# block 1

`src/rtl/vx_tcu_drl_excep_fixup_if.sv`:
```
// Bus between the FEDP datapath and the exception fixup stage.
// Stats signals exist only when VX_TCU_EXCEP_STATS_EN is defined.
interface vx_tcu_drl_excep_fixup_if #(
  parameter int LANES = 1
);
  logic                  enable;
  logic                  excep_valid;
  logic [LANES*3-1:0]    excep_in;
  logic                  result_valid;
  logic [LANES*32-1:0]   result_in;
  logic                  out_valid;
  logic [LANES*32-1:0]   out_data;
  logic [LANES*2-1:0]    out_excep;
  logic                  align_err;
  logic                  err_clr;
`ifdef VX_TCU_EXCEP_STATS_EN
  logic                  stat_clr;
  logic [15:0]           stat_nan;
  logic [15:0]           stat_inf;

  modport master (
    output enable, excep_valid, excep_in, result_valid, result_in, err_clr, stat_clr,
    input  out_valid, out_data, out_excep, align_err, stat_nan, stat_inf
  );
  modport slave (
    input  enable, excep_valid, excep_in, result_valid, result_in, err_clr, stat_clr,
    output out_valid, out_data, out_excep, align_err, stat_nan, stat_inf
  );
`else
  modport master (
    output enable, excep_valid, excep_in, result_valid, result_in, err_clr,
    input  out_valid, out_data, out_excep, align_err
  );
  modport slave (
    input  enable, excep_valid, excep_in, result_valid, result_in, err_clr,
    output out_valid, out_data, out_excep, align_err
  );
`endif
endinterface

```
`src/rtl/vx_tcu_drl_excep_fixup.sv`:
```
// FEDP exception alignment + FP32 result fixup (canonical NaN / signed Inf).
// Optional saturating NaN/Inf word counters: define VX_TCU_EXCEP_STATS_EN.

module vx_tcu_drl_excep_fixup_lane (
  input  logic        sign_i,
  input  logic        nan_i,
  input  logic        inf_i,
  input  logic [31:0] result_i,
  output logic [31:0] data_o,
  output logic [1:0]  excep_o
);
  // NaN has priority, so a malformed {nan,inf} word still yields a NaN
  always_comb begin
    data_o  = result_i;
    excep_o = 2'b00;
    if (nan_i) begin
      data_o  = 32'h7FC0_0000;
      excep_o = 2'b10;
    end else if (inf_i) begin
      data_o  = sign_i ? 32'hFF80_0000 : 32'h7F80_0000;
      excep_o = 2'b01;
    end
  end
endmodule

module vx_tcu_drl_excep_fixup #(
  parameter int LANES   = 1,
  parameter int LATENCY = 4
) (
  input  logic                      clk,
  input  logic                      reset,
  vx_tcu_drl_excep_fixup_if.slave   bus
);
  typedef struct packed {
    logic sign;
    logic is_nan;
    logic is_inf;
  } fedp_excep_t;

  logic [LATENCY-1:0]                    vld_q, vld_d;
  fedp_excep_t [LATENCY-1:0][LANES-1:0]  exc_q, exc_d;
  fedp_excep_t [LANES-1:0]               exc_in, tail_exc;
  logic                                  tail_vld;

  logic [LANES-1:0][31:0]                res_in, fix_data;
  logic [LANES-1:0][1:0]                 fix_exc;

  logic                                  out_valid_q;
  logic [LANES*32-1:0]                   out_data_q, out_data_d;
  logic [LANES*2-1:0]                    out_excep_q, out_excep_d;
  logic                                  align_err_q, align_err_d;

  assign exc_in   = bus.excep_in;
  assign res_in   = bus.result_in;
  assign tail_vld = vld_q[LATENCY-1];
  assign tail_exc = exc_q[LATENCY-1];

  always_comb begin
    vld_d    = vld_q;
    exc_d    = exc_q;
    vld_d[0] = bus.excep_valid;
    exc_d[0] = exc_in;
    for (int i = 1; i < LATENCY; i++) begin
      vld_d[i] = vld_q[i-1];
      exc_d[i] = exc_q[i-1];
    end
  end

  for (genvar g = 0; g < LANES; g++) begin : g_lane
    vx_tcu_drl_excep_fixup_lane u_lane (
      .sign_i   (tail_exc[g].sign),
      .nan_i    (tail_exc[g].is_nan),
      .inf_i    (tail_exc[g].is_inf),
      .result_i (res_in[g]),
      .data_o   (fix_data[g]),
      .excep_o  (fix_exc[g])
    );
  end

  // A lone result_valid is flagged but its data never reaches the output
  always_comb begin
    out_data_d  = tail_vld ? fix_data : out_data_q;
    out_excep_d = tail_vld ? fix_exc  : out_excep_q;
    align_err_d = (bus.result_valid != tail_vld) | (align_err_q & ~bus.err_clr);
  end

  always_ff @(posedge clk) begin
    if (!reset) begin
      vld_q       <= '0;
      exc_q       <= '0;
      out_valid_q <= 1'b0;
      out_data_q  <= '0;
      out_excep_q <= '0;
      align_err_q <= 1'b0;
    end else if (bus.enable) begin
      vld_q       <= vld_d;
      exc_q       <= exc_d;
      out_valid_q <= tail_vld;
      out_data_q  <= out_data_d;
      out_excep_q <= out_excep_d;
      align_err_q <= align_err_d;
    end
  end

  assign bus.out_valid = out_valid_q;
  assign bus.out_data  = out_data_q;
  assign bus.out_excep = out_excep_q;
  assign bus.align_err = align_err_q;

`ifdef VX_TCU_EXCEP_STATS_EN
  logic        any_nan, any_inf;
  logic [15:0] stat_nan_q, stat_nan_d, stat_inf_q, stat_inf_d;

  always_comb begin
    any_nan = 1'b0;
    any_inf = 1'b0;
    for (int l = 0; l < LANES; l++) begin
      any_nan = any_nan | fix_exc[l][1];
      any_inf = any_inf | fix_exc[l][0];
    end
    stat_nan_d = stat_nan_q;
    stat_inf_d = stat_inf_q;
    if (bus.stat_clr) begin
      stat_nan_d = '0;
      stat_inf_d = '0;
    end else if (tail_vld) begin
      if (any_nan && stat_nan_q != 16'hFFFF) stat_nan_d = stat_nan_q + 16'd1;
      if (any_inf && stat_inf_q != 16'hFFFF) stat_inf_d = stat_inf_q + 16'd1;
    end
  end

  always_ff @(posedge clk) begin
    if (!reset) begin
      stat_nan_q <= '0;
      stat_inf_q <= '0;
    end else if (bus.enable) begin
      stat_nan_q <= stat_nan_d;
      stat_inf_q <= stat_inf_d;
    end
  end

  assign bus.stat_nan = stat_nan_q;
  assign bus.stat_inf = stat_inf_q;
`endif

endmodule

```
`src/flat_wrapper.sv`:
```
// flat-port wrapper written by rule: the top's interface ports become plain ports
module vx_tcu_drl_excep_fixup_flat 
#(
  parameter int LANES   = 1,
  parameter int LATENCY = 4
)
  (clk, reset, bus_enable, bus_excep_valid, bus_excep_in, bus_result_valid, bus_result_in, bus_err_clr, bus_out_valid, bus_out_data, bus_out_excep, bus_align_err);
  vx_tcu_drl_excep_fixup_if #(.LANES(LANES)) bus_i ();
  input  logic clk;
  input  logic reset;
  input wire logic [$bits(bus_i.enable)-1:0] bus_enable;
  input wire logic [$bits(bus_i.excep_valid)-1:0] bus_excep_valid;
  input wire logic [$bits(bus_i.excep_in)-1:0] bus_excep_in;
  input wire logic [$bits(bus_i.result_valid)-1:0] bus_result_valid;
  input wire logic [$bits(bus_i.result_in)-1:0] bus_result_in;
  input wire logic [$bits(bus_i.err_clr)-1:0] bus_err_clr;
  output wire logic [$bits(bus_i.out_valid)-1:0] bus_out_valid;
  output wire logic [$bits(bus_i.out_data)-1:0] bus_out_data;
  output wire logic [$bits(bus_i.out_excep)-1:0] bus_out_excep;
  output wire logic [$bits(bus_i.align_err)-1:0] bus_align_err;
  assign bus_i.enable = bus_enable;
  assign bus_i.excep_valid = bus_excep_valid;
  assign bus_i.excep_in = bus_excep_in;
  assign bus_i.result_valid = bus_result_valid;
  assign bus_i.result_in = bus_result_in;
  assign bus_i.err_clr = bus_err_clr;
  assign bus_out_valid = bus_i.out_valid;
  assign bus_out_data = bus_i.out_data;
  assign bus_out_excep = bus_i.out_excep;
  assign bus_align_err = bus_i.align_err;
  vx_tcu_drl_excep_fixup #(.LANES(LANES), .LATENCY(LATENCY)) u_core (.clk(clk), .reset(reset), .bus(bus_i));
endmodule
```
`config.mk`:
```
export PLATFORM = sky130hd
export DESIGN_NAME = vx_tcu_drl_excep_fixup_flat
export DESIGN_NICKNAME = d
export VERILOG_FILES = /design/src/rtl/vx_tcu_drl_excep_fixup_if.sv /design/src/rtl/vx_tcu_drl_excep_fixup.sv /design/src/flat_wrapper.sv
export SDC_FILE = /design/constraint.sdc
export NUM_CORES = 1
export LEC_CHECK = 0
export CAP_MARGIN = 20
export CORE_ASPECT_RATIO = 1.2
export CORE_UTILIZATION = 45
export DETAILED_ROUTE_END_ITERATION = 12
export PLACE_DENSITY_LB_ADDON = 0.08
export SETUP_SLACK_MARGIN = 0.1
export SLEW_MARGIN = 10
export SYNTH_ARGS = -nofsm -noshare
export SYNTH_HDL_FRONTEND = slang
export SYNTH_SLANG_ARGS = --single-unit
```
`constraint.sdc`:
```
create_clock -name clk -period 2.4 [get_ports clk]
set_input_delay 0.6 -clock clk [delete_from_list [all_inputs] [get_ports clk]]
set_output_delay 0.6 -clock clk [all_outputs]
set_load 0.1 [all_outputs]
```
# block 2

$ cat src/rtl/alu_arbiter_if.sv
// Request/response channels between the two issuing units and alu_arbiter.
//
// Handshake semantics (all four channels): a transfer happens on a rising
// clock edge where both valid and ready are high. The source keeps its
// payload stable while valid is high and ready is low; the sink may raise
// ready only combinationally from its own state, never from a future edge.
interface alu_arbiter_if #(
  parameter int WIDTH = 32
);
  logic             req0_valid;
  logic             req0_ready;
  logic [WIDTH-1:0] req0_a;
  logic [WIDTH-1:0] req0_b;
  logic [3:0]       req0_op;

  logic             req1_valid;
  logic             req1_ready;
  logic [WIDTH-1:0] req1_a;
  logic [WIDTH-1:0] req1_b;
  logic [3:0]       req1_op;

  logic             rsp0_valid;
  logic             rsp0_ready;
  logic             rsp1_valid;
  logic             rsp1_ready;
  logic [WIDTH-1:0] rsp_data;

  // Requester side
  modport master (
    output req0_valid, req0_a, req0_b, req0_op,
    input  req0_ready,
    output req1_valid, req1_a, req1_b, req1_op,
    input  req1_ready,
    input  rsp0_valid, rsp1_valid, rsp_data,
    output rsp0_ready, rsp1_ready
  );

  // Arbiter side
  modport slave (
    input  req0_valid, req0_a, req0_b, req0_op,
    output req0_ready,
    input  req1_valid, req1_a, req1_b, req1_op,
    output req1_ready,
    output rsp0_valid, rsp1_valid, rsp_data,
    input  rsp0_ready, rsp1_ready
  );
endinterface

$ cat src/rtl/alu_arbiter.sv
// Two-requester front end for a single combinational ALU. Round-robin
// arbitration in IDLE, one EXEC cycle to capture the ALU result, then RESP
// holds the result for the owning requester until it is taken.
module alu_arbiter #(
  parameter int WIDTH = 32,
  parameter int CNTW  = 16
) (
  input  logic             clk,
  input  logic             reset,
  alu_arbiter_if.slave     bus,
  output logic [WIDTH-1:0] alu_a,
  output logic [WIDTH-1:0] alu_b,
  output logic [3:0]       alu_op,
  input  logic [WIDTH-1:0] alu_c,
  output logic             busy,
  output logic [CNTW-1:0]  done0_cnt,
  output logic [CNTW-1:0]  done1_cnt,
  output logic [1:0]       dbg_state
);

  typedef enum logic [1:0] {
    S_IDLE = 2'd0,
    S_EXEC = 2'd1,
    S_RESP = 2'd2
  } state_t;

  localparam logic [CNTW-1:0] CNT_ONE = {{(CNTW-1){1'b0}}, 1'b1};
  localparam logic [CNTW-1:0] CNT_MAX = {CNTW{1'b1}};

  state_t           r_state;
  state_t           w_next_state;
  logic             r_prio;     // requester favoured on a tie
  logic             r_owner;    // requester whose op is in flight
  logic [WIDTH-1:0] r_a;
  logic [WIDTH-1:0] r_b;
  logic [3:0]       r_op;
  logic [WIDTH-1:0] r_result;
  logic [CNTW-1:0]  r_done0;
  logic [CNTW-1:0]  r_done1;

  logic             w_grant;    // requester selected this IDLE cycle
  logic             w_accept;   // a request is taken on the coming edge
  logic             w_rsp_done; // owner takes the result on the coming edge

  // Arbitration, handshake outputs and next state; ready/valid are gated by
  // reset so nothing is offered or accepted while reset is asserted.
  always_comb begin
    w_next_state   = r_state;
    w_grant        = 1'b0;
    w_accept       = 1'b0;
    w_rsp_done     = 1'b0;
    bus.req0_ready = 1'b0;
    bus.req1_ready = 1'b0;
    bus.rsp0_valid = 1'b0;
    bus.rsp1_valid = 1'b0;
    case (r_state)
      S_IDLE: begin
        if (bus.req0_valid && bus.req1_valid) w_grant = r_prio;
        else                                  w_grant = bus.req1_valid;
        w_accept       = (bus.req0_valid || bus.req1_valid) && !reset;
        bus.req0_ready = w_accept && !w_grant;
        bus.req1_ready = w_accept && w_grant;
        if (w_accept) w_next_state = S_EXEC;
      end
      S_EXEC: w_next_state = S_RESP;
      S_RESP: begin
        bus.rsp0_valid = !reset && !r_owner;
        bus.rsp1_valid = !reset && r_owner;
        w_rsp_done     = !reset && (r_owner ? bus.rsp1_ready : bus.rsp0_ready);
        if (w_rsp_done) w_next_state = S_IDLE;
      end
      default: w_next_state = S_IDLE;
    endcase
  end

  // State, ownership and round-robin priority
  always_ff @(posedge clk) begin
    if (reset) begin
      r_state <= S_IDLE;
      r_prio  <= 1'b0;
      r_owner <= 1'b0;
    end else begin
      r_state <= w_next_state;
      if (w_accept)   r_owner <= w_grant;
      if (w_rsp_done) r_prio  <= ~r_owner;
    end
  end

  // Operand capture on accept, result capture at the end of EXEC
  always_ff @(posedge clk) begin
    if (reset) begin
      r_a      <= '0;
      r_b      <= '0;
      r_op     <= '0;
      r_result <= '0;
    end else begin
      if (w_accept) begin
        r_a  <= w_grant ? bus.req1_a  : bus.req0_a;
        r_b  <= w_grant ? bus.req1_b  : bus.req0_b;
        r_op <= w_grant ? bus.req1_op : bus.req0_op;
      end
      if (r_state == S_EXEC) r_result <= alu_c;
    end
  end

  // Saturating per-requester completion counters
  always_ff @(posedge clk) begin
    if (reset) begin
      r_done0 <= '0;
      r_done1 <= '0;
    end else if (w_rsp_done) begin
      if (!r_owner && r_done0 != CNT_MAX) r_done0 <= r_done0 + CNT_ONE;
      if (r_owner  && r_done1 != CNT_MAX) r_done1 <= r_done1 + CNT_ONE;
    end
  end

  assign alu_a        = r_a;
  assign alu_b        = r_b;
  assign alu_op       = r_op;
  assign bus.rsp_data = r_result;
  assign busy         = (r_state != S_IDLE);
  assign done0_cnt    = r_done0;
  assign done1_cnt    = r_done1;
  assign dbg_state    = r_state;

endmodule

$ cat src/flat_wrapper.sv
// flat-port wrapper written by rule: the top's interface ports become plain ports
module alu_arbiter_flat 
#(
  parameter int WIDTH = 32,
  parameter int CNTW  = 16
)
  (clk, reset, alu_a, alu_b, alu_op, alu_c, busy, done0_cnt, done1_cnt, dbg_state, bus_req0_valid, bus_req0_a, bus_req0_b, bus_req0_op, bus_req0_ready, bus_req1_valid, bus_req1_a, bus_req1_b, bus_req1_op, bus_req1_ready, bus_rsp0_valid, bus_rsp1_valid, bus_rsp_data, bus_rsp0_ready, bus_rsp1_ready);
  alu_arbiter_if #(.WIDTH(WIDTH)) bus_i ();
  input  logic clk;
  input  logic reset;
  output logic [WIDTH-1:0] alu_a;
  output logic [WIDTH-1:0] alu_b;
  output logic [3:0] alu_op;
  input  logic [WIDTH-1:0] alu_c;
  output logic busy;
  output logic [CNTW-1:0] done0_cnt;
  output logic [CNTW-1:0] done1_cnt;
  output logic [1:0] dbg_state;
  input wire logic [$bits(bus_i.req0_valid)-1:0] bus_req0_valid;
  input wire logic [$bits(bus_i.req0_a)-1:0] bus_req0_a;
  input wire logic [$bits(bus_i.req0_b)-1:0] bus_req0_b;
  input wire logic [$bits(bus_i.req0_op)-1:0] bus_req0_op;
  output wire logic [$bits(bus_i.req0_ready)-1:0] bus_req0_ready;
  input wire logic [$bits(bus_i.req1_valid)-1:0] bus_req1_valid;
  input wire logic [$bits(bus_i.req1_a)-1:0] bus_req1_a;
  input wire logic [$bits(bus_i.req1_b)-1:0] bus_req1_b;
  input wire logic [$bits(bus_i.req1_op)-1:0] bus_req1_op;
  output wire logic [$bits(bus_i.req1_ready)-1:0] bus_req1_ready;
  output wire logic [$bits(bus_i.rsp0_valid)-1:0] bus_rsp0_valid;
  output wire logic [$bits(bus_i.rsp1_valid)-1:0] bus_rsp1_valid;
  output wire logic [$bits(bus_i.rsp_data)-1:0] bus_rsp_data;
  input wire logic [$bits(bus_i.rsp0_ready)-1:0] bus_rsp0_ready;
  input wire logic [$bits(bus_i.rsp1_ready)-1:0] bus_rsp1_ready;
  assign bus_i.req0_valid = bus_req0_valid;
  assign bus_i.req0_a = bus_req0_a;
  assign bus_i.req0_b = bus_req0_b;
  assign bus_i.req0_op = bus_req0_op;
  assign bus_req0_ready = bus_i.req0_ready;
  assign bus_i.req1_valid = bus_req1_valid;
  assign bus_i.req1_a = bus_req1_a;
  assign bus_i.req1_b = bus_req1_b;
  assign bus_i.req1_op = bus_req1_op;
  assign bus_req1_ready = bus_i.req1_ready;
  assign bus_rsp0_valid = bus_i.rsp0_valid;
  assign bus_rsp1_valid = bus_i.rsp1_valid;
  assign bus_rsp_data = bus_i.rsp_data;
  assign bus_i.rsp0_ready = bus_rsp0_ready;
  assign bus_i.rsp1_ready = bus_rsp1_ready;
  alu_arbiter #(.WIDTH(WIDTH), .CNTW(CNTW)) u_core (.clk(clk), .reset(reset), .bus(bus_i), .alu_a(alu_a), .alu_b(alu_b), .alu_op(alu_op), .alu_c(alu_c), .busy(busy), .done0_cnt(done0_cnt), .done1_cnt(done1_cnt), .dbg_state(dbg_state));
endmodule
$ cat config.mk
export PLATFORM = sky130hd
export DESIGN_NAME = alu_arbiter_flat
export DESIGN_NICKNAME = d
export VERILOG_FILES = /design/src/rtl/alu_arbiter_if.sv /design/src/rtl/alu_arbiter.sv /design/src/flat_wrapper.sv
export SDC_FILE = /design/constraint.sdc
export NUM_CORES = 1
export LEC_CHECK = 0
export CAP_MARGIN = 20
export CORE_MARGIN = 4
export CORE_UTILIZATION = 25
export CTS_BUF_LIST = sky130_fd_sc_hd__clkbuf_4
export CTS_CLUSTER_DIAMETER = 30
export DETAILED_ROUTE_END_ITERATION = 10
export PLACE_DENSITY = 0.67
export SLEW_MARGIN = 10
export SYNTH_ARGS = -nofsm -noshare
export SYNTH_HDL_FRONTEND = slang
export SYNTH_SLANG_ARGS = --single-unit
$ cat constraint.sdc
create_clock -name clk -period 2.4 [get_ports clk]
set_clock_uncertainty 0.1 [all_clocks]
set_input_delay 0.48 -clock clk [delete_from_list [all_inputs] [get_ports clk]]
set_output_delay 0.48 -clock clk [all_outputs]
set_load 0.02 [all_outputs]
block_1/power_grid.png
(6 px per um) Pins as bars on the die edge. Tap cells in gray.
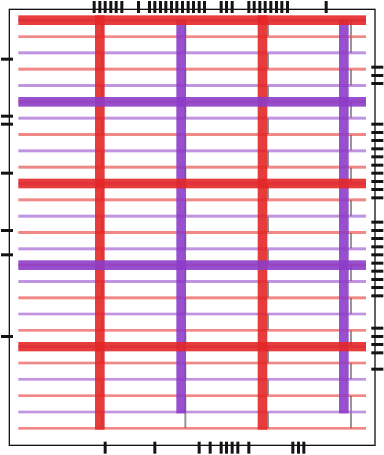
[red] VSS
[purple] VDD
met5 straps: 5
met4 straps: 4
signal pins: 77
met1 rails: 26
IR drop worst, VDD: 451.5 uV
vertical extent of the die: 72.44 um
core box area: 3941 um2
die x size: 60.70 um

block_1/congestion.png
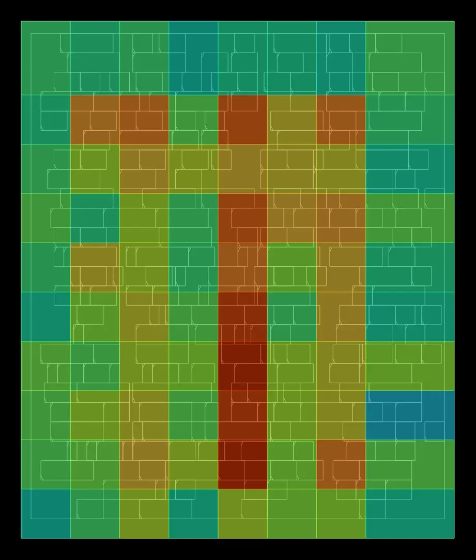
most heavily used metal layer in global routing: met2
met1 Track Usage GR: 0.1917
met2 Track Usage GR: 0.3284

==> notes.md, block 1 <==
Notes on the physical design

The total overflow reported by the global router is 0. For this run, the share of the core covered by cells in the final layout is 0.6721. The slew at the pin closest to its max-slew limit is 620.6 ps. The start point of the critical path is bus_enable. Setup repair after global routing left no endpoint under its margin.

The worst min-delay path category is flip-flop to flip-flop. The sequential cells in the finished layout cover a total of 1041 um2. The proportion of cell area occupied by registers is 0.3930.

The final hold violation count is 0. The first global-routing pass estimated around 6100 um of wire. The total of flip-flops plus latches after synthesis is 52. The number of sequential cells in the layout is 52. TritonCTS built the clock tree. The script parses the final routing iteration and logs DRC violations as 0. The final-stage net count is 268. Ranked by total area, the top cell class in this layout is flip-flops and latches. The flow reports an fmax of 607.5 MHz. STA puts the critical path data required time at roughly 2600 ps.

The worst reg2reg path depth is 2. For this run, the register share of the synthesized area comes to 0.5595. Leaving out fill and tap cells, the most frequent cell in the layout is sky130_fd_sc_hd__dfxtp_1. The well tap count is 54. The run finished with clean final reports.

Final hold analysis gives a worst-case slack of 473.1 ps. The launch point of the worst hold path is u_core.bus.out_data[8]. Of the total synthesized cell area, the portion taken by AND-OR and OR-AND cells is 0.2098.
block_2/power_grid.png
(3 px per um) Pins as bars on the die edge. Tap cells in gray.
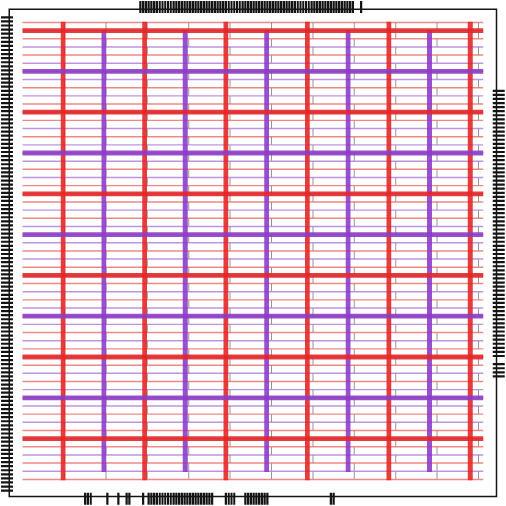
[purple] VDD
[red] VSS
met5 straps: 11
met1 rails: 57
tap cells: 319
signal pins: 313
die x size: 161.9 um
IR drop worst, VDD: 266.8 uV
vertical extent of the die: 161.9 um

==> notes.md, block 2 <==
Notes on the physical design

The flow ran to the end, and the final reports show no timing, DRC or antenna violations. Looking at the critical path, the highest net fanout was 8. The main power-consuming group is sequential cells. The total detailed-routing wirelength is 19820 um. The mean cell area of the mapped netlist is 8.905 um2. The row count is 56.

The arrival time at the worst endpoint is 1680 ps. The largest total area in the synthesized netlist belongs to sky130_fd_sc_hd__dfxtp_1. For met1 alone, demand over resource in global routing was 0.1760. The count of cells resized by post-cts repair is 8. The critical path endpoint category is an output pin. The initial antenna violation count was 1.

The proportion of total power due to net switching is 0.3192. The script reports the combined buffer and inverter count of the critical path as 1. The post-route clock period utilization is 0.9424. The number of cells after detailed placement is 1280. The proportion of cell area occupied by registers is 0.2782.

==> screenshots <==
Routed metal, one color a layer.
(a)
(3 px per um)
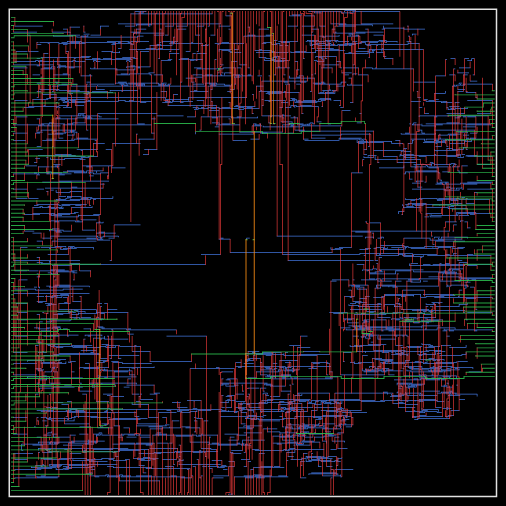
(b)
(6 px per um)
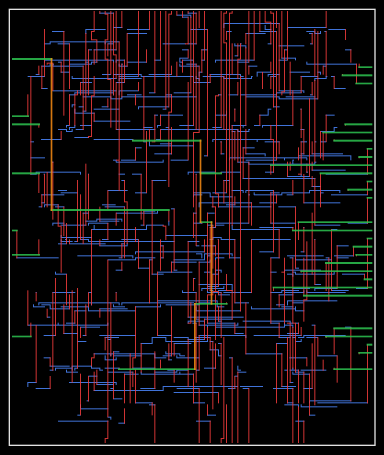
For block 2, see (a).
For block 1, see (b).
The one with the most wire is (a).
The one with the largest die is (a).

Key to (b):
[orange] metal 4 | wire length: 63.2 um
[red] metal 2 | wire length: 2090 um
[blue] metal 1 | wire length: 1500 um
[green] metal 3 | wire length: 244 um


# block 3

block_3/placement_by_type.png
(3 px per um) Fill, decap, tap and diode cells in gray.
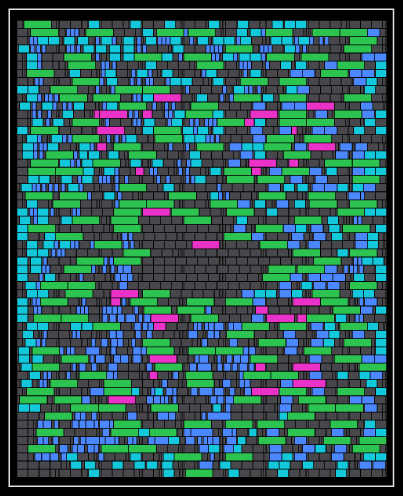

## config.mk

```make
export PLATFORM = sky130hd
export DESIGN_NAME = vectorsum_stream_ctrl_flat
export DESIGN_NICKNAME = d
export VERILOG_FILES = /design/src/rtl/vectorsum_stream_ctrl_if.sv /design/src/rtl/vectorsum_stream_ctrl.sv /design/src/flat_wrapper.sv
export SDC_FILE = /design/constraint.sdc
export NUM_CORES = 1
export LEC_CHECK = 0
export CORE_ASPECT_RATIO = 1.25
export CORE_MARGIN = 2
export CORE_UTILIZATION = 40
export DETAILED_ROUTE_END_ITERATION = 8
export PLACE_DENSITY_LB_ADDON = 0.05
export SYNTH_ARGS = -nofsm -noshare
export SYNTH_HDL_FRONTEND = slang
export SYNTH_SLANG_ARGS = --single-unit
```

## constraint.sdc

```tcl
create_clock -name clk -period 4.4 [get_ports clk]
set_clock_uncertainty 0.2 [all_clocks]
set_input_delay 0.44 -clock clk [delete_from_list [all_inputs] [get_ports clk]]
set_output_delay 0.44 -clock clk [all_outputs]
set_load 0.005 [all_outputs]
```

## src/rtl/vectorsum_stream_ctrl_if.sv

```systemverilog
// vectorsum_stream_ctrl_if: host streams, x/y/z BRAM ports and core start/done for the stream controller.
interface vectorsum_stream_ctrl_if #(
    parameter int DATA_WIDTH = 32,
    parameter int ADDR_WIDTH = 10
) ();
    logic                  in_valid;
    logic                  in_ready;
    logic [DATA_WIDTH-1:0] in_x;
    logic [DATA_WIDTH-1:0] in_y;
    logic                  out_valid;
    logic                  out_ready;
    logic [DATA_WIDTH-1:0] out_z;
    logic                  out_last;
    logic                  busy;
    logic                  start;
    logic                  done;
    logic [DATA_WIDTH-1:0] x_din;
    logic [DATA_WIDTH-1:0] y_din;
    logic [ADDR_WIDTH-1:0] x_wr_addr;
    logic [ADDR_WIDTH-1:0] y_wr_addr;
    logic                  x_wr_en;
    logic                  y_wr_en;
    logic [ADDR_WIDTH-1:0] z_rd_addr;
    logic [DATA_WIDTH-1:0] z_dout;

    modport master (
        input  in_valid, in_x, in_y, out_ready, done, z_dout,
        output in_ready, out_valid, out_z, out_last, busy, start,
               x_din, y_din, x_wr_addr, y_wr_addr, x_wr_en, y_wr_en, z_rd_addr
    );
    modport slave (
        output in_valid, in_x, in_y, out_ready, done, z_dout,
        input  in_ready, out_valid, out_z, out_last, busy, start,
               x_din, y_din, x_wr_addr, y_wr_addr, x_wr_en, y_wr_en, z_rd_addr
    );
endinterface

```

## src/rtl/vectorsum_stream_ctrl.sv

```systemverilog
// vectorsum_stream_ctrl: loads (x,y) pairs into BRAM, runs vectorsum_top once, streams z back out.
module vectorsum_stream_ctrl #(
    parameter int DATA_WIDTH  = 32,
    parameter int ADDR_WIDTH  = 10,
    parameter int VECTOR_SIZE = 1024
) (
    input logic clk,
    input logic rst_n,
    vectorsum_stream_ctrl_if.master bus
);
    localparam int CW = ADDR_WIDTH + 1;
    localparam logic [CW-1:0] LAST = CW'(VECTOR_SIZE - 1);
    localparam logic [CW-1:0] VS   = CW'(VECTOR_SIZE);

    typedef enum logic [2:0] {LOAD, FLUSH, START, WAIT, DRAIN} state_t;

    state_t                state, state_nx;
    logic [CW-1:0]         wr_cnt, rd_cnt, tx_cnt;
    logic [DATA_WIDTH-1:0] x_din, y_din;
    logic [ADDR_WIDTH-1:0] wr_addr;
    logic                  wr_en;
    logic [DATA_WIDTH-1:0] fifo [2];
    logic                  wptr, rptr, in_flight;
    logic [1:0]            count;
    logic                  accept, pop, issue, frame_end;

    assign accept    = bus.in_valid && state == LOAD;
    assign pop       = bus.out_valid && bus.out_ready;
    assign frame_end = pop && tx_cnt == LAST;
    // Credit the beat leaving this cycle so a steady drain sustains one beat per cycle.
    assign issue     = state == DRAIN && rd_cnt < VS &&
                       ({1'b0, count} + {2'b0, in_flight} - {2'b0, pop}) < 3'd2;

    assign bus.in_ready  = state == LOAD;
    assign bus.start     = state == START;
    assign bus.busy      = !(state == LOAD && wr_cnt == '0);
    assign bus.out_valid = count != 2'd0;
    assign bus.out_z     = fifo[rptr];
    assign bus.out_last  = bus.out_valid && tx_cnt == LAST;
    assign bus.z_rd_addr = rd_cnt[ADDR_WIDTH-1:0];
    assign bus.x_din     = x_din;
    assign bus.y_din     = y_din;
    assign bus.x_wr_addr = wr_addr;
    assign bus.y_wr_addr = wr_addr;
    assign bus.x_wr_en   = wr_en;
    assign bus.y_wr_en   = wr_en;

    always_comb begin
        state_nx = state;
        case (state)
            LOAD:    state_nx = (accept && wr_cnt == LAST) ? FLUSH : LOAD;
            FLUSH:   state_nx = START;
            START:   state_nx = WAIT;
            WAIT:    state_nx = bus.done ? DRAIN : WAIT;
            DRAIN:   state_nx = frame_end ? LOAD : DRAIN;
            default: state_nx = LOAD;
        endcase
    end

    always_ff @(posedge clk or negedge rst_n) begin
        if (!rst_n) begin
            state     <= LOAD;
            wr_cnt    <= '0;
            rd_cnt    <= '0;
            tx_cnt    <= '0;
            x_din     <= '0;
            y_din     <= '0;
            wr_addr   <= '0;
            wr_en     <= 1'b0;
            fifo[0]   <= '0;
            fifo[1]   <= '0;
            wptr      <= 1'b0;
            rptr      <= 1'b0;
            in_flight <= 1'b0;
            count     <= 2'd0;
        end else begin
            state     <= state_nx;
            wr_en     <= accept;
            if (accept) begin
                x_din   <= bus.in_x;
                y_din   <= bus.in_y;
                wr_addr <= wr_cnt[ADDR_WIDTH-1:0];
            end
            wr_cnt    <= frame_end ? '0 : wr_cnt + CW'(accept);
            rd_cnt    <= frame_end ? '0 : rd_cnt + CW'(issue);
            tx_cnt    <= frame_end ? '0 : tx_cnt + CW'(pop);
            in_flight <= issue;
            if (in_flight) begin
                fifo[wptr] <= bus.z_dout;
                wptr       <= !wptr;
            end
            if (pop) rptr <= !rptr;
            count     <= count + {1'b0, in_flight} - {1'b0, pop};
        end
    end
endmodule

```

## src/flat_wrapper.sv

```systemverilog
// flat-port wrapper written by rule: the top's interface ports become plain ports
module vectorsum_stream_ctrl_flat 
#(
    parameter int DATA_WIDTH  = 32,
    parameter int ADDR_WIDTH  = 10,
    parameter int VECTOR_SIZE = 1024
)
  (clk, rst_n, bus_in_valid, bus_in_x, bus_in_y, bus_out_ready, bus_done, bus_z_dout, bus_in_ready, bus_out_valid, bus_out_z, bus_out_last, bus_busy, bus_start, bus_x_din, bus_y_din, bus_x_wr_addr, bus_y_wr_addr, bus_x_wr_en, bus_y_wr_en, bus_z_rd_addr);
  vectorsum_stream_ctrl_if #(.DATA_WIDTH(DATA_WIDTH), .ADDR_WIDTH(ADDR_WIDTH)) bus_i ();
  input logic clk;
  input logic rst_n;
  input wire logic [$bits(bus_i.in_valid)-1:0] bus_in_valid;
  input wire logic [$bits(bus_i.in_x)-1:0] bus_in_x;
  input wire logic [$bits(bus_i.in_y)-1:0] bus_in_y;
  input wire logic [$bits(bus_i.out_ready)-1:0] bus_out_ready;
  input wire logic [$bits(bus_i.done)-1:0] bus_done;
  input wire logic [$bits(bus_i.z_dout)-1:0] bus_z_dout;
  output wire logic [$bits(bus_i.in_ready)-1:0] bus_in_ready;
  output wire logic [$bits(bus_i.out_valid)-1:0] bus_out_valid;
  output wire logic [$bits(bus_i.out_z)-1:0] bus_out_z;
  output wire logic [$bits(bus_i.out_last)-1:0] bus_out_last;
  output wire logic [$bits(bus_i.busy)-1:0] bus_busy;
  output wire logic [$bits(bus_i.start)-1:0] bus_start;
  output wire logic [$bits(bus_i.x_din)-1:0] bus_x_din;
  output wire logic [$bits(bus_i.y_din)-1:0] bus_y_din;
  output wire logic [$bits(bus_i.x_wr_addr)-1:0] bus_x_wr_addr;
  output wire logic [$bits(bus_i.y_wr_addr)-1:0] bus_y_wr_addr;
  output wire logic [$bits(bus_i.x_wr_en)-1:0] bus_x_wr_en;
  output wire logic [$bits(bus_i.y_wr_en)-1:0] bus_y_wr_en;
  output wire logic [$bits(bus_i.z_rd_addr)-1:0] bus_z_rd_addr;
  assign bus_i.in_valid = bus_in_valid;
  assign bus_i.in_x = bus_in_x;
  assign bus_i.in_y = bus_in_y;
  assign bus_i.out_ready = bus_out_ready;
  assign bus_i.done = bus_done;
  assign bus_i.z_dout = bus_z_dout;
  assign bus_in_ready = bus_i.in_ready;
  assign bus_out_valid = bus_i.out_valid;
  assign bus_out_z = bus_i.out_z;
  assign bus_out_last = bus_i.out_last;
  assign bus_busy = bus_i.busy;
  assign bus_start = bus_i.start;
  assign bus_x_din = bus_i.x_din;
  assign bus_y_din = bus_i.y_din;
  assign bus_x_wr_addr = bus_i.x_wr_addr;
  assign bus_y_wr_addr = bus_i.y_wr_addr;
  assign bus_x_wr_en = bus_i.x_wr_en;
  assign bus_y_wr_en = bus_i.y_wr_en;
  assign bus_z_rd_addr = bus_i.z_rd_addr;
  vectorsum_stream_ctrl #(.DATA_WIDTH(DATA_WIDTH), .ADDR_WIDTH(ADDR_WIDTH), .VECTOR_SIZE(VECTOR_SIZE)) u_core (.clk(clk), .rst_n(rst_n), .bus(bus_i));
endmodule
```

# block 4

### src/rtl/mem_loader.sv
`timescale 1ns/1ps
// Purpose: turns a serial byte stream into little-endian words, fills imem then dmem, then releases the CPU.
// Latency: a word's write pulse appears one clock after its 4th byte is accepted.
// Backpressure: in_ready is high only while loading; no stall inside a load, so bytes may arrive every cycle.
module mem_loader #(
    parameter int depth = 32,
    parameter int width = 32    // only 32-bit words are supported
) (
    input  logic                     clk,
    input  logic                     rst,
    input  logic                     start,
    input  logic                     in_valid,
    input  logic [7:0]               in_byte,
    output logic                     in_ready,
    output logic                     imem_we,
    output logic [$clog2(depth)-1:0] imem_waddr,
    output logic [width-1:0]         imem_wdata,
    output logic                     dmem_we,
    output logic [$clog2(depth)-1:0] dmem_waddr,
    output logic [width-1:0]         dmem_wdata,
    output logic                     cpu_run,
    output logic                     busy
);

    localparam int AW = $clog2(depth);

    typedef enum logic [1:0] {
        IDLE   = 2'd0,
        LOAD_I = 2'd1,
        LOAD_D = 2'd2,
        DONE   = 2'd3
    } state_t;

    state_t            state_q, state_d;
    logic [1:0]        byte_cnt_q, byte_cnt_d;
    logic [AW-1:0]     word_cnt_q, word_cnt_d;
    logic [23:0]       buf_q, buf_d;          // first three bytes of the word being assembled
    logic              imem_we_q, imem_we_d;
    logic [AW-1:0]     imem_waddr_q, imem_waddr_d;
    logic [width-1:0]  imem_wdata_q, imem_wdata_d;
    logic              dmem_we_q, dmem_we_d;
    logic [AW-1:0]     dmem_waddr_q, dmem_waddr_d;
    logic [width-1:0]  dmem_wdata_q, dmem_wdata_d;
    logic              cpu_run_q, cpu_run_d;

    logic              loading;
    logic              accept;
    logic              last_word;
    logic [width-1:0]  full_word;

    assign loading   = (state_q == LOAD_I) || (state_q == LOAD_D);
    assign accept    = in_valid && loading;
    assign last_word = (word_cnt_q == AW'(depth - 1));
    // The 4th byte goes straight to the top lane; the lower three come from the buffer.
    assign full_word = width'({in_byte, buf_q});

    // Next-state, byte assembly and write-port selection.
    always_comb begin
        state_d      = state_q;
        byte_cnt_d   = byte_cnt_q;
        word_cnt_d   = word_cnt_q;
        buf_d        = buf_q;
        imem_we_d    = 1'b0;
        imem_waddr_d = imem_waddr_q;
        imem_wdata_d = imem_wdata_q;
        dmem_we_d    = 1'b0;
        dmem_waddr_d = dmem_waddr_q;
        dmem_wdata_d = dmem_wdata_q;
        cpu_run_d    = 1'b0;

        case (state_q)
            IDLE: begin
                if (start) begin
                    state_d    = LOAD_I;
                    byte_cnt_d = 2'd0;
                    word_cnt_d = '0;
                end
            end
            LOAD_I, LOAD_D: begin
                if (accept) begin
                    if (byte_cnt_q != 2'd3) begin
                        case (byte_cnt_q)
                            2'd0:    buf_d[7:0]   = in_byte;
                            2'd1:    buf_d[15:8]  = in_byte;
                            default: buf_d[23:16] = in_byte;
                        endcase
                        byte_cnt_d = byte_cnt_q + 2'd1;
                    end else begin
                        byte_cnt_d = 2'd0;
                        if (state_q == LOAD_I) begin
                            imem_we_d    = 1'b1;
                            imem_waddr_d = word_cnt_q;
                            imem_wdata_d = full_word;
                        end else begin
                            dmem_we_d    = 1'b1;
                            dmem_waddr_d = word_cnt_q;
                            dmem_wdata_d = full_word;
                        end
                        if (last_word) begin
                            word_cnt_d = '0;
                            state_d    = (state_q == LOAD_I) ? LOAD_D : DONE;
                        end else begin
                            word_cnt_d = word_cnt_q + AW'(1);
                        end
                    end
                end
            end
            default: begin  // DONE
                if (start) begin
                    // Reload: CPU is held again from the next cycle.
                    state_d    = LOAD_I;
                    byte_cnt_d = 2'd0;
                    word_cnt_d = '0;
                end else begin
                    // First DONE cycle carries the last dmem pulse; run starts after it.
                    cpu_run_d = 1'b1;
                end
            end
        endcase
    end

    // State and output registers with synchronous reset.
    always_ff @(posedge clk) begin
        if (rst) begin
            state_q      <= IDLE;
            byte_cnt_q   <= 2'd0;
            word_cnt_q   <= '0;
            buf_q        <= '0;
            imem_we_q    <= 1'b0;
            imem_waddr_q <= '0;
            imem_wdata_q <= '0;
            dmem_we_q    <= 1'b0;
            dmem_waddr_q <= '0;
            dmem_wdata_q <= '0;
            cpu_run_q    <= 1'b0;
        end else begin
            state_q      <= state_d;
            byte_cnt_q   <= byte_cnt_d;
            word_cnt_q   <= word_cnt_d;
            buf_q        <= buf_d;
            imem_we_q    <= imem_we_d;
            imem_waddr_q <= imem_waddr_d;
            imem_wdata_q <= imem_wdata_d;
            dmem_we_q    <= dmem_we_d;
            dmem_waddr_q <= dmem_waddr_d;
            dmem_wdata_q <= dmem_wdata_d;
            cpu_run_q    <= cpu_run_d;
        end
    end

    assign in_ready   = loading;
    assign busy       = loading;
    assign imem_we    = imem_we_q;
    assign imem_waddr = imem_waddr_q;
    assign imem_wdata = imem_wdata_q;
    assign dmem_we    = dmem_we_q;
    assign dmem_waddr = dmem_waddr_q;
    assign dmem_wdata = dmem_wdata_q;
    assign cpu_run    = cpu_run_q;

endmodule

### config.mk
export PLATFORM = sky130hd
export DESIGN_NAME = mem_loader
export DESIGN_NICKNAME = d
export VERILOG_FILES = /design/src/rtl/mem_loader.sv
export SDC_FILE = /design/constraint.sdc
export NUM_CORES = 1
export LEC_CHECK = 0
export ABC_AREA = 1
export CAP_MARGIN = 20
export CORE_MARGIN = 2
export CORE_UTILIZATION = 54
export DETAILED_ROUTE_END_ITERATION = 10
export PLACE_DENSITY = 0.91
export SYNTH_ARGS = -nofsm -noshare
export SYNTH_HDL_FRONTEND = slang
export SYNTH_SLANG_ARGS = --single-unit
export TNS_END_PERCENT = 30
### constraint.sdc
create_clock -name clk -period 4.6 [get_ports clk]
set_input_delay 0.92 -clock clk [delete_from_list [all_inputs] [get_ports clk]]
set_output_delay 0.92 -clock clk [all_outputs]
set_load 0.005 [all_outputs]
# block 5

$ cat src/rtl/sevenseg_pkg.sv
// Shared glyph constants, slot-latch payload and helpers for the 7-segment scan driver.
package sevenseg_pkg;

    // Active-high glyphs, bit order {g,f,e,d,c,b,a}
    localparam logic [6:0] SEG_0     = 7'h3F;
    localparam logic [6:0] SEG_1     = 7'h06;
    localparam logic [6:0] SEG_2     = 7'h5B;
    localparam logic [6:0] SEG_3     = 7'h4F;
    localparam logic [6:0] SEG_4     = 7'h66;
    localparam logic [6:0] SEG_5     = 7'h6D;
    localparam logic [6:0] SEG_6     = 7'h7D;
    localparam logic [6:0] SEG_7     = 7'h07;
    localparam logic [6:0] SEG_8     = 7'h7F;
    localparam logic [6:0] SEG_9     = 7'h6F;
    localparam logic [6:0] SEG_A     = 7'h77;
    localparam logic [6:0] SEG_B     = 7'h7C;
    localparam logic [6:0] SEG_C     = 7'h39;
    localparam logic [6:0] SEG_D     = 7'h5E;
    localparam logic [6:0] SEG_E     = 7'h79;
    localparam logic [6:0] SEG_F     = 7'h71;
    localparam logic [6:0] SEG_BLANK = 7'h00;

    // Per-slot snapshot taken at slot start
    typedef struct packed {
        logic [3:0] nib;
        logic       dp_req;
        logic       blank;
        logic       sup;
    } slot_t;

    localparam slot_t SLOT_DARK = '{nib: 4'h0, dp_req: 1'b0, blank: 1'b1, sup: 1'b0};

    // Ceiling log2, never below 1 so index buses stay at least one bit wide
    function automatic int unsigned clog2(input int unsigned v);
        int r;
        r = 0;
        for (int i = 0; i < 32; i++) begin
            if ((64'd1 << i) < 64'(v)) r = i + 1;
        end
        return (r < 1) ? 1 : int'(r);
    endfunction

    function automatic logic [6:0] seg_pol(input logic [6:0] seg, input bit active_low);
        return active_low ? ~seg : seg;
    endfunction

endpackage

$ cat src/rtl/sevenseg_scan_driver_if.sv
// Display-side bundle: digit data/controls from the datapath and the pin-level scan outputs.
interface sevenseg_scan_driver_if #(
    parameter int unsigned N_DIGITS = 4
);
    import sevenseg_pkg::*;

    localparam int unsigned IDX_W = clog2(N_DIGITS);

    logic [4*N_DIGITS-1:0] din;
    logic [N_DIGITS-1:0]   dp_in;
    logic [N_DIGITS-1:0]   blank_in;
    logic                  lzs;
    logic [3:0]            bright;
    logic [6:0]            seg;
    logic                  dp;
    logic [N_DIGITS-1:0]   en;
    logic                  slot_tick;
    logic [IDX_W-1:0]      digit_idx;

    modport master (
        output din, dp_in, blank_in, lzs, bright,
        input  seg, dp, en, slot_tick, digit_idx
    );

    modport slave (
        input  din, dp_in, blank_in, lzs, bright,
        output seg, dp, en, slot_tick, digit_idx
    );

endinterface

$ cat src/rtl/seg7_hex_decode.sv
// Combinational hex nibble to active-high 7-segment glyph {g,f,e,d,c,b,a}.
module seg7_hex_decode
    import sevenseg_pkg::*;
(
    input  logic [3:0] i_nib,
    output logic [6:0] o_seg_c
);

    always_comb begin
        o_seg_c = SEG_BLANK;
        case (i_nib)
            4'h0: o_seg_c = SEG_0;
            4'h1: o_seg_c = SEG_1;
            4'h2: o_seg_c = SEG_2;
            4'h3: o_seg_c = SEG_3;
            4'h4: o_seg_c = SEG_4;
            4'h5: o_seg_c = SEG_5;
            4'h6: o_seg_c = SEG_6;
            4'h7: o_seg_c = SEG_7;
            4'h8: o_seg_c = SEG_8;
            4'h9: o_seg_c = SEG_9;
            4'hA: o_seg_c = SEG_A;
            4'hB: o_seg_c = SEG_B;
            4'hC: o_seg_c = SEG_C;
            4'hD: o_seg_c = SEG_D;
            4'hE: o_seg_c = SEG_E;
            4'hF: o_seg_c = SEG_F;
            default: o_seg_c = SEG_BLANK;
        endcase
    end

endmodule

$ cat src/rtl/sevenseg_scan_driver.sv
// Time-multiplexed N-digit 7-segment driver: prescaled slot scan, LZS, per-digit dp/blank,
// 16-level PWM brightness and an anti-ghost dark cycle at each slot start.
module sevenseg_scan_driver
    import sevenseg_pkg::*;
#(
    parameter int unsigned N_DIGITS       = 4,
    parameter int unsigned REFRESH_DIV    = 8192,
    parameter bit          SEG_ACTIVE_LOW = 1'b1,
    parameter bit          EN_ACTIVE_LOW  = 1'b1
) (
    input logic                   clk,
    input logic                   clr,
    sevenseg_scan_driver_if.slave bus
);

    localparam int unsigned DIV_W = clog2(REFRESH_DIV);
    localparam int unsigned IDX_W = clog2(N_DIGITS);

    logic [DIV_W-1:0]    r_pc;
    logic [IDX_W-1:0]    r_idx;
    slot_t               r_slot;
    logic [6:0]          r_seg;
    logic                r_dp;
    logic [N_DIGITS-1:0] r_en;
    logic                r_slot_tick;
    logic [IDX_W-1:0]    r_digit_idx;

    logic                w_slot_start;
    logic                w_pc_last;
    logic [DIV_W-1:0]    w_pc_nxt;
    logic [N_DIGITS-1:0] w_zero_above;
    slot_t               w_live;
    slot_t               w_cur;
    logic [6:0]          w_glyph;
    logic                w_dark;
    logic                w_lit;
    logic [N_DIGITS-1:0] w_en_hot;

    assign w_slot_start = (r_pc == '0);
    assign w_pc_last    = (r_pc == DIV_W'(REFRESH_DIV - 1));
    assign w_pc_nxt     = r_pc + DIV_W'(1);

    // w_zero_above[i]: nibbles N_DIGITS-1 down to i are all zero
    always_comb begin
        w_zero_above = '0;
        w_zero_above[N_DIGITS-1] = (bus.din[4*(N_DIGITS-1) +: 4] == 4'h0);
        for (int i = N_DIGITS - 2; i >= 0; i--) begin
            w_zero_above[i] = w_zero_above[i+1] & (bus.din[4*i +: 4] == 4'h0);
        end
    end

    // Live view of the digit selected by the scan index
    always_comb begin
        w_live = SLOT_DARK;
        for (int i = 0; i < N_DIGITS; i++) begin
            if (r_idx == IDX_W'(i)) begin
                w_live.nib    = bus.din[4*i +: 4];
                w_live.dp_req = bus.dp_in[i];
                w_live.blank  = bus.blank_in[i];
                w_live.sup    = bus.lzs & (i != 0) & w_zero_above[i];
            end
        end
    end

    // At slot start the outputs are computed straight from the live sample, so they
    // show the new digit one cycle later without an extra pipeline stage.
    assign w_cur = w_slot_start ? w_live : r_slot;

    seg7_hex_decode u_decode (
        .i_nib   (w_cur.nib),
        .o_seg_c (w_glyph)
    );

    assign w_dark = w_cur.blank | w_cur.sup;

    // en for the next cycle: never at pc==0, otherwise gated by PWM phase
    assign w_lit    = ~w_dark & (w_pc_nxt != '0) & (w_pc_nxt[DIV_W-1 -: 4] <= bus.bright);
    assign w_en_hot = w_lit ? (N_DIGITS'(1) << r_idx) : '0;

    always_ff @(posedge clk or posedge clr) begin
        if (clr) begin
            r_pc        <= '0;
            r_idx       <= '0;
            r_slot      <= SLOT_DARK;
            r_seg       <= seg_pol(SEG_BLANK, SEG_ACTIVE_LOW);
            r_dp        <= SEG_ACTIVE_LOW;
            r_en        <= {N_DIGITS{EN_ACTIVE_LOW}};
            r_slot_tick <= 1'b0;
            r_digit_idx <= '0;
        end else begin
            r_pc <= w_pc_nxt;
            if (w_pc_last) begin
                r_idx <= (r_idx == IDX_W'(N_DIGITS - 1)) ? '0 : r_idx + IDX_W'(1);
            end
            if (w_slot_start) begin
                r_slot      <= w_live;
                r_digit_idx <= r_idx;
            end
            r_slot_tick <= w_slot_start;
            r_seg       <= seg_pol(w_dark ? SEG_BLANK : w_glyph, SEG_ACTIVE_LOW);
            r_dp        <= (w_cur.dp_req & ~w_cur.blank) ^ SEG_ACTIVE_LOW;
            r_en        <= w_en_hot ^ {N_DIGITS{EN_ACTIVE_LOW}};
        end
    end

    assign bus.seg       = r_seg;
    assign bus.dp        = r_dp;
    assign bus.en        = r_en;
    assign bus.slot_tick = r_slot_tick;
    assign bus.digit_idx = r_digit_idx;

endmodule

$ cat src/flat_wrapper.sv
// flat-port wrapper written by rule: the top's interface ports become plain ports
module sevenseg_scan_driver_flat import sevenseg_pkg::*;
#(
    parameter int unsigned N_DIGITS       = 4,
    parameter int unsigned REFRESH_DIV    = 8192,
    parameter bit          SEG_ACTIVE_LOW = 1'b1,
    parameter bit          EN_ACTIVE_LOW  = 1'b1
)
  (clk, clr, bus_din, bus_dp_in, bus_blank_in, bus_lzs, bus_bright, bus_seg, bus_dp, bus_en, bus_slot_tick, bus_digit_idx);
  sevenseg_scan_driver_if #(.N_DIGITS(N_DIGITS)) bus_i ();
  input logic clk;
  input logic clr;
  input wire logic [$bits(bus_i.din)-1:0] bus_din;
  input wire logic [$bits(bus_i.dp_in)-1:0] bus_dp_in;
  input wire logic [$bits(bus_i.blank_in)-1:0] bus_blank_in;
  input wire logic [$bits(bus_i.lzs)-1:0] bus_lzs;
  input wire logic [$bits(bus_i.bright)-1:0] bus_bright;
  output wire logic [$bits(bus_i.seg)-1:0] bus_seg;
  output wire logic [$bits(bus_i.dp)-1:0] bus_dp;
  output wire logic [$bits(bus_i.en)-1:0] bus_en;
  output wire logic [$bits(bus_i.slot_tick)-1:0] bus_slot_tick;
  output wire logic [$bits(bus_i.digit_idx)-1:0] bus_digit_idx;
  assign bus_i.din = bus_din;
  assign bus_i.dp_in = bus_dp_in;
  assign bus_i.blank_in = bus_blank_in;
  assign bus_i.lzs = bus_lzs;
  assign bus_i.bright = bus_bright;
  assign bus_seg = bus_i.seg;
  assign bus_dp = bus_i.dp;
  assign bus_en = bus_i.en;
  assign bus_slot_tick = bus_i.slot_tick;
  assign bus_digit_idx = bus_i.digit_idx;
  sevenseg_scan_driver #(.N_DIGITS(N_DIGITS), .REFRESH_DIV(REFRESH_DIV), .SEG_ACTIVE_LOW(SEG_ACTIVE_LOW), .EN_ACTIVE_LOW(EN_ACTIVE_LOW)) u_core (.clk(clk), .clr(clr), .bus(bus_i));
endmodule
$ cat config.mk
export PLATFORM = sky130hd
export DESIGN_NAME = sevenseg_scan_driver_flat
export DESIGN_NICKNAME = d
export VERILOG_FILES = /design/src/rtl/sevenseg_pkg.sv /design/src/rtl/sevenseg_scan_driver_if.sv /design/src/rtl/seg7_hex_decode.sv /design/src/rtl/sevenseg_scan_driver.sv /design/src/flat_wrapper.sv
export SDC_FILE = /design/constraint.sdc
export NUM_CORES = 1
export LEC_CHECK = 0
export ABC_AREA = 1
export CAP_MARGIN = 20
export CORE_ASPECT_RATIO = 0.75
export CORE_UTILIZATION = 52
export DETAILED_ROUTE_END_ITERATION = 7
export PLACE_DENSITY = 0.78
export SLEW_MARGIN = 0
export SYNTH_ARGS = -nofsm -noshare
export SYNTH_HDL_FRONTEND = slang
export SYNTH_SLANG_ARGS = --single-unit
$ cat constraint.sdc
create_clock -name clk -period 2.7 [get_ports clk]
set_clock_uncertainty 0.05 [all_clocks]
set_input_delay 0.54 -clock clk [delete_from_list [all_inputs] [get_ports clk]]
set_output_delay 0.54 -clock clk [all_outputs]
set_load 0.01 [all_outputs]
# block 6

`src/rtl/fetch_pkg.sv`:
```
// Shared types and constants for the instruction fetch front end.
package fetch_pkg;

    localparam logic [31:0] RESET_PC_DEF = 32'h0000_0000;
    localparam logic [31:0] NOP          = 32'h0000_0013;

    typedef struct packed {
        logic [31:0] pc;
        logic [31:0] instr;
    } fetch_entry_t;

endpackage

```
`src/rtl/fetch_fifo.sv`:
```
// Prefetch queue holding {pc, instr} pairs between instruction memory and decode.
module fetch_fifo
    import fetch_pkg::*;
#(
    parameter int DEPTH = 2
) (
    input  logic         clk,
    input  logic         rst_n,
    input  logic         flush,
    input  logic         push,
    input  logic         pop,
    input  fetch_entry_t din,
    output logic         full,
    output logic         empty,
    output fetch_entry_t head
);

    localparam int PW = (DEPTH > 1) ? $clog2(DEPTH) : 1;
    localparam int CW = $clog2(DEPTH) + 1;

    fetch_entry_t    mem [DEPTH];
    logic [PW-1:0]   rd_ptr;
    logic [PW-1:0]   wr_ptr;
    logic [CW-1:0]   count;

    // Explicit wrap keeps DEPTH=1 correct where the pointer cannot shrink to 0 bits.
    function automatic logic [PW-1:0] ptr_inc(input logic [PW-1:0] p);
        return (p == PW'(DEPTH - 1)) ? '0 : p + PW'(1);
    endfunction

    always_ff @(posedge clk) begin
        if (!rst_n || flush) begin
            rd_ptr <= '0;
            wr_ptr <= '0;
            count  <= '0;
        end else begin
            if (push) wr_ptr <= ptr_inc(wr_ptr);
            if (pop)  rd_ptr <= ptr_inc(rd_ptr);
            count <= count + CW'(push) - CW'(pop);
        end
    end

    always_ff @(posedge clk) begin
        if (push && !flush) mem[wr_ptr] <= din;
    end

    assign full  = (count == CW'(DEPTH));
    assign empty = (count == '0);
    assign head  = mem[rd_ptr];

endmodule

```
`src/rtl/fetch_unit.sv`:
```
// Fetch front end: owns the fetch PC, reads instruction memory, feeds decode via the prefetch queue.
module fetch_unit
    import fetch_pkg::*;
#(
    parameter logic [31:0] RESET_PC = RESET_PC_DEF,
    parameter int          ADDR_W   = 16,
    parameter int          DEPTH    = 2
) (
    input  logic              clk,
    input  logic              rst_n,
    output logic [ADDR_W-1:0] im_addr,
    input  logic [31:0]       im_rd,
    input  logic              redir_valid,
    input  logic [31:0]       redir_pc,
    output logic              out_valid,
    input  logic              out_ready,
    output logic [31:0]       out_instr,
    output logic [31:0]       out_pc
);

    logic [31:0]  fpc;
    logic         full;
    logic         empty;
    logic         push;
    logic         pop;
    fetch_entry_t din;
    fetch_entry_t head;

    // A redirect swallows any same-cycle pop and suppresses the push of the stale word.
    assign pop  = !empty && out_ready && !redir_valid;
    assign push = !redir_valid && (!full || pop);

    assign din.pc    = fpc;
    assign din.instr = im_rd;

    always_ff @(posedge clk) begin
        if (!rst_n) begin
            fpc <= RESET_PC;
        end else if (redir_valid) begin
            fpc <= {redir_pc[31:2], 2'b00};
        end else if (push) begin
            fpc <= fpc + 32'd4;
        end
    end

    fetch_fifo #(.DEPTH(DEPTH)) u_fifo (
        .clk   (clk),
        .rst_n (rst_n),
        .flush (redir_valid),
        .push  (push),
        .pop   (pop),
        .din   (din),
        .full  (full),
        .empty (empty),
        .head  (head)
    );

    assign im_addr   = fpc[ADDR_W-1:0];
    assign out_valid = !empty;
    assign out_instr = empty ? 32'd0 : head.instr;
    assign out_pc    = empty ? 32'd0 : head.pc;

endmodule

```
`config.mk`:
```
export PLATFORM = sky130hd
export DESIGN_NAME = fetch_unit
export DESIGN_NICKNAME = d
export VERILOG_FILES = /design/src/rtl/fetch_pkg.sv /design/src/rtl/fetch_fifo.sv /design/src/rtl/fetch_unit.sv
export SDC_FILE = /design/constraint.sdc
export NUM_CORES = 1
export LEC_CHECK = 0
export CAP_MARGIN = 20
export CORE_MARGIN = 1
export CORE_UTILIZATION = 51
export CTS_BUF_LIST = sky130_fd_sc_hd__clkbuf_8
export DETAILED_ROUTE_END_ITERATION = 10
export GPL_TIMING_DRIVEN = 0
export HOLD_SLACK_MARGIN = 0.15
export PLACE_DENSITY = 0.85
export SYNTH_ARGS = -nofsm -noshare
export SYNTH_HDL_FRONTEND = slang
export SYNTH_SLANG_ARGS = --single-unit
```
`constraint.sdc`:
```
create_clock -name clk -period 9 [get_ports clk]
set_input_delay 1.8 -clock clk [delete_from_list [all_inputs] [get_ports clk]]
set_output_delay 1.8 -clock clk [all_outputs]
set_load 0.005 [all_outputs]
```
block_6/congestion.png
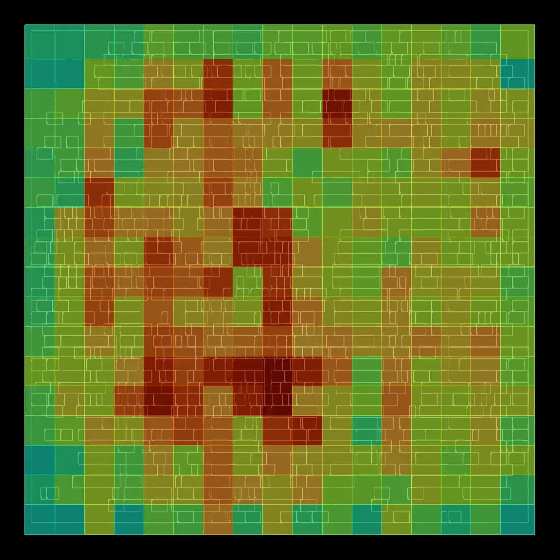
post-layout util: 0.6806
wire length per cell after detailed routing: 17.61 um
met1 Track Usage GR: 0.2849
GRT Util Overall: 0.2346
global-route met3 utilization: 0.05598

==> notes.md, block 6 <==
Notes on the physical design

The mean cell area of the mapped netlist is about 13 um2. Once placement finished, the instance area stood at 8601 um2. The shortest clock period the worst path allows after layout is 4369 ps. The routed wirelength on the met1 layer is recorded as roughly 6400 um. The cell-mix breakdown from Yosys lists the XOR/XNOR area share as 0.01652. TritonCTS built the clock tree. The cell with the largest stage delay on the worst path is sky130_fd_sc_hd__nor2_1. The post-synthesis cell count from yosys is around 540. The final hold violation count is 0. The sum of internal, switching and leakage power is 0.001533 W. According to the finish report, the design has a final net count of 776. STA classifies the critical path startpoint as a flip-flop. The transition time recorded at the tightest slew-check pin is just under 900 ps. In this run, distinct cell masters in the synthesized netlist total 54.

The number of cells on the critical path is 4. The number of warnings the tools reported is 28. The internal portion of total power is between 0.001 and 0.0015 W. The most used routing layer in global routing is met2. The synthesized netlist has a Yosys-reported chip area of 6894 um2. The multi-input logic cell count is 329. The power dissipated in combinational cells is around 0.00018 W. After global routing the overflow that remains totals 0. The fraction of final cell area spent on clock buffers and inverters in this run is 0.04195. The part of the total power dissipated in the clock network is 0.319. The number of hold buffers added after CTS was 0. Per the layout area report, the register area comes to 4424 um2. Measured on the final layout, buffering overhead outside the clock network stands at 0.1923. The clock input transition at the sequential cells of the worst setup and hold paths is 80 ps.

The fraction of cell area in sequential cells is reported as 0.4928. For reference, the critical path cell chain is nor2_1 > clkbuf_1 > nor2_1 > clkdlybuf4s50_1. The endpoint identified for the worst register-to-register timing path is u_fifo.count[1]. The flow ran to the end, and the final reports show no timing, DRC or antenna violations. Excluding fillers, the count of instances in the completed layout stands at 894.
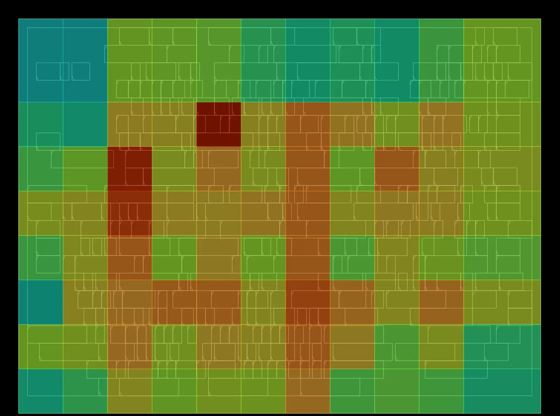
block_5/congestion.png
wire length per cell after detailed routing: 13.35 um
post-layout util: 0.6829

block_5/clk_routes.png
(4 px per um)
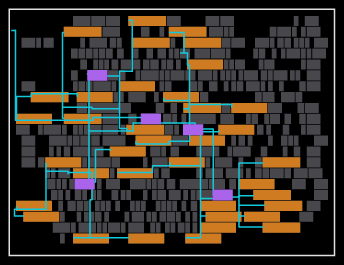
[orange] flip-flops | count: 37
[cyan] clock wires | length: 500 um
[purple] clock drivers | count: 5
flops lie: widely spread
Latency at later pin: 290 ps
Clk network pwr share: 0.400
P_clk: 0.000492 W

==> notes.md, block 5 <==
Notes on the physical design

The flow ran to the end, and the final reports show no timing, DRC or antenna violations. For reference, the critical path is launched at u_core.r_pc[0]. Per the OpenROAD floorplan log, the area of the die is 4955 um2. Using the TritonRoute via totals, the vias-per-cell ratio works out to 5.094.

The slew at the pin closest to its max-slew limit is ~480 ps. Counting tap cells, the placed design contains a total of 405 instances. Per STA, the worst path is made up of ha_1 > nand2_2 > nor2_4 > nand2_2 > nor2_2 > nand2_2 > nand2_1 > inv_2 > ha_1 > nand2_1 > o21bai_1 > a22oi_1 > nor3_4 > nand3_1. The global routing usage on met3 is 0.05778. The cell at the root of the clock tree is sky130_fd_sc_hd__clkbuf_8. The arrival time of data at the worst endpoint is listed as between 2000 and 3000 ps. By count the netlist is led by sky130_fd_sc_hd__nand2_1, sky130_fd_sc_hd__nand3_1, sky130_fd_sc_hd__inv_1. The library cells used most frequently in the layout, excluding fill and tap cells, are sky130_fd_sc_hd__nand2_1, sky130_fd_sc_hd__clkdlybuf4s50_1, sky130_fd_sc_hd__nand3_1, sky130_fd_sc_hd__inv_1, sky130_fd_sc_hd__nor2_1. For this floorplan the total number of well-tap instances is 57. The worst stage delay on the critical path is approximately 440 ps. The data required time of the worst path is 2860 ps. The filler cells instantiated in the layout total around 370. The number of instances on the worst hold path is 2.

The initial antenna violation count is 0. The compound-gate portion of the synthesized area is 0.05867. The total area inside the core boundary comes to 4467 um2.

The number of warnings the tools reported is 35. sky130_fd_sc_hd__nand2_1 is the most common cell in the netlist. By area the synthesized netlist is led by sky130_fd_sc_hd__dfrtp_1, sky130_fd_sc_hd__dfstp_2, sky130_fd_sc_hd__nand2_1, sky130_fd_sc_hd__ha_1, sky130_fd_sc_hd__nand3_1.
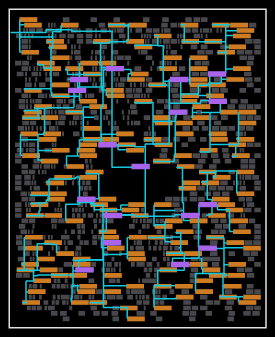
block_3/clk_routes.png
(2 px per um)
[orange] flip-flops | count: 180
[cyan] clock wires | length: 2160 um
[purple] clock drivers | count: 17
routed clock nets: 18
Latency at later pin: 430 ps
P_clk: 0.00147 W
Clk network pwr share: 0.321

Notes on block_3/placement_by_type.png above:
[blue] combinational and other logic | cells: 467 | share of their area: 28%
[cyan] other buffers and delay cells | cells: 243 | share of their area: 23%
[magenta] clock drivers and dummy loads | cells: 32 | share of their area: 5.5%
[green] flops | cells: 180 | share of their area: 44%
post-layout util: 0.5665
# rows: 56
core box area: 18780 um2

==> notes.md, block 3 <==
Notes on the physical design

The worst stage delay on the critical path is roughly 510 ps. The mean cell area of the mapped netlist is 10.90 um2. The remaining routing DRC violations is 0. The start point of the critical path is u_core.count[1]. The sum of internal, switching and leakage power is 0.004588 W. Per the layout area report, the combinational gate area comes to 2833 um2. The flow reported a cell area power density of 431.3 nW/um2. Setup repair after global routing left no endpoint under its margin. The share of final-layout standard cells stronger than drive strength 1 is 0.1551. The full die area is 20220 um2. The layout report lists the non-clock buffer share of cell area as 0.2267. Ranking logic cells in the layout by count gives the top entries sky130_fd_sc_hd__clkdlybuf4s50_1, sky130_fd_sc_hd__nand2_1, sky130_fd_sc_hd__dfrtp_1, sky130_fd_sc_hd__mux2_2, sky130_fd_sc_hd__a21oi_1.

No sink is reached through more buffers than the 2 on the longest clock path. The number of flip-flops under the largest register name is 64. In this run the worst path has a maximum fanout of 5. Buffers placed on the I/O ports in this run total 233. The run finished with clean final reports.
block_4/clk_routes.png
(4 px per um)
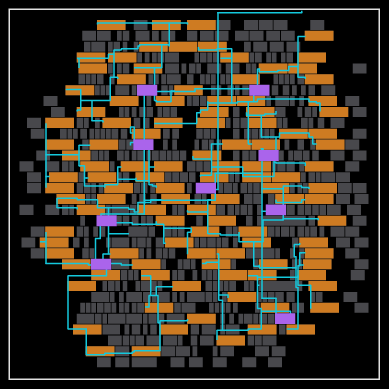
[purple] clock drivers | count: 9
[orange] flip-flops | count: 110
[cyan] clock wires | length: 1130 um
routed clock nets: 10
worst clock skew on the final layout: 11.03 ps
P_clk: 0.000645 W
Clk network pwr share: 0.325

block_4/wires.png
(4 px per um)
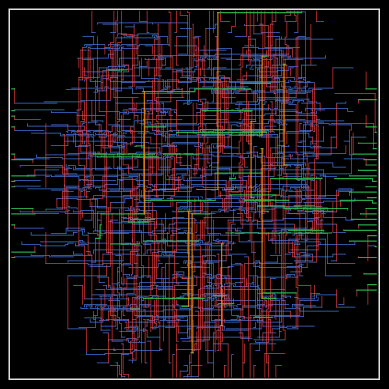
[green] metal 3 | wire length: 581 um
[red] metal 2 | wire length: 4650 um
[blue] metal 1 | wire length: 4690 um
[orange] metal 4 | wire length: 255 um
vias after detailed routing: 3699
GRT Util Overall: 0.2468
total length of routed wires: 10180 um
wire length per cell after detailed routing: 14.65 um

==> notes.md, block 4 <==
Notes on the physical design

Buffers placed on the I/O ports in this run total 90. The largest buffer count on any clock path is 2. For this run, the chip area from Yosys synthesis comes to around 4200 um2. Counting flops with an async set or reset pin after synthesis yields a share of 0. In the detailed route, the total length drawn on met3 is about 580 um. met3 track demand over resource after global routing is 0.04437. For the worst reg-to-reg path, the startpoint reported by OpenROAD is state_q[0]. By area, flip-flops and latches come first. The initial antenna violation count came to 0. Setup repair after global routing left no endpoint under its margin.

The most instantiated flip-flop cell in the synthesis netlist is sky130_fd_sc_hd__dfxtp_1. The count of endpoints failing setup in the final report is 0. The number of synthesis warnings is 0. The combinational power share is 0.161. Per the timing report, the biggest fanout along the worst path comes to 38. Looking at the clock tree report, the root buffer type is sky130_fd_sc_hd__clkbuf_8. The share of final-layout standard cells stronger than drive strength 1 is 0.07926. The number of warnings the tools reported is 31. The logic gate fraction of the total cell area is 0.3240.

The peak supply drop is roughly 180 uV. The report puts the hold buffer count at CTS at 0. On the critical path the data arrives at 3340 ps.

The most critical setup path has its startpoint at in_valid. 0 antenna diodes ended up in the layout. The utilization after layout is 0.6878.

After layout, the inverter instance count without clock inverters stands at 15. The share of the core area taken by cells at floorplan is 0.5513. The die is ~90 um tall. The standard cell core area is ~7600 um2. The combinational family with the most area after synthesis is simple AND/OR/NAND/NOR gates. The total overflow reported by the global router is 0. The critical path in the final layout is reported with a setup slack of 1528 ps. The commonest cells after synthesis are sky130_fd_sc_hd__nor2_1, sky130_fd_sc_hd__dfxtp_1, sky130_fd_sc_hd__o21ai_1. The number of sequential cells in the layout is 110. On the critical path the largest part of the delay comes from simple AND/OR/NAND/NOR gates. The area fraction in xor and xnor cells is 0.

From left edge to right edge, the die measures 92.13 um. The total I/O pin count is ~91. Per the GRT log, the top usage layer is met2.

The number of instances on the worst hold path is 2. The count of cells in the finished layout, fillers not included, comes to 695. Per the post-synthesis report, the nets total 537.

For this run, the top clock speed supported by timing is 325.5 MHz. The final count of pins violating max slew is 0. The worst setup path is launched from an input port. The final hold violation count is 0. The register cell area after layout is 2202 um2. The flow ran to the end, and the final reports show no timing, DRC or antenna violations. The group that draws the most power in this run is sequential cells. The worst slack after detailed placement is 1159 ps.

The detailed-router iteration count before antenna repair is 5. Looking at the clock tree report, the H-tree level count equals 3.

==> layout pictures side by side <==
Cells colored by class.
Plate I
(4 px per um) Fill, decap, tap and diode cells in gray.
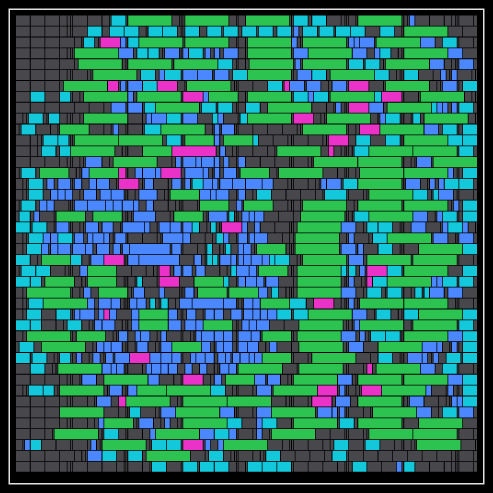
Plate II
(6 px per um) Fill, decap, tap and diode cells in gray.
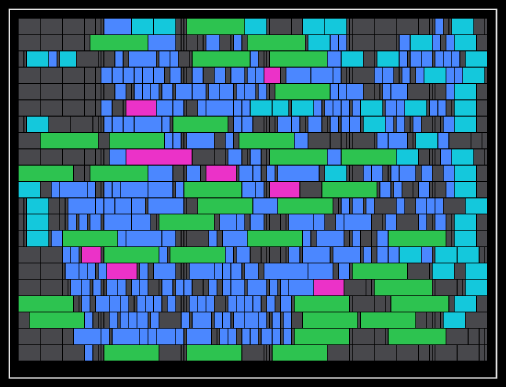
Plate III
(4 px per um) Fill, decap, tap and diode cells in gray.
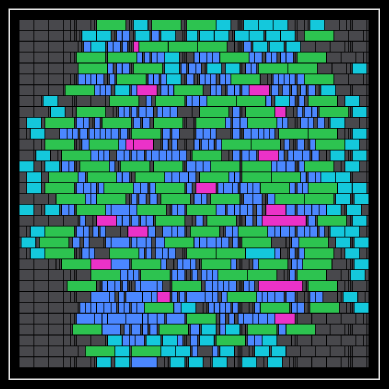
Plate III -> block 4
Plate I -> block 6
Plate II -> block 5


# block 7

block_7/wires.png
(4 px per um)
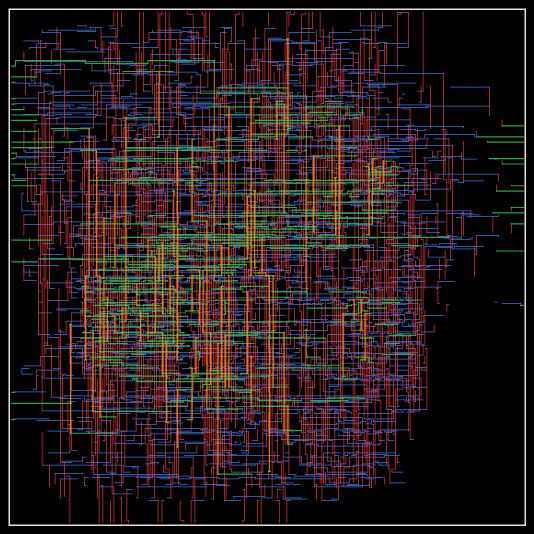

### config.mk
export PLATFORM = sky130hd
export DESIGN_NAME = dmem_loader_flat
export DESIGN_NICKNAME = d
export VERILOG_FILES = /design/src/rtl/dmem_loader_if.sv /design/src/rtl/dmem_loader.sv /design/src/flat_wrapper.sv
export SDC_FILE = /design/constraint.sdc
export NUM_CORES = 1
export LEC_CHECK = 0
export CAP_MARGIN = 25
export CORE_MARGIN = 3
export CORE_UTILIZATION = 58
export DETAILED_ROUTE_END_ITERATION = 10
export GPL_TIMING_DRIVEN = 0
export PLACE_DENSITY = 0.91
export SLEW_MARGIN = 20
export SYNTH_ARGS = -nofsm -noshare
export SYNTH_HDL_FRONTEND = slang
export SYNTH_SLANG_ARGS = --single-unit
### constraint.sdc
create_clock -name clk -period 2.85 [get_ports clk]
set_input_delay 0.285 -clock clk [delete_from_list [all_inputs] [get_ports clk]]
set_output_delay 0.285 -clock clk [all_outputs]
set_load 0.02 [all_outputs]
### src/rtl/dmem_loader_if.sv
// Byte-stream input and memory port-B write bus of the data-memory loader.
// slave is the loader's view; master is the host/memory-side view.
interface dmem_loader_if;
  logic        s_valid;
  logic [7:0]  s_data;
  logic        s_ready;
  logic [31:0] addr_b;
  logic [31:0] din_b;
  logic        we_b;
  logic        busy;
  logic        done;
  logic        err;

  modport slave (
    input  s_valid, s_data,
    output s_ready, addr_b, din_b, we_b, busy, done, err
  );

  modport master (
    output s_valid, s_data,
    input  s_ready, addr_b, din_b, we_b, busy, done, err
  );
endinterface

### src/rtl/dmem_loader.sv
// Parses framed load records (base, count, data words) from a byte stream and
// issues little-endian 32-bit word writes to data-memory port B.
module dmem_loader #(
  parameter int unsigned DEPTH = 12
) (
  input  logic          clk,
  input  logic          reset,
  dmem_loader_if.slave  bus
);

  localparam int unsigned HI_LSB = DEPTH + 2;

  typedef enum logic [1:0] {
    HDR_ADDR = 2'd0,
    HDR_LEN  = 2'd1,
    DATA     = 2'd2,
    FIN      = 2'd3
  } state_e;

  state_e      state_q, state_d;
  logic [1:0]  cnt_q, cnt_d;
  logic [23:0] word_q, word_d;
  logic [29:0] base_q, base_d;
  logic [31:0] remain_q, remain_d;
  logic [31:0] cur_addr_q, cur_addr_d;
  logic [31:0] addr_b_q, addr_b_d;
  logic [31:0] din_b_q, din_b_d;
  logic        we_b_q, we_b_d;
  logic        done_q, done_d;
  logic        err_q, err_d;
  logic        s_ready_q, s_ready_d;

  logic        xfer;
  logic        last_byte;
  logic [31:0] word_full;
  logic        in_range;

  assign xfer      = bus.s_valid & s_ready_q;
  assign last_byte = xfer && (cnt_q == 2'd3);
  // The 4th byte is taken straight from the stream, so only 3 lanes are stored.
  assign word_full = {bus.s_data, word_q};
  assign in_range  = (cur_addr_q >> HI_LSB) == 32'(0);

  always_comb begin
    state_d    = state_q;
    cnt_d      = cnt_q;
    word_d     = word_q;
    base_d     = base_q;
    remain_d   = remain_q;
    cur_addr_d = cur_addr_q;
    addr_b_d   = addr_b_q;
    din_b_d    = din_b_q;
    we_b_d     = 1'b0;
    done_d     = 1'b0;
    err_d      = err_q;

    if (xfer) begin
      cnt_d = cnt_q + 2'd1;
      case (cnt_q)
        2'd0:    word_d[7:0]   = bus.s_data;
        2'd1:    word_d[15:8]  = bus.s_data;
        2'd2:    word_d[23:16] = bus.s_data;
        default: word_d        = word_q;
      endcase
    end

    case (state_q)
      HDR_ADDR: begin
        if (xfer && (cnt_q == 2'd0)) err_d = 1'b0;
        if (last_byte) begin
          base_d  = word_full[31:2];
          state_d = HDR_LEN;
        end
      end
      HDR_LEN: begin
        if (last_byte) begin
          remain_d   = word_full;
          cur_addr_d = {base_q, 2'b00};
          if (word_full == 32'd0) begin
            state_d = FIN;
            done_d  = 1'b1;
          end else begin
            state_d = DATA;
          end
        end
      end
      DATA: begin
        if (last_byte) begin
          // Out-of-range words are consumed silently and flagged.
          if (in_range) begin
            we_b_d   = 1'b1;
            addr_b_d = cur_addr_q;
            din_b_d  = word_full;
          end else begin
            err_d = 1'b1;
          end
          cur_addr_d = cur_addr_q + 32'd4;
          remain_d   = remain_q - 32'd1;
          if (remain_q == 32'd1) begin
            state_d = FIN;
            done_d  = 1'b1;
          end
        end
      end
      FIN:     state_d = HDR_ADDR;
      default: state_d = HDR_ADDR;
    endcase

    s_ready_d = (state_d != FIN);
  end

  always_ff @(posedge clk or negedge reset) begin
    if (!reset) begin
      state_q    <= HDR_ADDR;
      cnt_q      <= 2'd0;
      word_q     <= 24'd0;
      base_q     <= 30'd0;
      remain_q   <= 32'd0;
      cur_addr_q <= 32'd0;
      addr_b_q   <= 32'd0;
      din_b_q    <= 32'd0;
      we_b_q     <= 1'b0;
      done_q     <= 1'b0;
      err_q      <= 1'b0;
      s_ready_q  <= 1'b0;
    end else begin
      state_q    <= state_d;
      cnt_q      <= cnt_d;
      word_q     <= word_d;
      base_q     <= base_d;
      remain_q   <= remain_d;
      cur_addr_q <= cur_addr_d;
      addr_b_q   <= addr_b_d;
      din_b_q    <= din_b_d;
      we_b_q     <= we_b_d;
      done_q     <= done_d;
      err_q      <= err_d;
      s_ready_q  <= s_ready_d;
    end
  end

  assign bus.s_ready = s_ready_q;
  assign bus.addr_b  = addr_b_q;
  assign bus.din_b   = din_b_q;
  assign bus.we_b    = we_b_q;
  assign bus.done    = done_q;
  assign bus.err     = err_q;
  assign bus.busy    = (state_q != HDR_ADDR) || (cnt_q != 2'd0);

endmodule
### src/flat_wrapper.sv
// flat-port wrapper written by rule: the top's interface ports become plain ports
module dmem_loader_flat 
#(
  parameter int unsigned DEPTH = 12
)
  (clk, reset, bus_s_valid, bus_s_data, bus_s_ready, bus_addr_b, bus_din_b, bus_we_b, bus_busy, bus_done, bus_err);
  dmem_loader_if bus_i ();
  input  logic clk;
  input  logic reset;
  input wire logic [$bits(bus_i.s_valid)-1:0] bus_s_valid;
  input wire logic [$bits(bus_i.s_data)-1:0] bus_s_data;
  output wire logic [$bits(bus_i.s_ready)-1:0] bus_s_ready;
  output wire logic [$bits(bus_i.addr_b)-1:0] bus_addr_b;
  output wire logic [$bits(bus_i.din_b)-1:0] bus_din_b;
  output wire logic [$bits(bus_i.we_b)-1:0] bus_we_b;
  output wire logic [$bits(bus_i.busy)-1:0] bus_busy;
  output wire logic [$bits(bus_i.done)-1:0] bus_done;
  output wire logic [$bits(bus_i.err)-1:0] bus_err;
  assign bus_i.s_valid = bus_s_valid;
  assign bus_i.s_data = bus_s_data;
  assign bus_s_ready = bus_i.s_ready;
  assign bus_addr_b = bus_i.addr_b;
  assign bus_din_b = bus_i.din_b;
  assign bus_we_b = bus_i.we_b;
  assign bus_busy = bus_i.busy;
  assign bus_done = bus_i.done;
  assign bus_err = bus_i.err;
  dmem_loader #(.DEPTH(DEPTH)) u_core (.clk(clk), .reset(reset), .bus(bus_i));
endmodule
# block 8

<file path="src/rtl/array_port_arb.sv">
// Purpose : two-requester round-robin arbiter for one masked 256x168 array port, with clear walk.
// Latency : grant is combinational; read data returns on respN one cycle after the grant.
// Backpr. : reqN_ready low while clearing or when losing arbitration; responses cannot stall.
//
// Ports: clock/reset_n (async active-low); init_req/init_done control the clear walk;
//        req0_*/req1_* valid-ready request channels; resp0_*/resp1_* read returns;
//        mem_* drive the array port, mem_rdata returns data one cycle after a read enable.
// Optional: define ARRAY_PORT_ARB_PERF_EN to add perf_grant0/perf_grant1/perf_conflict counters.
module array_port_arb #(
  parameter int ADDR_W = 8,
  parameter int DEPTH  = 256,
  parameter int DATA_W = 168,
  parameter int MASK_W = 8
) (
  input  logic              clock,
  input  logic              reset_n,
  input  logic              init_req,
  output logic              init_done,
  input  logic              req0_valid,
  output logic              req0_ready,
  input  logic              req0_write,
  input  logic [ADDR_W-1:0] req0_addr,
  input  logic [MASK_W-1:0] req0_wmask,
  input  logic [DATA_W-1:0] req0_wdata,
  input  logic              req1_valid,
  output logic              req1_ready,
  input  logic              req1_write,
  input  logic [ADDR_W-1:0] req1_addr,
  input  logic [MASK_W-1:0] req1_wmask,
  input  logic [DATA_W-1:0] req1_wdata,
  output logic              resp0_valid,
  output logic [DATA_W-1:0] resp0_rdata,
  output logic              resp1_valid,
  output logic [DATA_W-1:0] resp1_rdata,
  output logic              mem_en,
  output logic              mem_wmode,
  output logic [ADDR_W-1:0] mem_addr,
  output logic [MASK_W-1:0] mem_wmask,
  output logic [DATA_W-1:0] mem_wdata,
  input  logic [DATA_W-1:0] mem_rdata
`ifdef ARRAY_PORT_ARB_PERF_EN
  ,
  output logic [31:0]       perf_grant0,
  output logic [31:0]       perf_grant1,
  output logic [31:0]       perf_conflict
`endif
);

  typedef enum logic {ST_INIT = 1'b0, ST_RUN = 1'b1} state_t;

  state_t            state;
  logic [ADDR_W-1:0] clr_addr;
  logic              rr_ptr;
  logic              rd_owner;

  logic              in_run;
  logic              contested;
  logic              gnt_vld;
  logic              gnt_idx;
  logic              gnt_write;
  logic [ADDR_W-1:0] gnt_addr;
  logic [MASK_W-1:0] gnt_wmask;
  logic [DATA_W-1:0] gnt_wdata;

  // Reset gating keeps the array port and ready lines quiet while reset_n is low.
  assign in_run    = reset_n && (state == ST_RUN);
  assign contested = req0_valid && req1_valid;
  assign gnt_vld   = in_run && (req0_valid || req1_valid);
  // Contested: pointer decides. Uncontested: whichever one is valid (req1 iff req0 idle).
  assign gnt_idx   = contested ? rr_ptr : req1_valid;

  always_comb begin
    gnt_write = gnt_idx ? req1_write : req0_write;
    gnt_addr  = gnt_idx ? req1_addr  : req0_addr;
    gnt_wmask = gnt_idx ? req1_wmask : req0_wmask;
    gnt_wdata = gnt_idx ? req1_wdata : req0_wdata;
  end

  assign req0_ready = gnt_vld && !gnt_idx;
  assign req1_ready = gnt_vld &&  gnt_idx;

  always_comb begin
    mem_en    = 1'b0;
    mem_wmode = 1'b0;
    mem_addr  = '0;
    mem_wmask = '0;
    mem_wdata = '0;
    if (reset_n && state == ST_INIT) begin
      mem_en    = 1'b1;
      mem_wmode = 1'b1;
      mem_addr  = clr_addr;
      mem_wmask = '1;
    end else if (gnt_vld) begin
      mem_en    = 1'b1;
      mem_wmode = gnt_write;
      mem_addr  = gnt_addr;
      mem_wmask = gnt_wmask;
      mem_wdata = gnt_wdata;
    end
  end

  // The array presents read data one cycle after the enable; steer it to the issuer only.
  assign resp0_rdata = (resp0_valid && !rd_owner) ? mem_rdata : '0;
  assign resp1_rdata = (resp1_valid &&  rd_owner) ? mem_rdata : '0;

  always_ff @(posedge clock or negedge reset_n) begin
    if (!reset_n) begin
      state       <= ST_INIT;
      clr_addr    <= '0;
      rr_ptr      <= 1'b0;
      init_done   <= 1'b0;
      rd_owner    <= 1'b0;
      resp0_valid <= 1'b0;
      resp1_valid <= 1'b0;
    end else begin
      // Responses are registered regardless of next state, so a read granted
      // alongside init_req still returns in the first clear cycle.
      resp0_valid <= gnt_vld && !gnt_write && !gnt_idx;
      resp1_valid <= gnt_vld && !gnt_write &&  gnt_idx;
      if (gnt_vld && !gnt_write) begin
        rd_owner <= gnt_idx;
      end
      case (state)
        ST_INIT: begin
          clr_addr <= clr_addr + 1'b1;
          if (clr_addr == ADDR_W'(DEPTH - 1)) begin
            state     <= ST_RUN;
            init_done <= 1'b1;
          end
        end
        ST_RUN: begin
          if (contested) begin
            rr_ptr <= ~gnt_idx;
          end
          if (init_req) begin
            state     <= ST_INIT;
            clr_addr  <= '0;
            init_done <= 1'b0;
          end
        end
        default: state <= ST_INIT;
      endcase
    end
  end

`ifdef ARRAY_PORT_ARB_PERF_EN
  always_ff @(posedge clock or negedge reset_n) begin
    if (!reset_n) begin
      perf_grant0   <= '0;
      perf_grant1   <= '0;
      perf_conflict <= '0;
    end else if (in_run && init_req) begin
      // Entering the clear walk restarts the statistics.
      perf_grant0   <= '0;
      perf_grant1   <= '0;
      perf_conflict <= '0;
    end else if (in_run) begin
      if (req0_ready && perf_grant0 != 32'hFFFF_FFFF) begin
        perf_grant0 <= perf_grant0 + 32'd1;
      end
      if (req1_ready && perf_grant1 != 32'hFFFF_FFFF) begin
        perf_grant1 <= perf_grant1 + 32'd1;
      end
      if (contested && perf_conflict != 32'hFFFF_FFFF) begin
        perf_conflict <= perf_conflict + 32'd1;
      end
    end
  end
`endif

endmodule

</file>
<file path="config.mk">
export PLATFORM = sky130hd
export DESIGN_NAME = array_port_arb
export DESIGN_NICKNAME = d
export VERILOG_FILES = /design/src/rtl/array_port_arb.sv
export SDC_FILE = /design/constraint.sdc
export NUM_CORES = 1
export LEC_CHECK = 0
export CORE_AREA = 4 4 420 422
export CTS_BUF_LIST = sky130_fd_sc_hd__clkbuf_4 sky130_fd_sc_hd__clkbuf_8
export CTS_CLUSTER_DIAMETER = 200
export DETAILED_ROUTE_END_ITERATION = 6
export DIE_AREA = 0 0 424 426
export SYNTH_ARGS = -nofsm -noshare
export SYNTH_HDL_FRONTEND = slang
export SYNTH_SLANG_ARGS = --single-unit
</file>
<file path="constraint.sdc">
create_clock -name clock -period 1.7 [get_ports clock]
set_input_delay 0.425 -clock clock [delete_from_list [all_inputs] [get_ports clock]]
set_output_delay 0.425 -clock clock [all_outputs]
set_load 0.02 [all_outputs]
</file>
# block 9

**src/rtl/uart_tx_pkg.sv**
```systemverilog
// Shared definitions for the UART transmit arbiter: FSM encoding, baud
// defaults and the frame-length helper.
package uart_tx_pkg;

  localparam int unsigned CLK_HZ     = 50_000_000;
  localparam int unsigned BAUD       = 115200;
  localparam int unsigned BAUD_DIV   = CLK_HZ / BAUD;
  localparam int unsigned FRAME_BITS = 10;

  typedef enum logic [1:0] {
    IDLE = 2'd0,
    LOAD = 2'd1,
    SEND = 2'd2
  } state_e;

  // Clock cycles one frame occupies, including the idle guard tail.
  function automatic int unsigned frame_cycles(input int unsigned bits,
                                               input int unsigned div,
                                               input int unsigned guard);
    return bits * div + guard;
  endfunction

endpackage

```
**src/rtl/uart_tx_arbiter_rr_pick.sv**
```systemverilog
// Combinational requester picker. Default: round-robin, scanning from the
// slot after ptr. With UART_TX_ARB_PRIO_EN defined: fixed priority, lowest
// index wins and ptr is ignored.
module rr_pick #(
  parameter int unsigned N_REQ = 4,
  localparam int unsigned IW   = $clog2(N_REQ)
) (
  input  logic [N_REQ-1:0] req,
  input  logic [IW-1:0]    ptr,
  output logic             valid,
  output logic [IW-1:0]    index
);

`ifdef UART_TX_ARB_PRIO_EN
  logic unused_ptr;
  assign unused_ptr = ^ptr;

  // Lowest set bit wins; scanning downward lets the lowest index overwrite.
  always_comb begin
    valid = 1'b0;
    index = '0;
    for (int i = int'(N_REQ) - 1; i >= 0; i--) begin
      if (req[i]) begin
        valid = 1'b1;
        index = IW'(i);
      end
    end
  end
`else
  // First set bit at ptr+1, ptr+2, ... wins; scanning the offsets in reverse
  // lets the nearest one overwrite the rest.
  always_comb begin
    valid = 1'b0;
    index = '0;
    for (int k = int'(N_REQ); k >= 1; k--) begin
      if (req[IW'((int'(ptr) + k) % int'(N_REQ))]) begin
        valid = 1'b1;
        index = IW'((int'(ptr) + k) % int'(N_REQ));
      end
    end
  end
`endif

endmodule

```
**src/rtl/uart_tx_arbiter.sv**
```systemverilog
// Shares one UART transmitter between N_REQ byte producers. One byte per
// grant; the block times each frame (plus guard) itself because the
// transmitter has no done/busy indication.
// Build option: UART_TX_ARB_PRIO_EN selects fixed priority instead of
// round-robin.
module uart_tx_arbiter #(
  parameter int unsigned N_REQ      = 4,
  parameter int unsigned DATA_W     = 8,
  parameter int unsigned BAUD_DIV   = uart_tx_pkg::BAUD_DIV,
  parameter int unsigned FRAME_BITS = uart_tx_pkg::FRAME_BITS,
  parameter int unsigned GUARD      = 16
) (
  input  logic                       clk,
  input  logic                       reset,
  input  logic [N_REQ-1:0]           req,
  input  logic [N_REQ*DATA_W-1:0]    req_data,
  output logic [N_REQ-1:0]           gnt,
  output logic                       tx_start,
  output logic [DATA_W-1:0]          tx_data,
  output logic                       busy,
  output logic [$clog2(N_REQ)-1:0]   last_id
);

  import uart_tx_pkg::*;

  localparam int unsigned IW           = $clog2(N_REQ);
  localparam int unsigned FRAME_CYCLES = frame_cycles(FRAME_BITS, BAUD_DIV, GUARD);
  localparam int unsigned CW           = $clog2(FRAME_CYCLES + 1);

  state_e              state_q, state_n;
  logic [CW-1:0]       cnt_q, cnt_n;
  logic [IW-1:0]       rr_ptr_q, rr_ptr_n;
  logic [IW-1:0]       win_q, win_n;
  logic [N_REQ-1:0]    gnt_n;
  logic                tx_start_n;
  logic [DATA_W-1:0]   tx_data_n;
  logic                busy_n;
  logic [IW-1:0]       last_id_n;

  logic                pick_valid;
  logic [IW-1:0]       pick_idx;
  logic [DATA_W-1:0]   pick_data;
  logic [N_REQ-1:0]    win_onehot;

  rr_pick #(
    .N_REQ (N_REQ)
  ) u_pick (
    .req   (req),
    .ptr   (rr_ptr_q),
    .valid (pick_valid),
    .index (pick_idx)
  );

  // Byte of the current pick, muxed with constant slice bases.
  always_comb begin
    pick_data = '0;
    for (int i = 0; i < int'(N_REQ); i++) begin
      if (pick_idx == IW'(i)) pick_data = req_data[i*DATA_W +: DATA_W];
    end
  end

  // One-hot form of the latched winner for the grant pulse.
  always_comb begin
    win_onehot = '0;
    for (int i = 0; i < int'(N_REQ); i++) begin
      win_onehot[i] = (win_q == IW'(i));
    end
  end

  // State and registered outputs; reset abandons any frame in progress.
  always_ff @(posedge clk) begin
    if (reset) begin
      state_q  <= IDLE;
      cnt_q    <= '0;
      rr_ptr_q <= IW'(N_REQ - 1);
      win_q    <= '0;
      gnt      <= '0;
      tx_start <= 1'b0;
      tx_data  <= '0;
      busy     <= 1'b0;
      last_id  <= '0;
    end else begin
      state_q  <= state_n;
      cnt_q    <= cnt_n;
      rr_ptr_q <= rr_ptr_n;
      win_q    <= win_n;
      gnt      <= gnt_n;
      tx_start <= tx_start_n;
      tx_data  <= tx_data_n;
      busy     <= busy_n;
      last_id  <= last_id_n;
    end
  end

  // Next state: pick in IDLE, pulse in LOAD, count the frame out in SEND.
  always_comb begin
    state_n    = state_q;
    cnt_n      = cnt_q;
    rr_ptr_n   = rr_ptr_q;
    win_n      = win_q;
    gnt_n      = '0;
    tx_start_n = 1'b0;
    tx_data_n  = tx_data;
    busy_n     = busy;
    last_id_n  = last_id;
    case (state_q)
      IDLE: begin
        busy_n = 1'b0;
        if (pick_valid) begin
          state_n   = LOAD;
          win_n     = pick_idx;
          tx_data_n = pick_data;
`ifndef UART_TX_ARB_PRIO_EN
          rr_ptr_n  = pick_idx;
`endif
        end
      end
      LOAD: begin
        gnt_n      = win_onehot;
        tx_start_n = 1'b1;
        busy_n     = 1'b1;
        last_id_n  = win_q;
        cnt_n      = CW'(FRAME_CYCLES - 1);
        state_n    = SEND;
      end
      SEND: begin
        busy_n = 1'b1;
        if (cnt_q == '0) begin
          state_n = IDLE;
        end else begin
          cnt_n = cnt_q - CW'(1);
        end
      end
      default: begin
        state_n = IDLE;
      end
    endcase
  end

endmodule

```
**config.mk**
```make
export PLATFORM = sky130hd
export DESIGN_NAME = uart_tx_arbiter
export DESIGN_NICKNAME = d
export VERILOG_FILES = /design/src/rtl/uart_tx_pkg.sv /design/src/rtl/uart_tx_arbiter_rr_pick.sv /design/src/rtl/uart_tx_arbiter.sv
export SDC_FILE = /design/constraint.sdc
export NUM_CORES = 1
export LEC_CHECK = 0
export CAP_MARGIN = 15
export CELL_PAD_IN_SITES_DETAIL_PLACEMENT = 1
export CELL_PAD_IN_SITES_GLOBAL_PLACEMENT = 1
export CORE_MARGIN = 2
export CORE_UTILIZATION = 31
export DETAILED_ROUTE_END_ITERATION = 12
export PLACE_DENSITY_LB_ADDON = 0.1
export SETUP_SLACK_MARGIN = 0.05
export SKIP_CTS_REPAIR_TIMING = 1
export SLEW_MARGIN = 40
export SYNTH_ARGS = -nofsm -noshare
export SYNTH_HDL_FRONTEND = slang
export SYNTH_SLANG_ARGS = --single-unit
```
**constraint.sdc**
```tcl
create_clock -name clk -period 1.9 [get_ports clk]
set_clock_uncertainty 0.2 [all_clocks]
set_input_delay 0.38 -clock clk [delete_from_list [all_inputs] [get_ports clk]]
set_output_delay 0.38 -clock clk [all_outputs]
set_load 0.05 [all_outputs]
```

==> notes/layouts.md <==
Pictures saved along the way, in no particular order.

Clock wires, drivers and flops.
picture 1
(4 px per um)
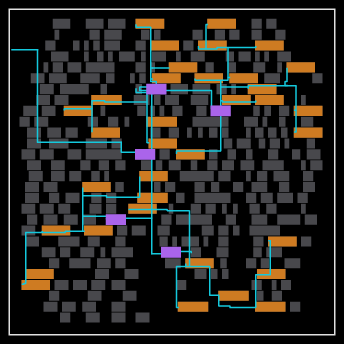
picture 2
(3 px per um)
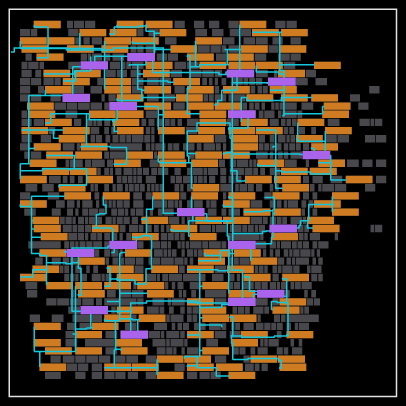
picture 3
(1 px per um)
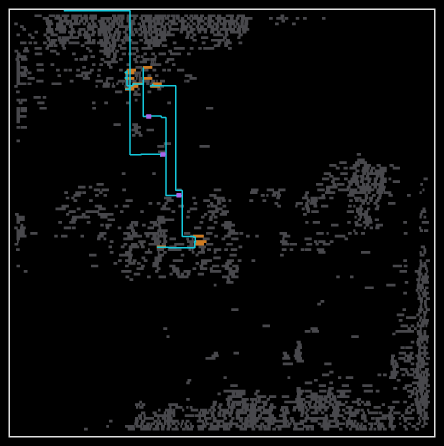
block 7: picture 2
block 8: picture 3
block 9: picture 1

block_8/power_grid.png
(1 px per um) Pins as bars on the die edge. Tap cells in gray.
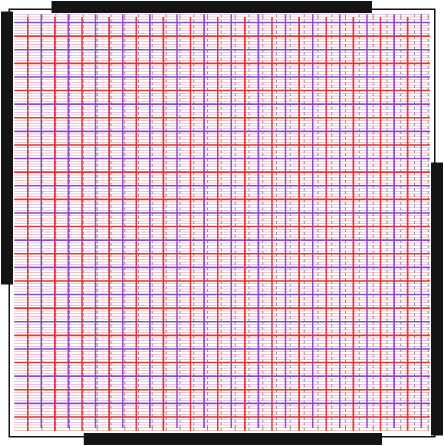
[red] VSS
[purple] VDD
rows: 153
met4 straps: 30
signal pins: 1070
met5 straps: 30
core box area: 173100 um2
IR drop worst, VDD: 192.5 uV

block_8/wires.png
(1 px per um)
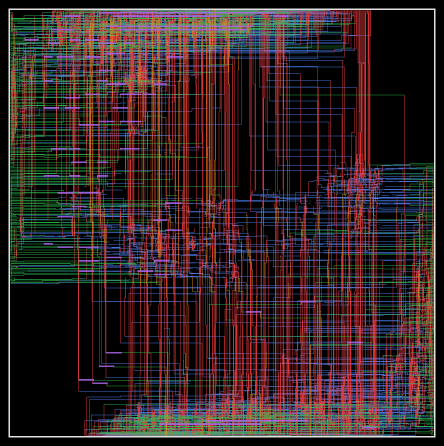
[purple] metal 5 | wire length: 1580 um
[blue] metal 1 | wire length: 60.1 mm
[red] metal 2 | wire length: 85.6 mm
[orange] metal 4 | wire length: 8560 um
[green] metal 3 | wire length: 30.3 mm
total length of routed wires: 186200 um
wire length per cell after detailed routing: 42.95 um

==> notes.md, block 8 <==
Notes on the physical design

Entering global routing, the biggest net connects 56 pins. The slew at the pin closest to its max-slew limit is 494.0 ps. The run finished, with violations left.

The final hold violation count is 0. The first-pass GRT wire length is 209700 um. The clock network latency to the later pin of the worst-skew pair is about 300 ps. For this run, global-route usage on met2 was measured as 0.3197. The post-layout worst setup margin is -800.5 ps. The share of synthesized area in the top cell type comes to 0.2970. The switching portion of total power comes to 0.3574. The number of inverters outside the clock class in the layout is 4. The number of global-route vias before repair is 12230.

Per the post-route antenna check, the number of violating nets is 0. The cell family contributing the most delay on the critical path is buffers and inverters. Per STA, the worst path is made up of nand3_4 > a21oi_4 > buf_12 > buf_12 > buf_16 > a222oi_1 > inv_1 > buf_12.

The worst relative slew slack is 0.6707. The clock tree from TritonCTS is yes. The checks that failed: negative setup slack. In this run the number of H-tree levels came out at 1.

The switching power is around 0.0012 W. The number of DRC markers in iteration 0 is roughly 1500. The post-synth tally of flip-flops with integrated enable is 0. The end of the worst register-to-register path is rd_owner. The total number of vias is 13660. The count of endpoints failing setup in the final report is around 530. The most instantiated flip-flop cell in the synthesis netlist is sky130_fd_sc_hd__dfrtp_1. The share of final-layout standard cells stronger than drive strength 1 is 0.5675. The most used routing layer in global routing is met2.

The final worst hold slack is 311.5 ps. Setup repair after global routing could not meet its margin everywhere. The global routing report lists met1 layer usage as 0.1827. The number of maximum-capacitance constraint violations is 0. The HPWL after detailed placement is around 160000 um. The cell at the root of the clock tree is sky130_fd_sc_hd__clkbuf_8. The chip occupies 180600 um2.
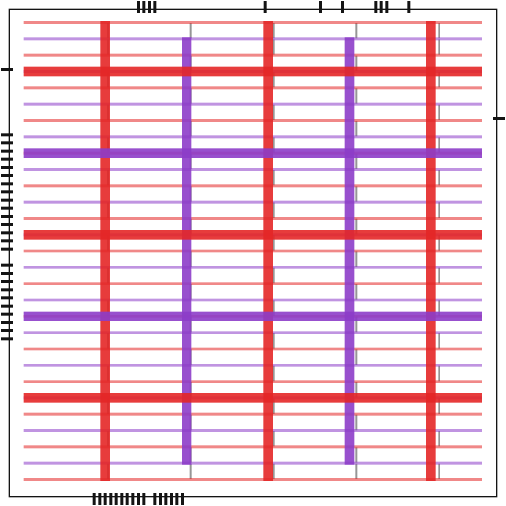
block_9/power_grid.png
(6 px per um) Pins as bars on the die edge. Tap cells in gray.
[red] VSS
[purple] VDD
met5 straps: 5
met1 rails: 29
rows: 28
signal pins: 54
tap cells: 75
core box area: 5816 um2
die x size: 80.98 um
IR drop worst, VDD: 555.1 uV
vertical extent of the die: 80.98 um

==> notes.md, block 9 <==
Notes on the physical design

Registers represent a cell area share of 0.2327. The run finished, with violations left. The family with the most delay on the worst path is simple AND/OR/NAND/NOR gates. On the worst path, the slowest cell contributes a delay of about 480 ps. The launch point of the worst hold path is win_q[0]. For met1 alone, demand over resource in global routing was 0.2144. The post-layout worst setup margin is -54.21 ps.

The detailed-router iteration count before antenna repair is 4. The share of final-layout standard cells stronger than drive strength 1 is 0.3880. The number of sinks on the clock net is 35. The vias per cell is slightly above 5. In this run the worst path has a maximum fanout of 3. In this run the critical register-to-register path is captured at cnt_q[2].

The critical path endpoint category is a flip-flop. The end-of-flow timing check tallies setup violations at 3. The number of buffers and inverters on the critical path is 2.

The checks that failed: negative setup slack. The multi-input logic cell count is 152. The number of clock buffer instances in the layout is 5. The path type of the worst setup path is flip-flop to flip-flop. The remaining routing DRC violations is 0.

Per STA, the worst path is made up of inv_2 > ha_4 > nor4b_4 > buf_4 > and3_4 > a21o_2 > or4_4 > nand2_2. The most popular library cell in the synthesized design by count is sky130_fd_sc_hd__dfxtp_1. The shortest clock period the worst path allows after layout is 1954 ps.
block_7/congestion.png
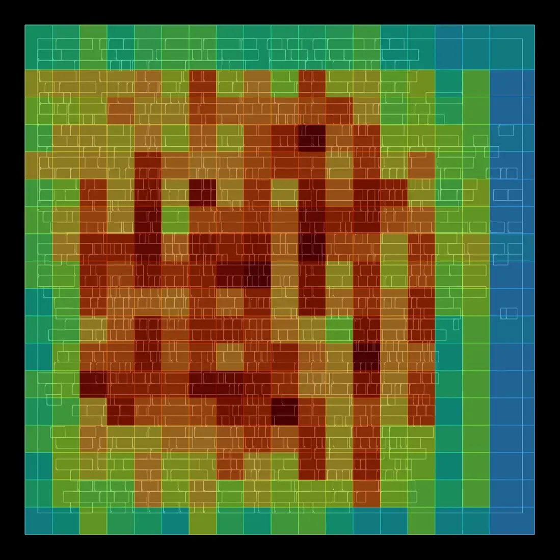
met2 Track Usage GR: 0.4759
most heavily used metal layer in global routing: met2

block_7/power_grid.png
(4 px per um) Pins as bars on the die edge. Tap cells in gray.
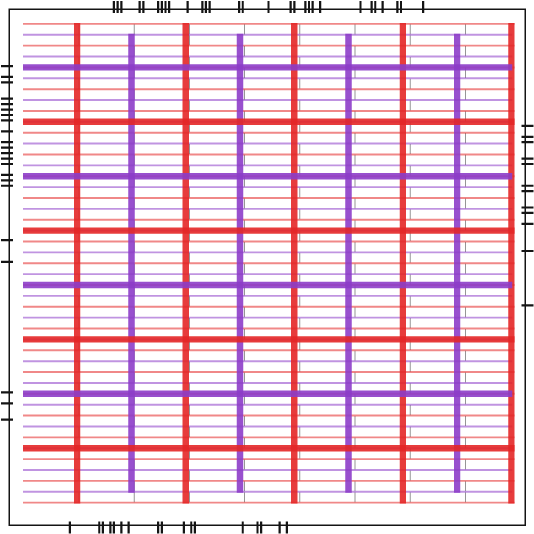
[purple] VDD
[red] VSS
met4 straps: 9
rows: 44
tap cells: 184
met1 rails: 45
met5 straps: 8
core box area: 14640 um2
vertical extent of the die: 128.6 um
die x size: 128.6 um

Notes on block_7/wires.png above:
[green] metal 3 | wire length: 2460 um
[red] metal 2 | wire length: 11600 um
[blue] metal 1 | wire length: 9030 um
[orange] metal 4 | wire length: 1380 um
wire length per cell after detailed routing: 22.53 um
total length of routed wires: 24450 um
vias after detailed routing: 7342
GRT Util Overall: 0.3051

==> notes.md, block 7 <==
Notes on the physical design

The data required time of the worst path is 3190 ps. The number of synthesis warnings is 0. The timing report attributes the biggest portion of critical-path delay to buffers and inverters. Non-clock buffers in the final layout number 129. The cell-mix breakdown from Yosys lists the compound-gate area share as 0.1155. Summed over all combinational cells, the power is ~0.0043 W. The synthesized instance count is slightly below 800. The distinct cell type count after synthesis is 54.

The total of flip-flops plus latches after synthesis is 186. In this run the static leakage power is 4.560 nW. In the final design, more cell area goes to flip-flops and latches than to any other class. The most instantiated flip-flop cell in the synthesis netlist is sky130_fd_sc_hd__dfrtp_1. The number of setup buffers added after CTS is 2. Measured on the finished design, the core utilization comes to 0.7157. The flow ran to the end, and the final reports show no timing, DRC or antenna violations. Total power for the finished layout comes to 0.01137 W. In this run, the synthesized area fraction spent on and/or/nand/nor cells is recorded as 0.1414.

The TritonCTS buffer count is 17. As reported, the later end of the worst-skew pair has a clock insertion delay of 440 ps. After routing the design area is around 10000 um2.

The number of clock buffer instances in the layout is 20. The share of total power dissipated in the clock network is 0.229. The largest single stage delay on the critical path is slightly below 600 ps. The initial antenna violation count was 0. TritonCTS built the clock tree.

The worst relative slew slack is 0.3682. The iteration count recorded for the first detailed-route pass is 7. The post-route clock period utilization is 0.9781. The area fraction in xor and xnor cells is 0.001005. Detailed routing placed a total of 2456 um of wire on met3. Per the timing report, the most critical flop-to-flop path finishes at u_core.remain_q[21]. The layout has 12 inverters outside the clock class.


==> layout pictures side by side <==
Routed metal, one color a layer.
image #1
(3 px per um)
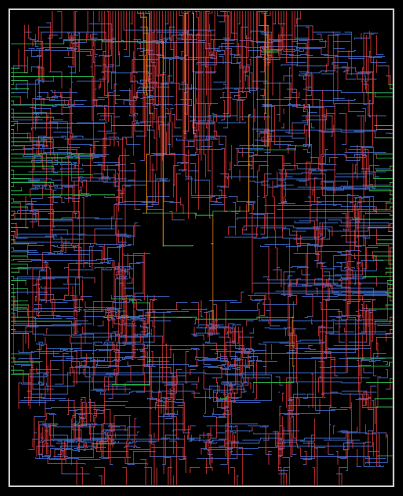
image #2
(4 px per um)
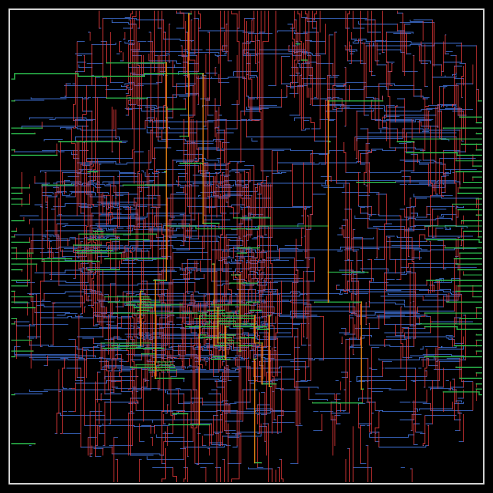
image #3
(6 px per um)
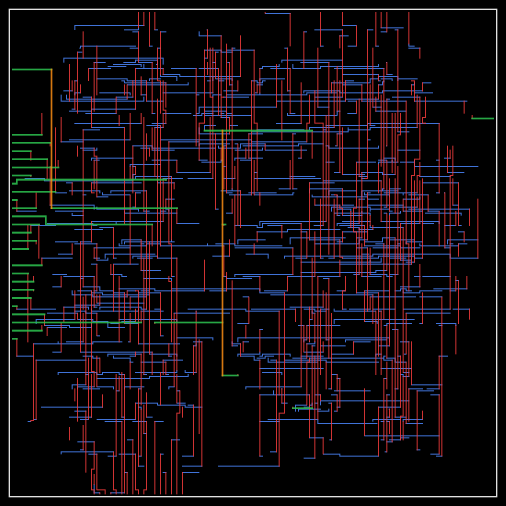
image #4
(6 px per um)
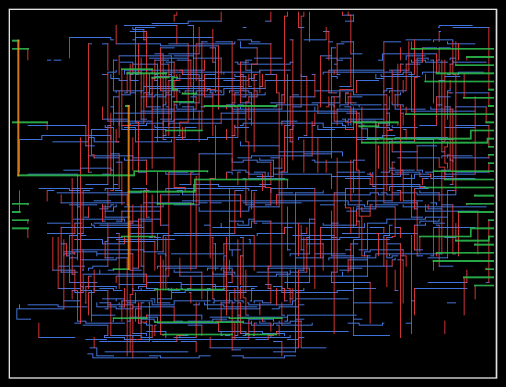
- image #3 = block 9
- image #2 = block 6
- image #1 = block 3
- image #4 = block 5
The one with the most wire is image #1.
The one with the smallest die is image #4.

Key to image #4:
[red] metal 2 | wire length: 2370 um
[orange] metal 4 | wire length: 49.6 um
[blue] metal 1 | wire length: 2690 um
[green] metal 3 | wire length: 410 um


## Gallery

Clock wires, drivers and flops.
shot_01.png
(3 px per um)
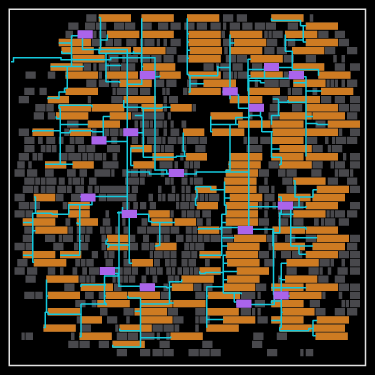
shot_02.png
(4 px per um)
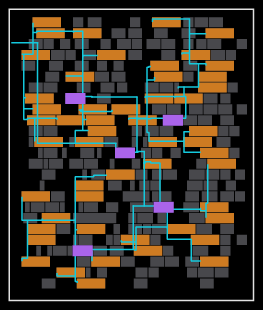
shot_03.png
(2 px per um)
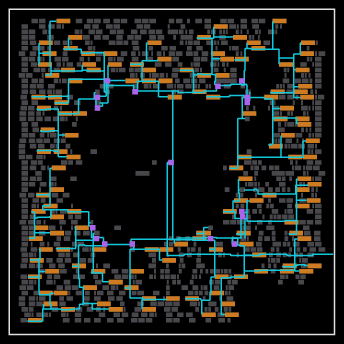
Of these, smallest die: shot_02.png
Of these, largest die: shot_03.png
- shot_01.png = block 6
- shot_03.png = block 2
- shot_02.png = block 1

Power is estimated from default activity; no workload was simulated.
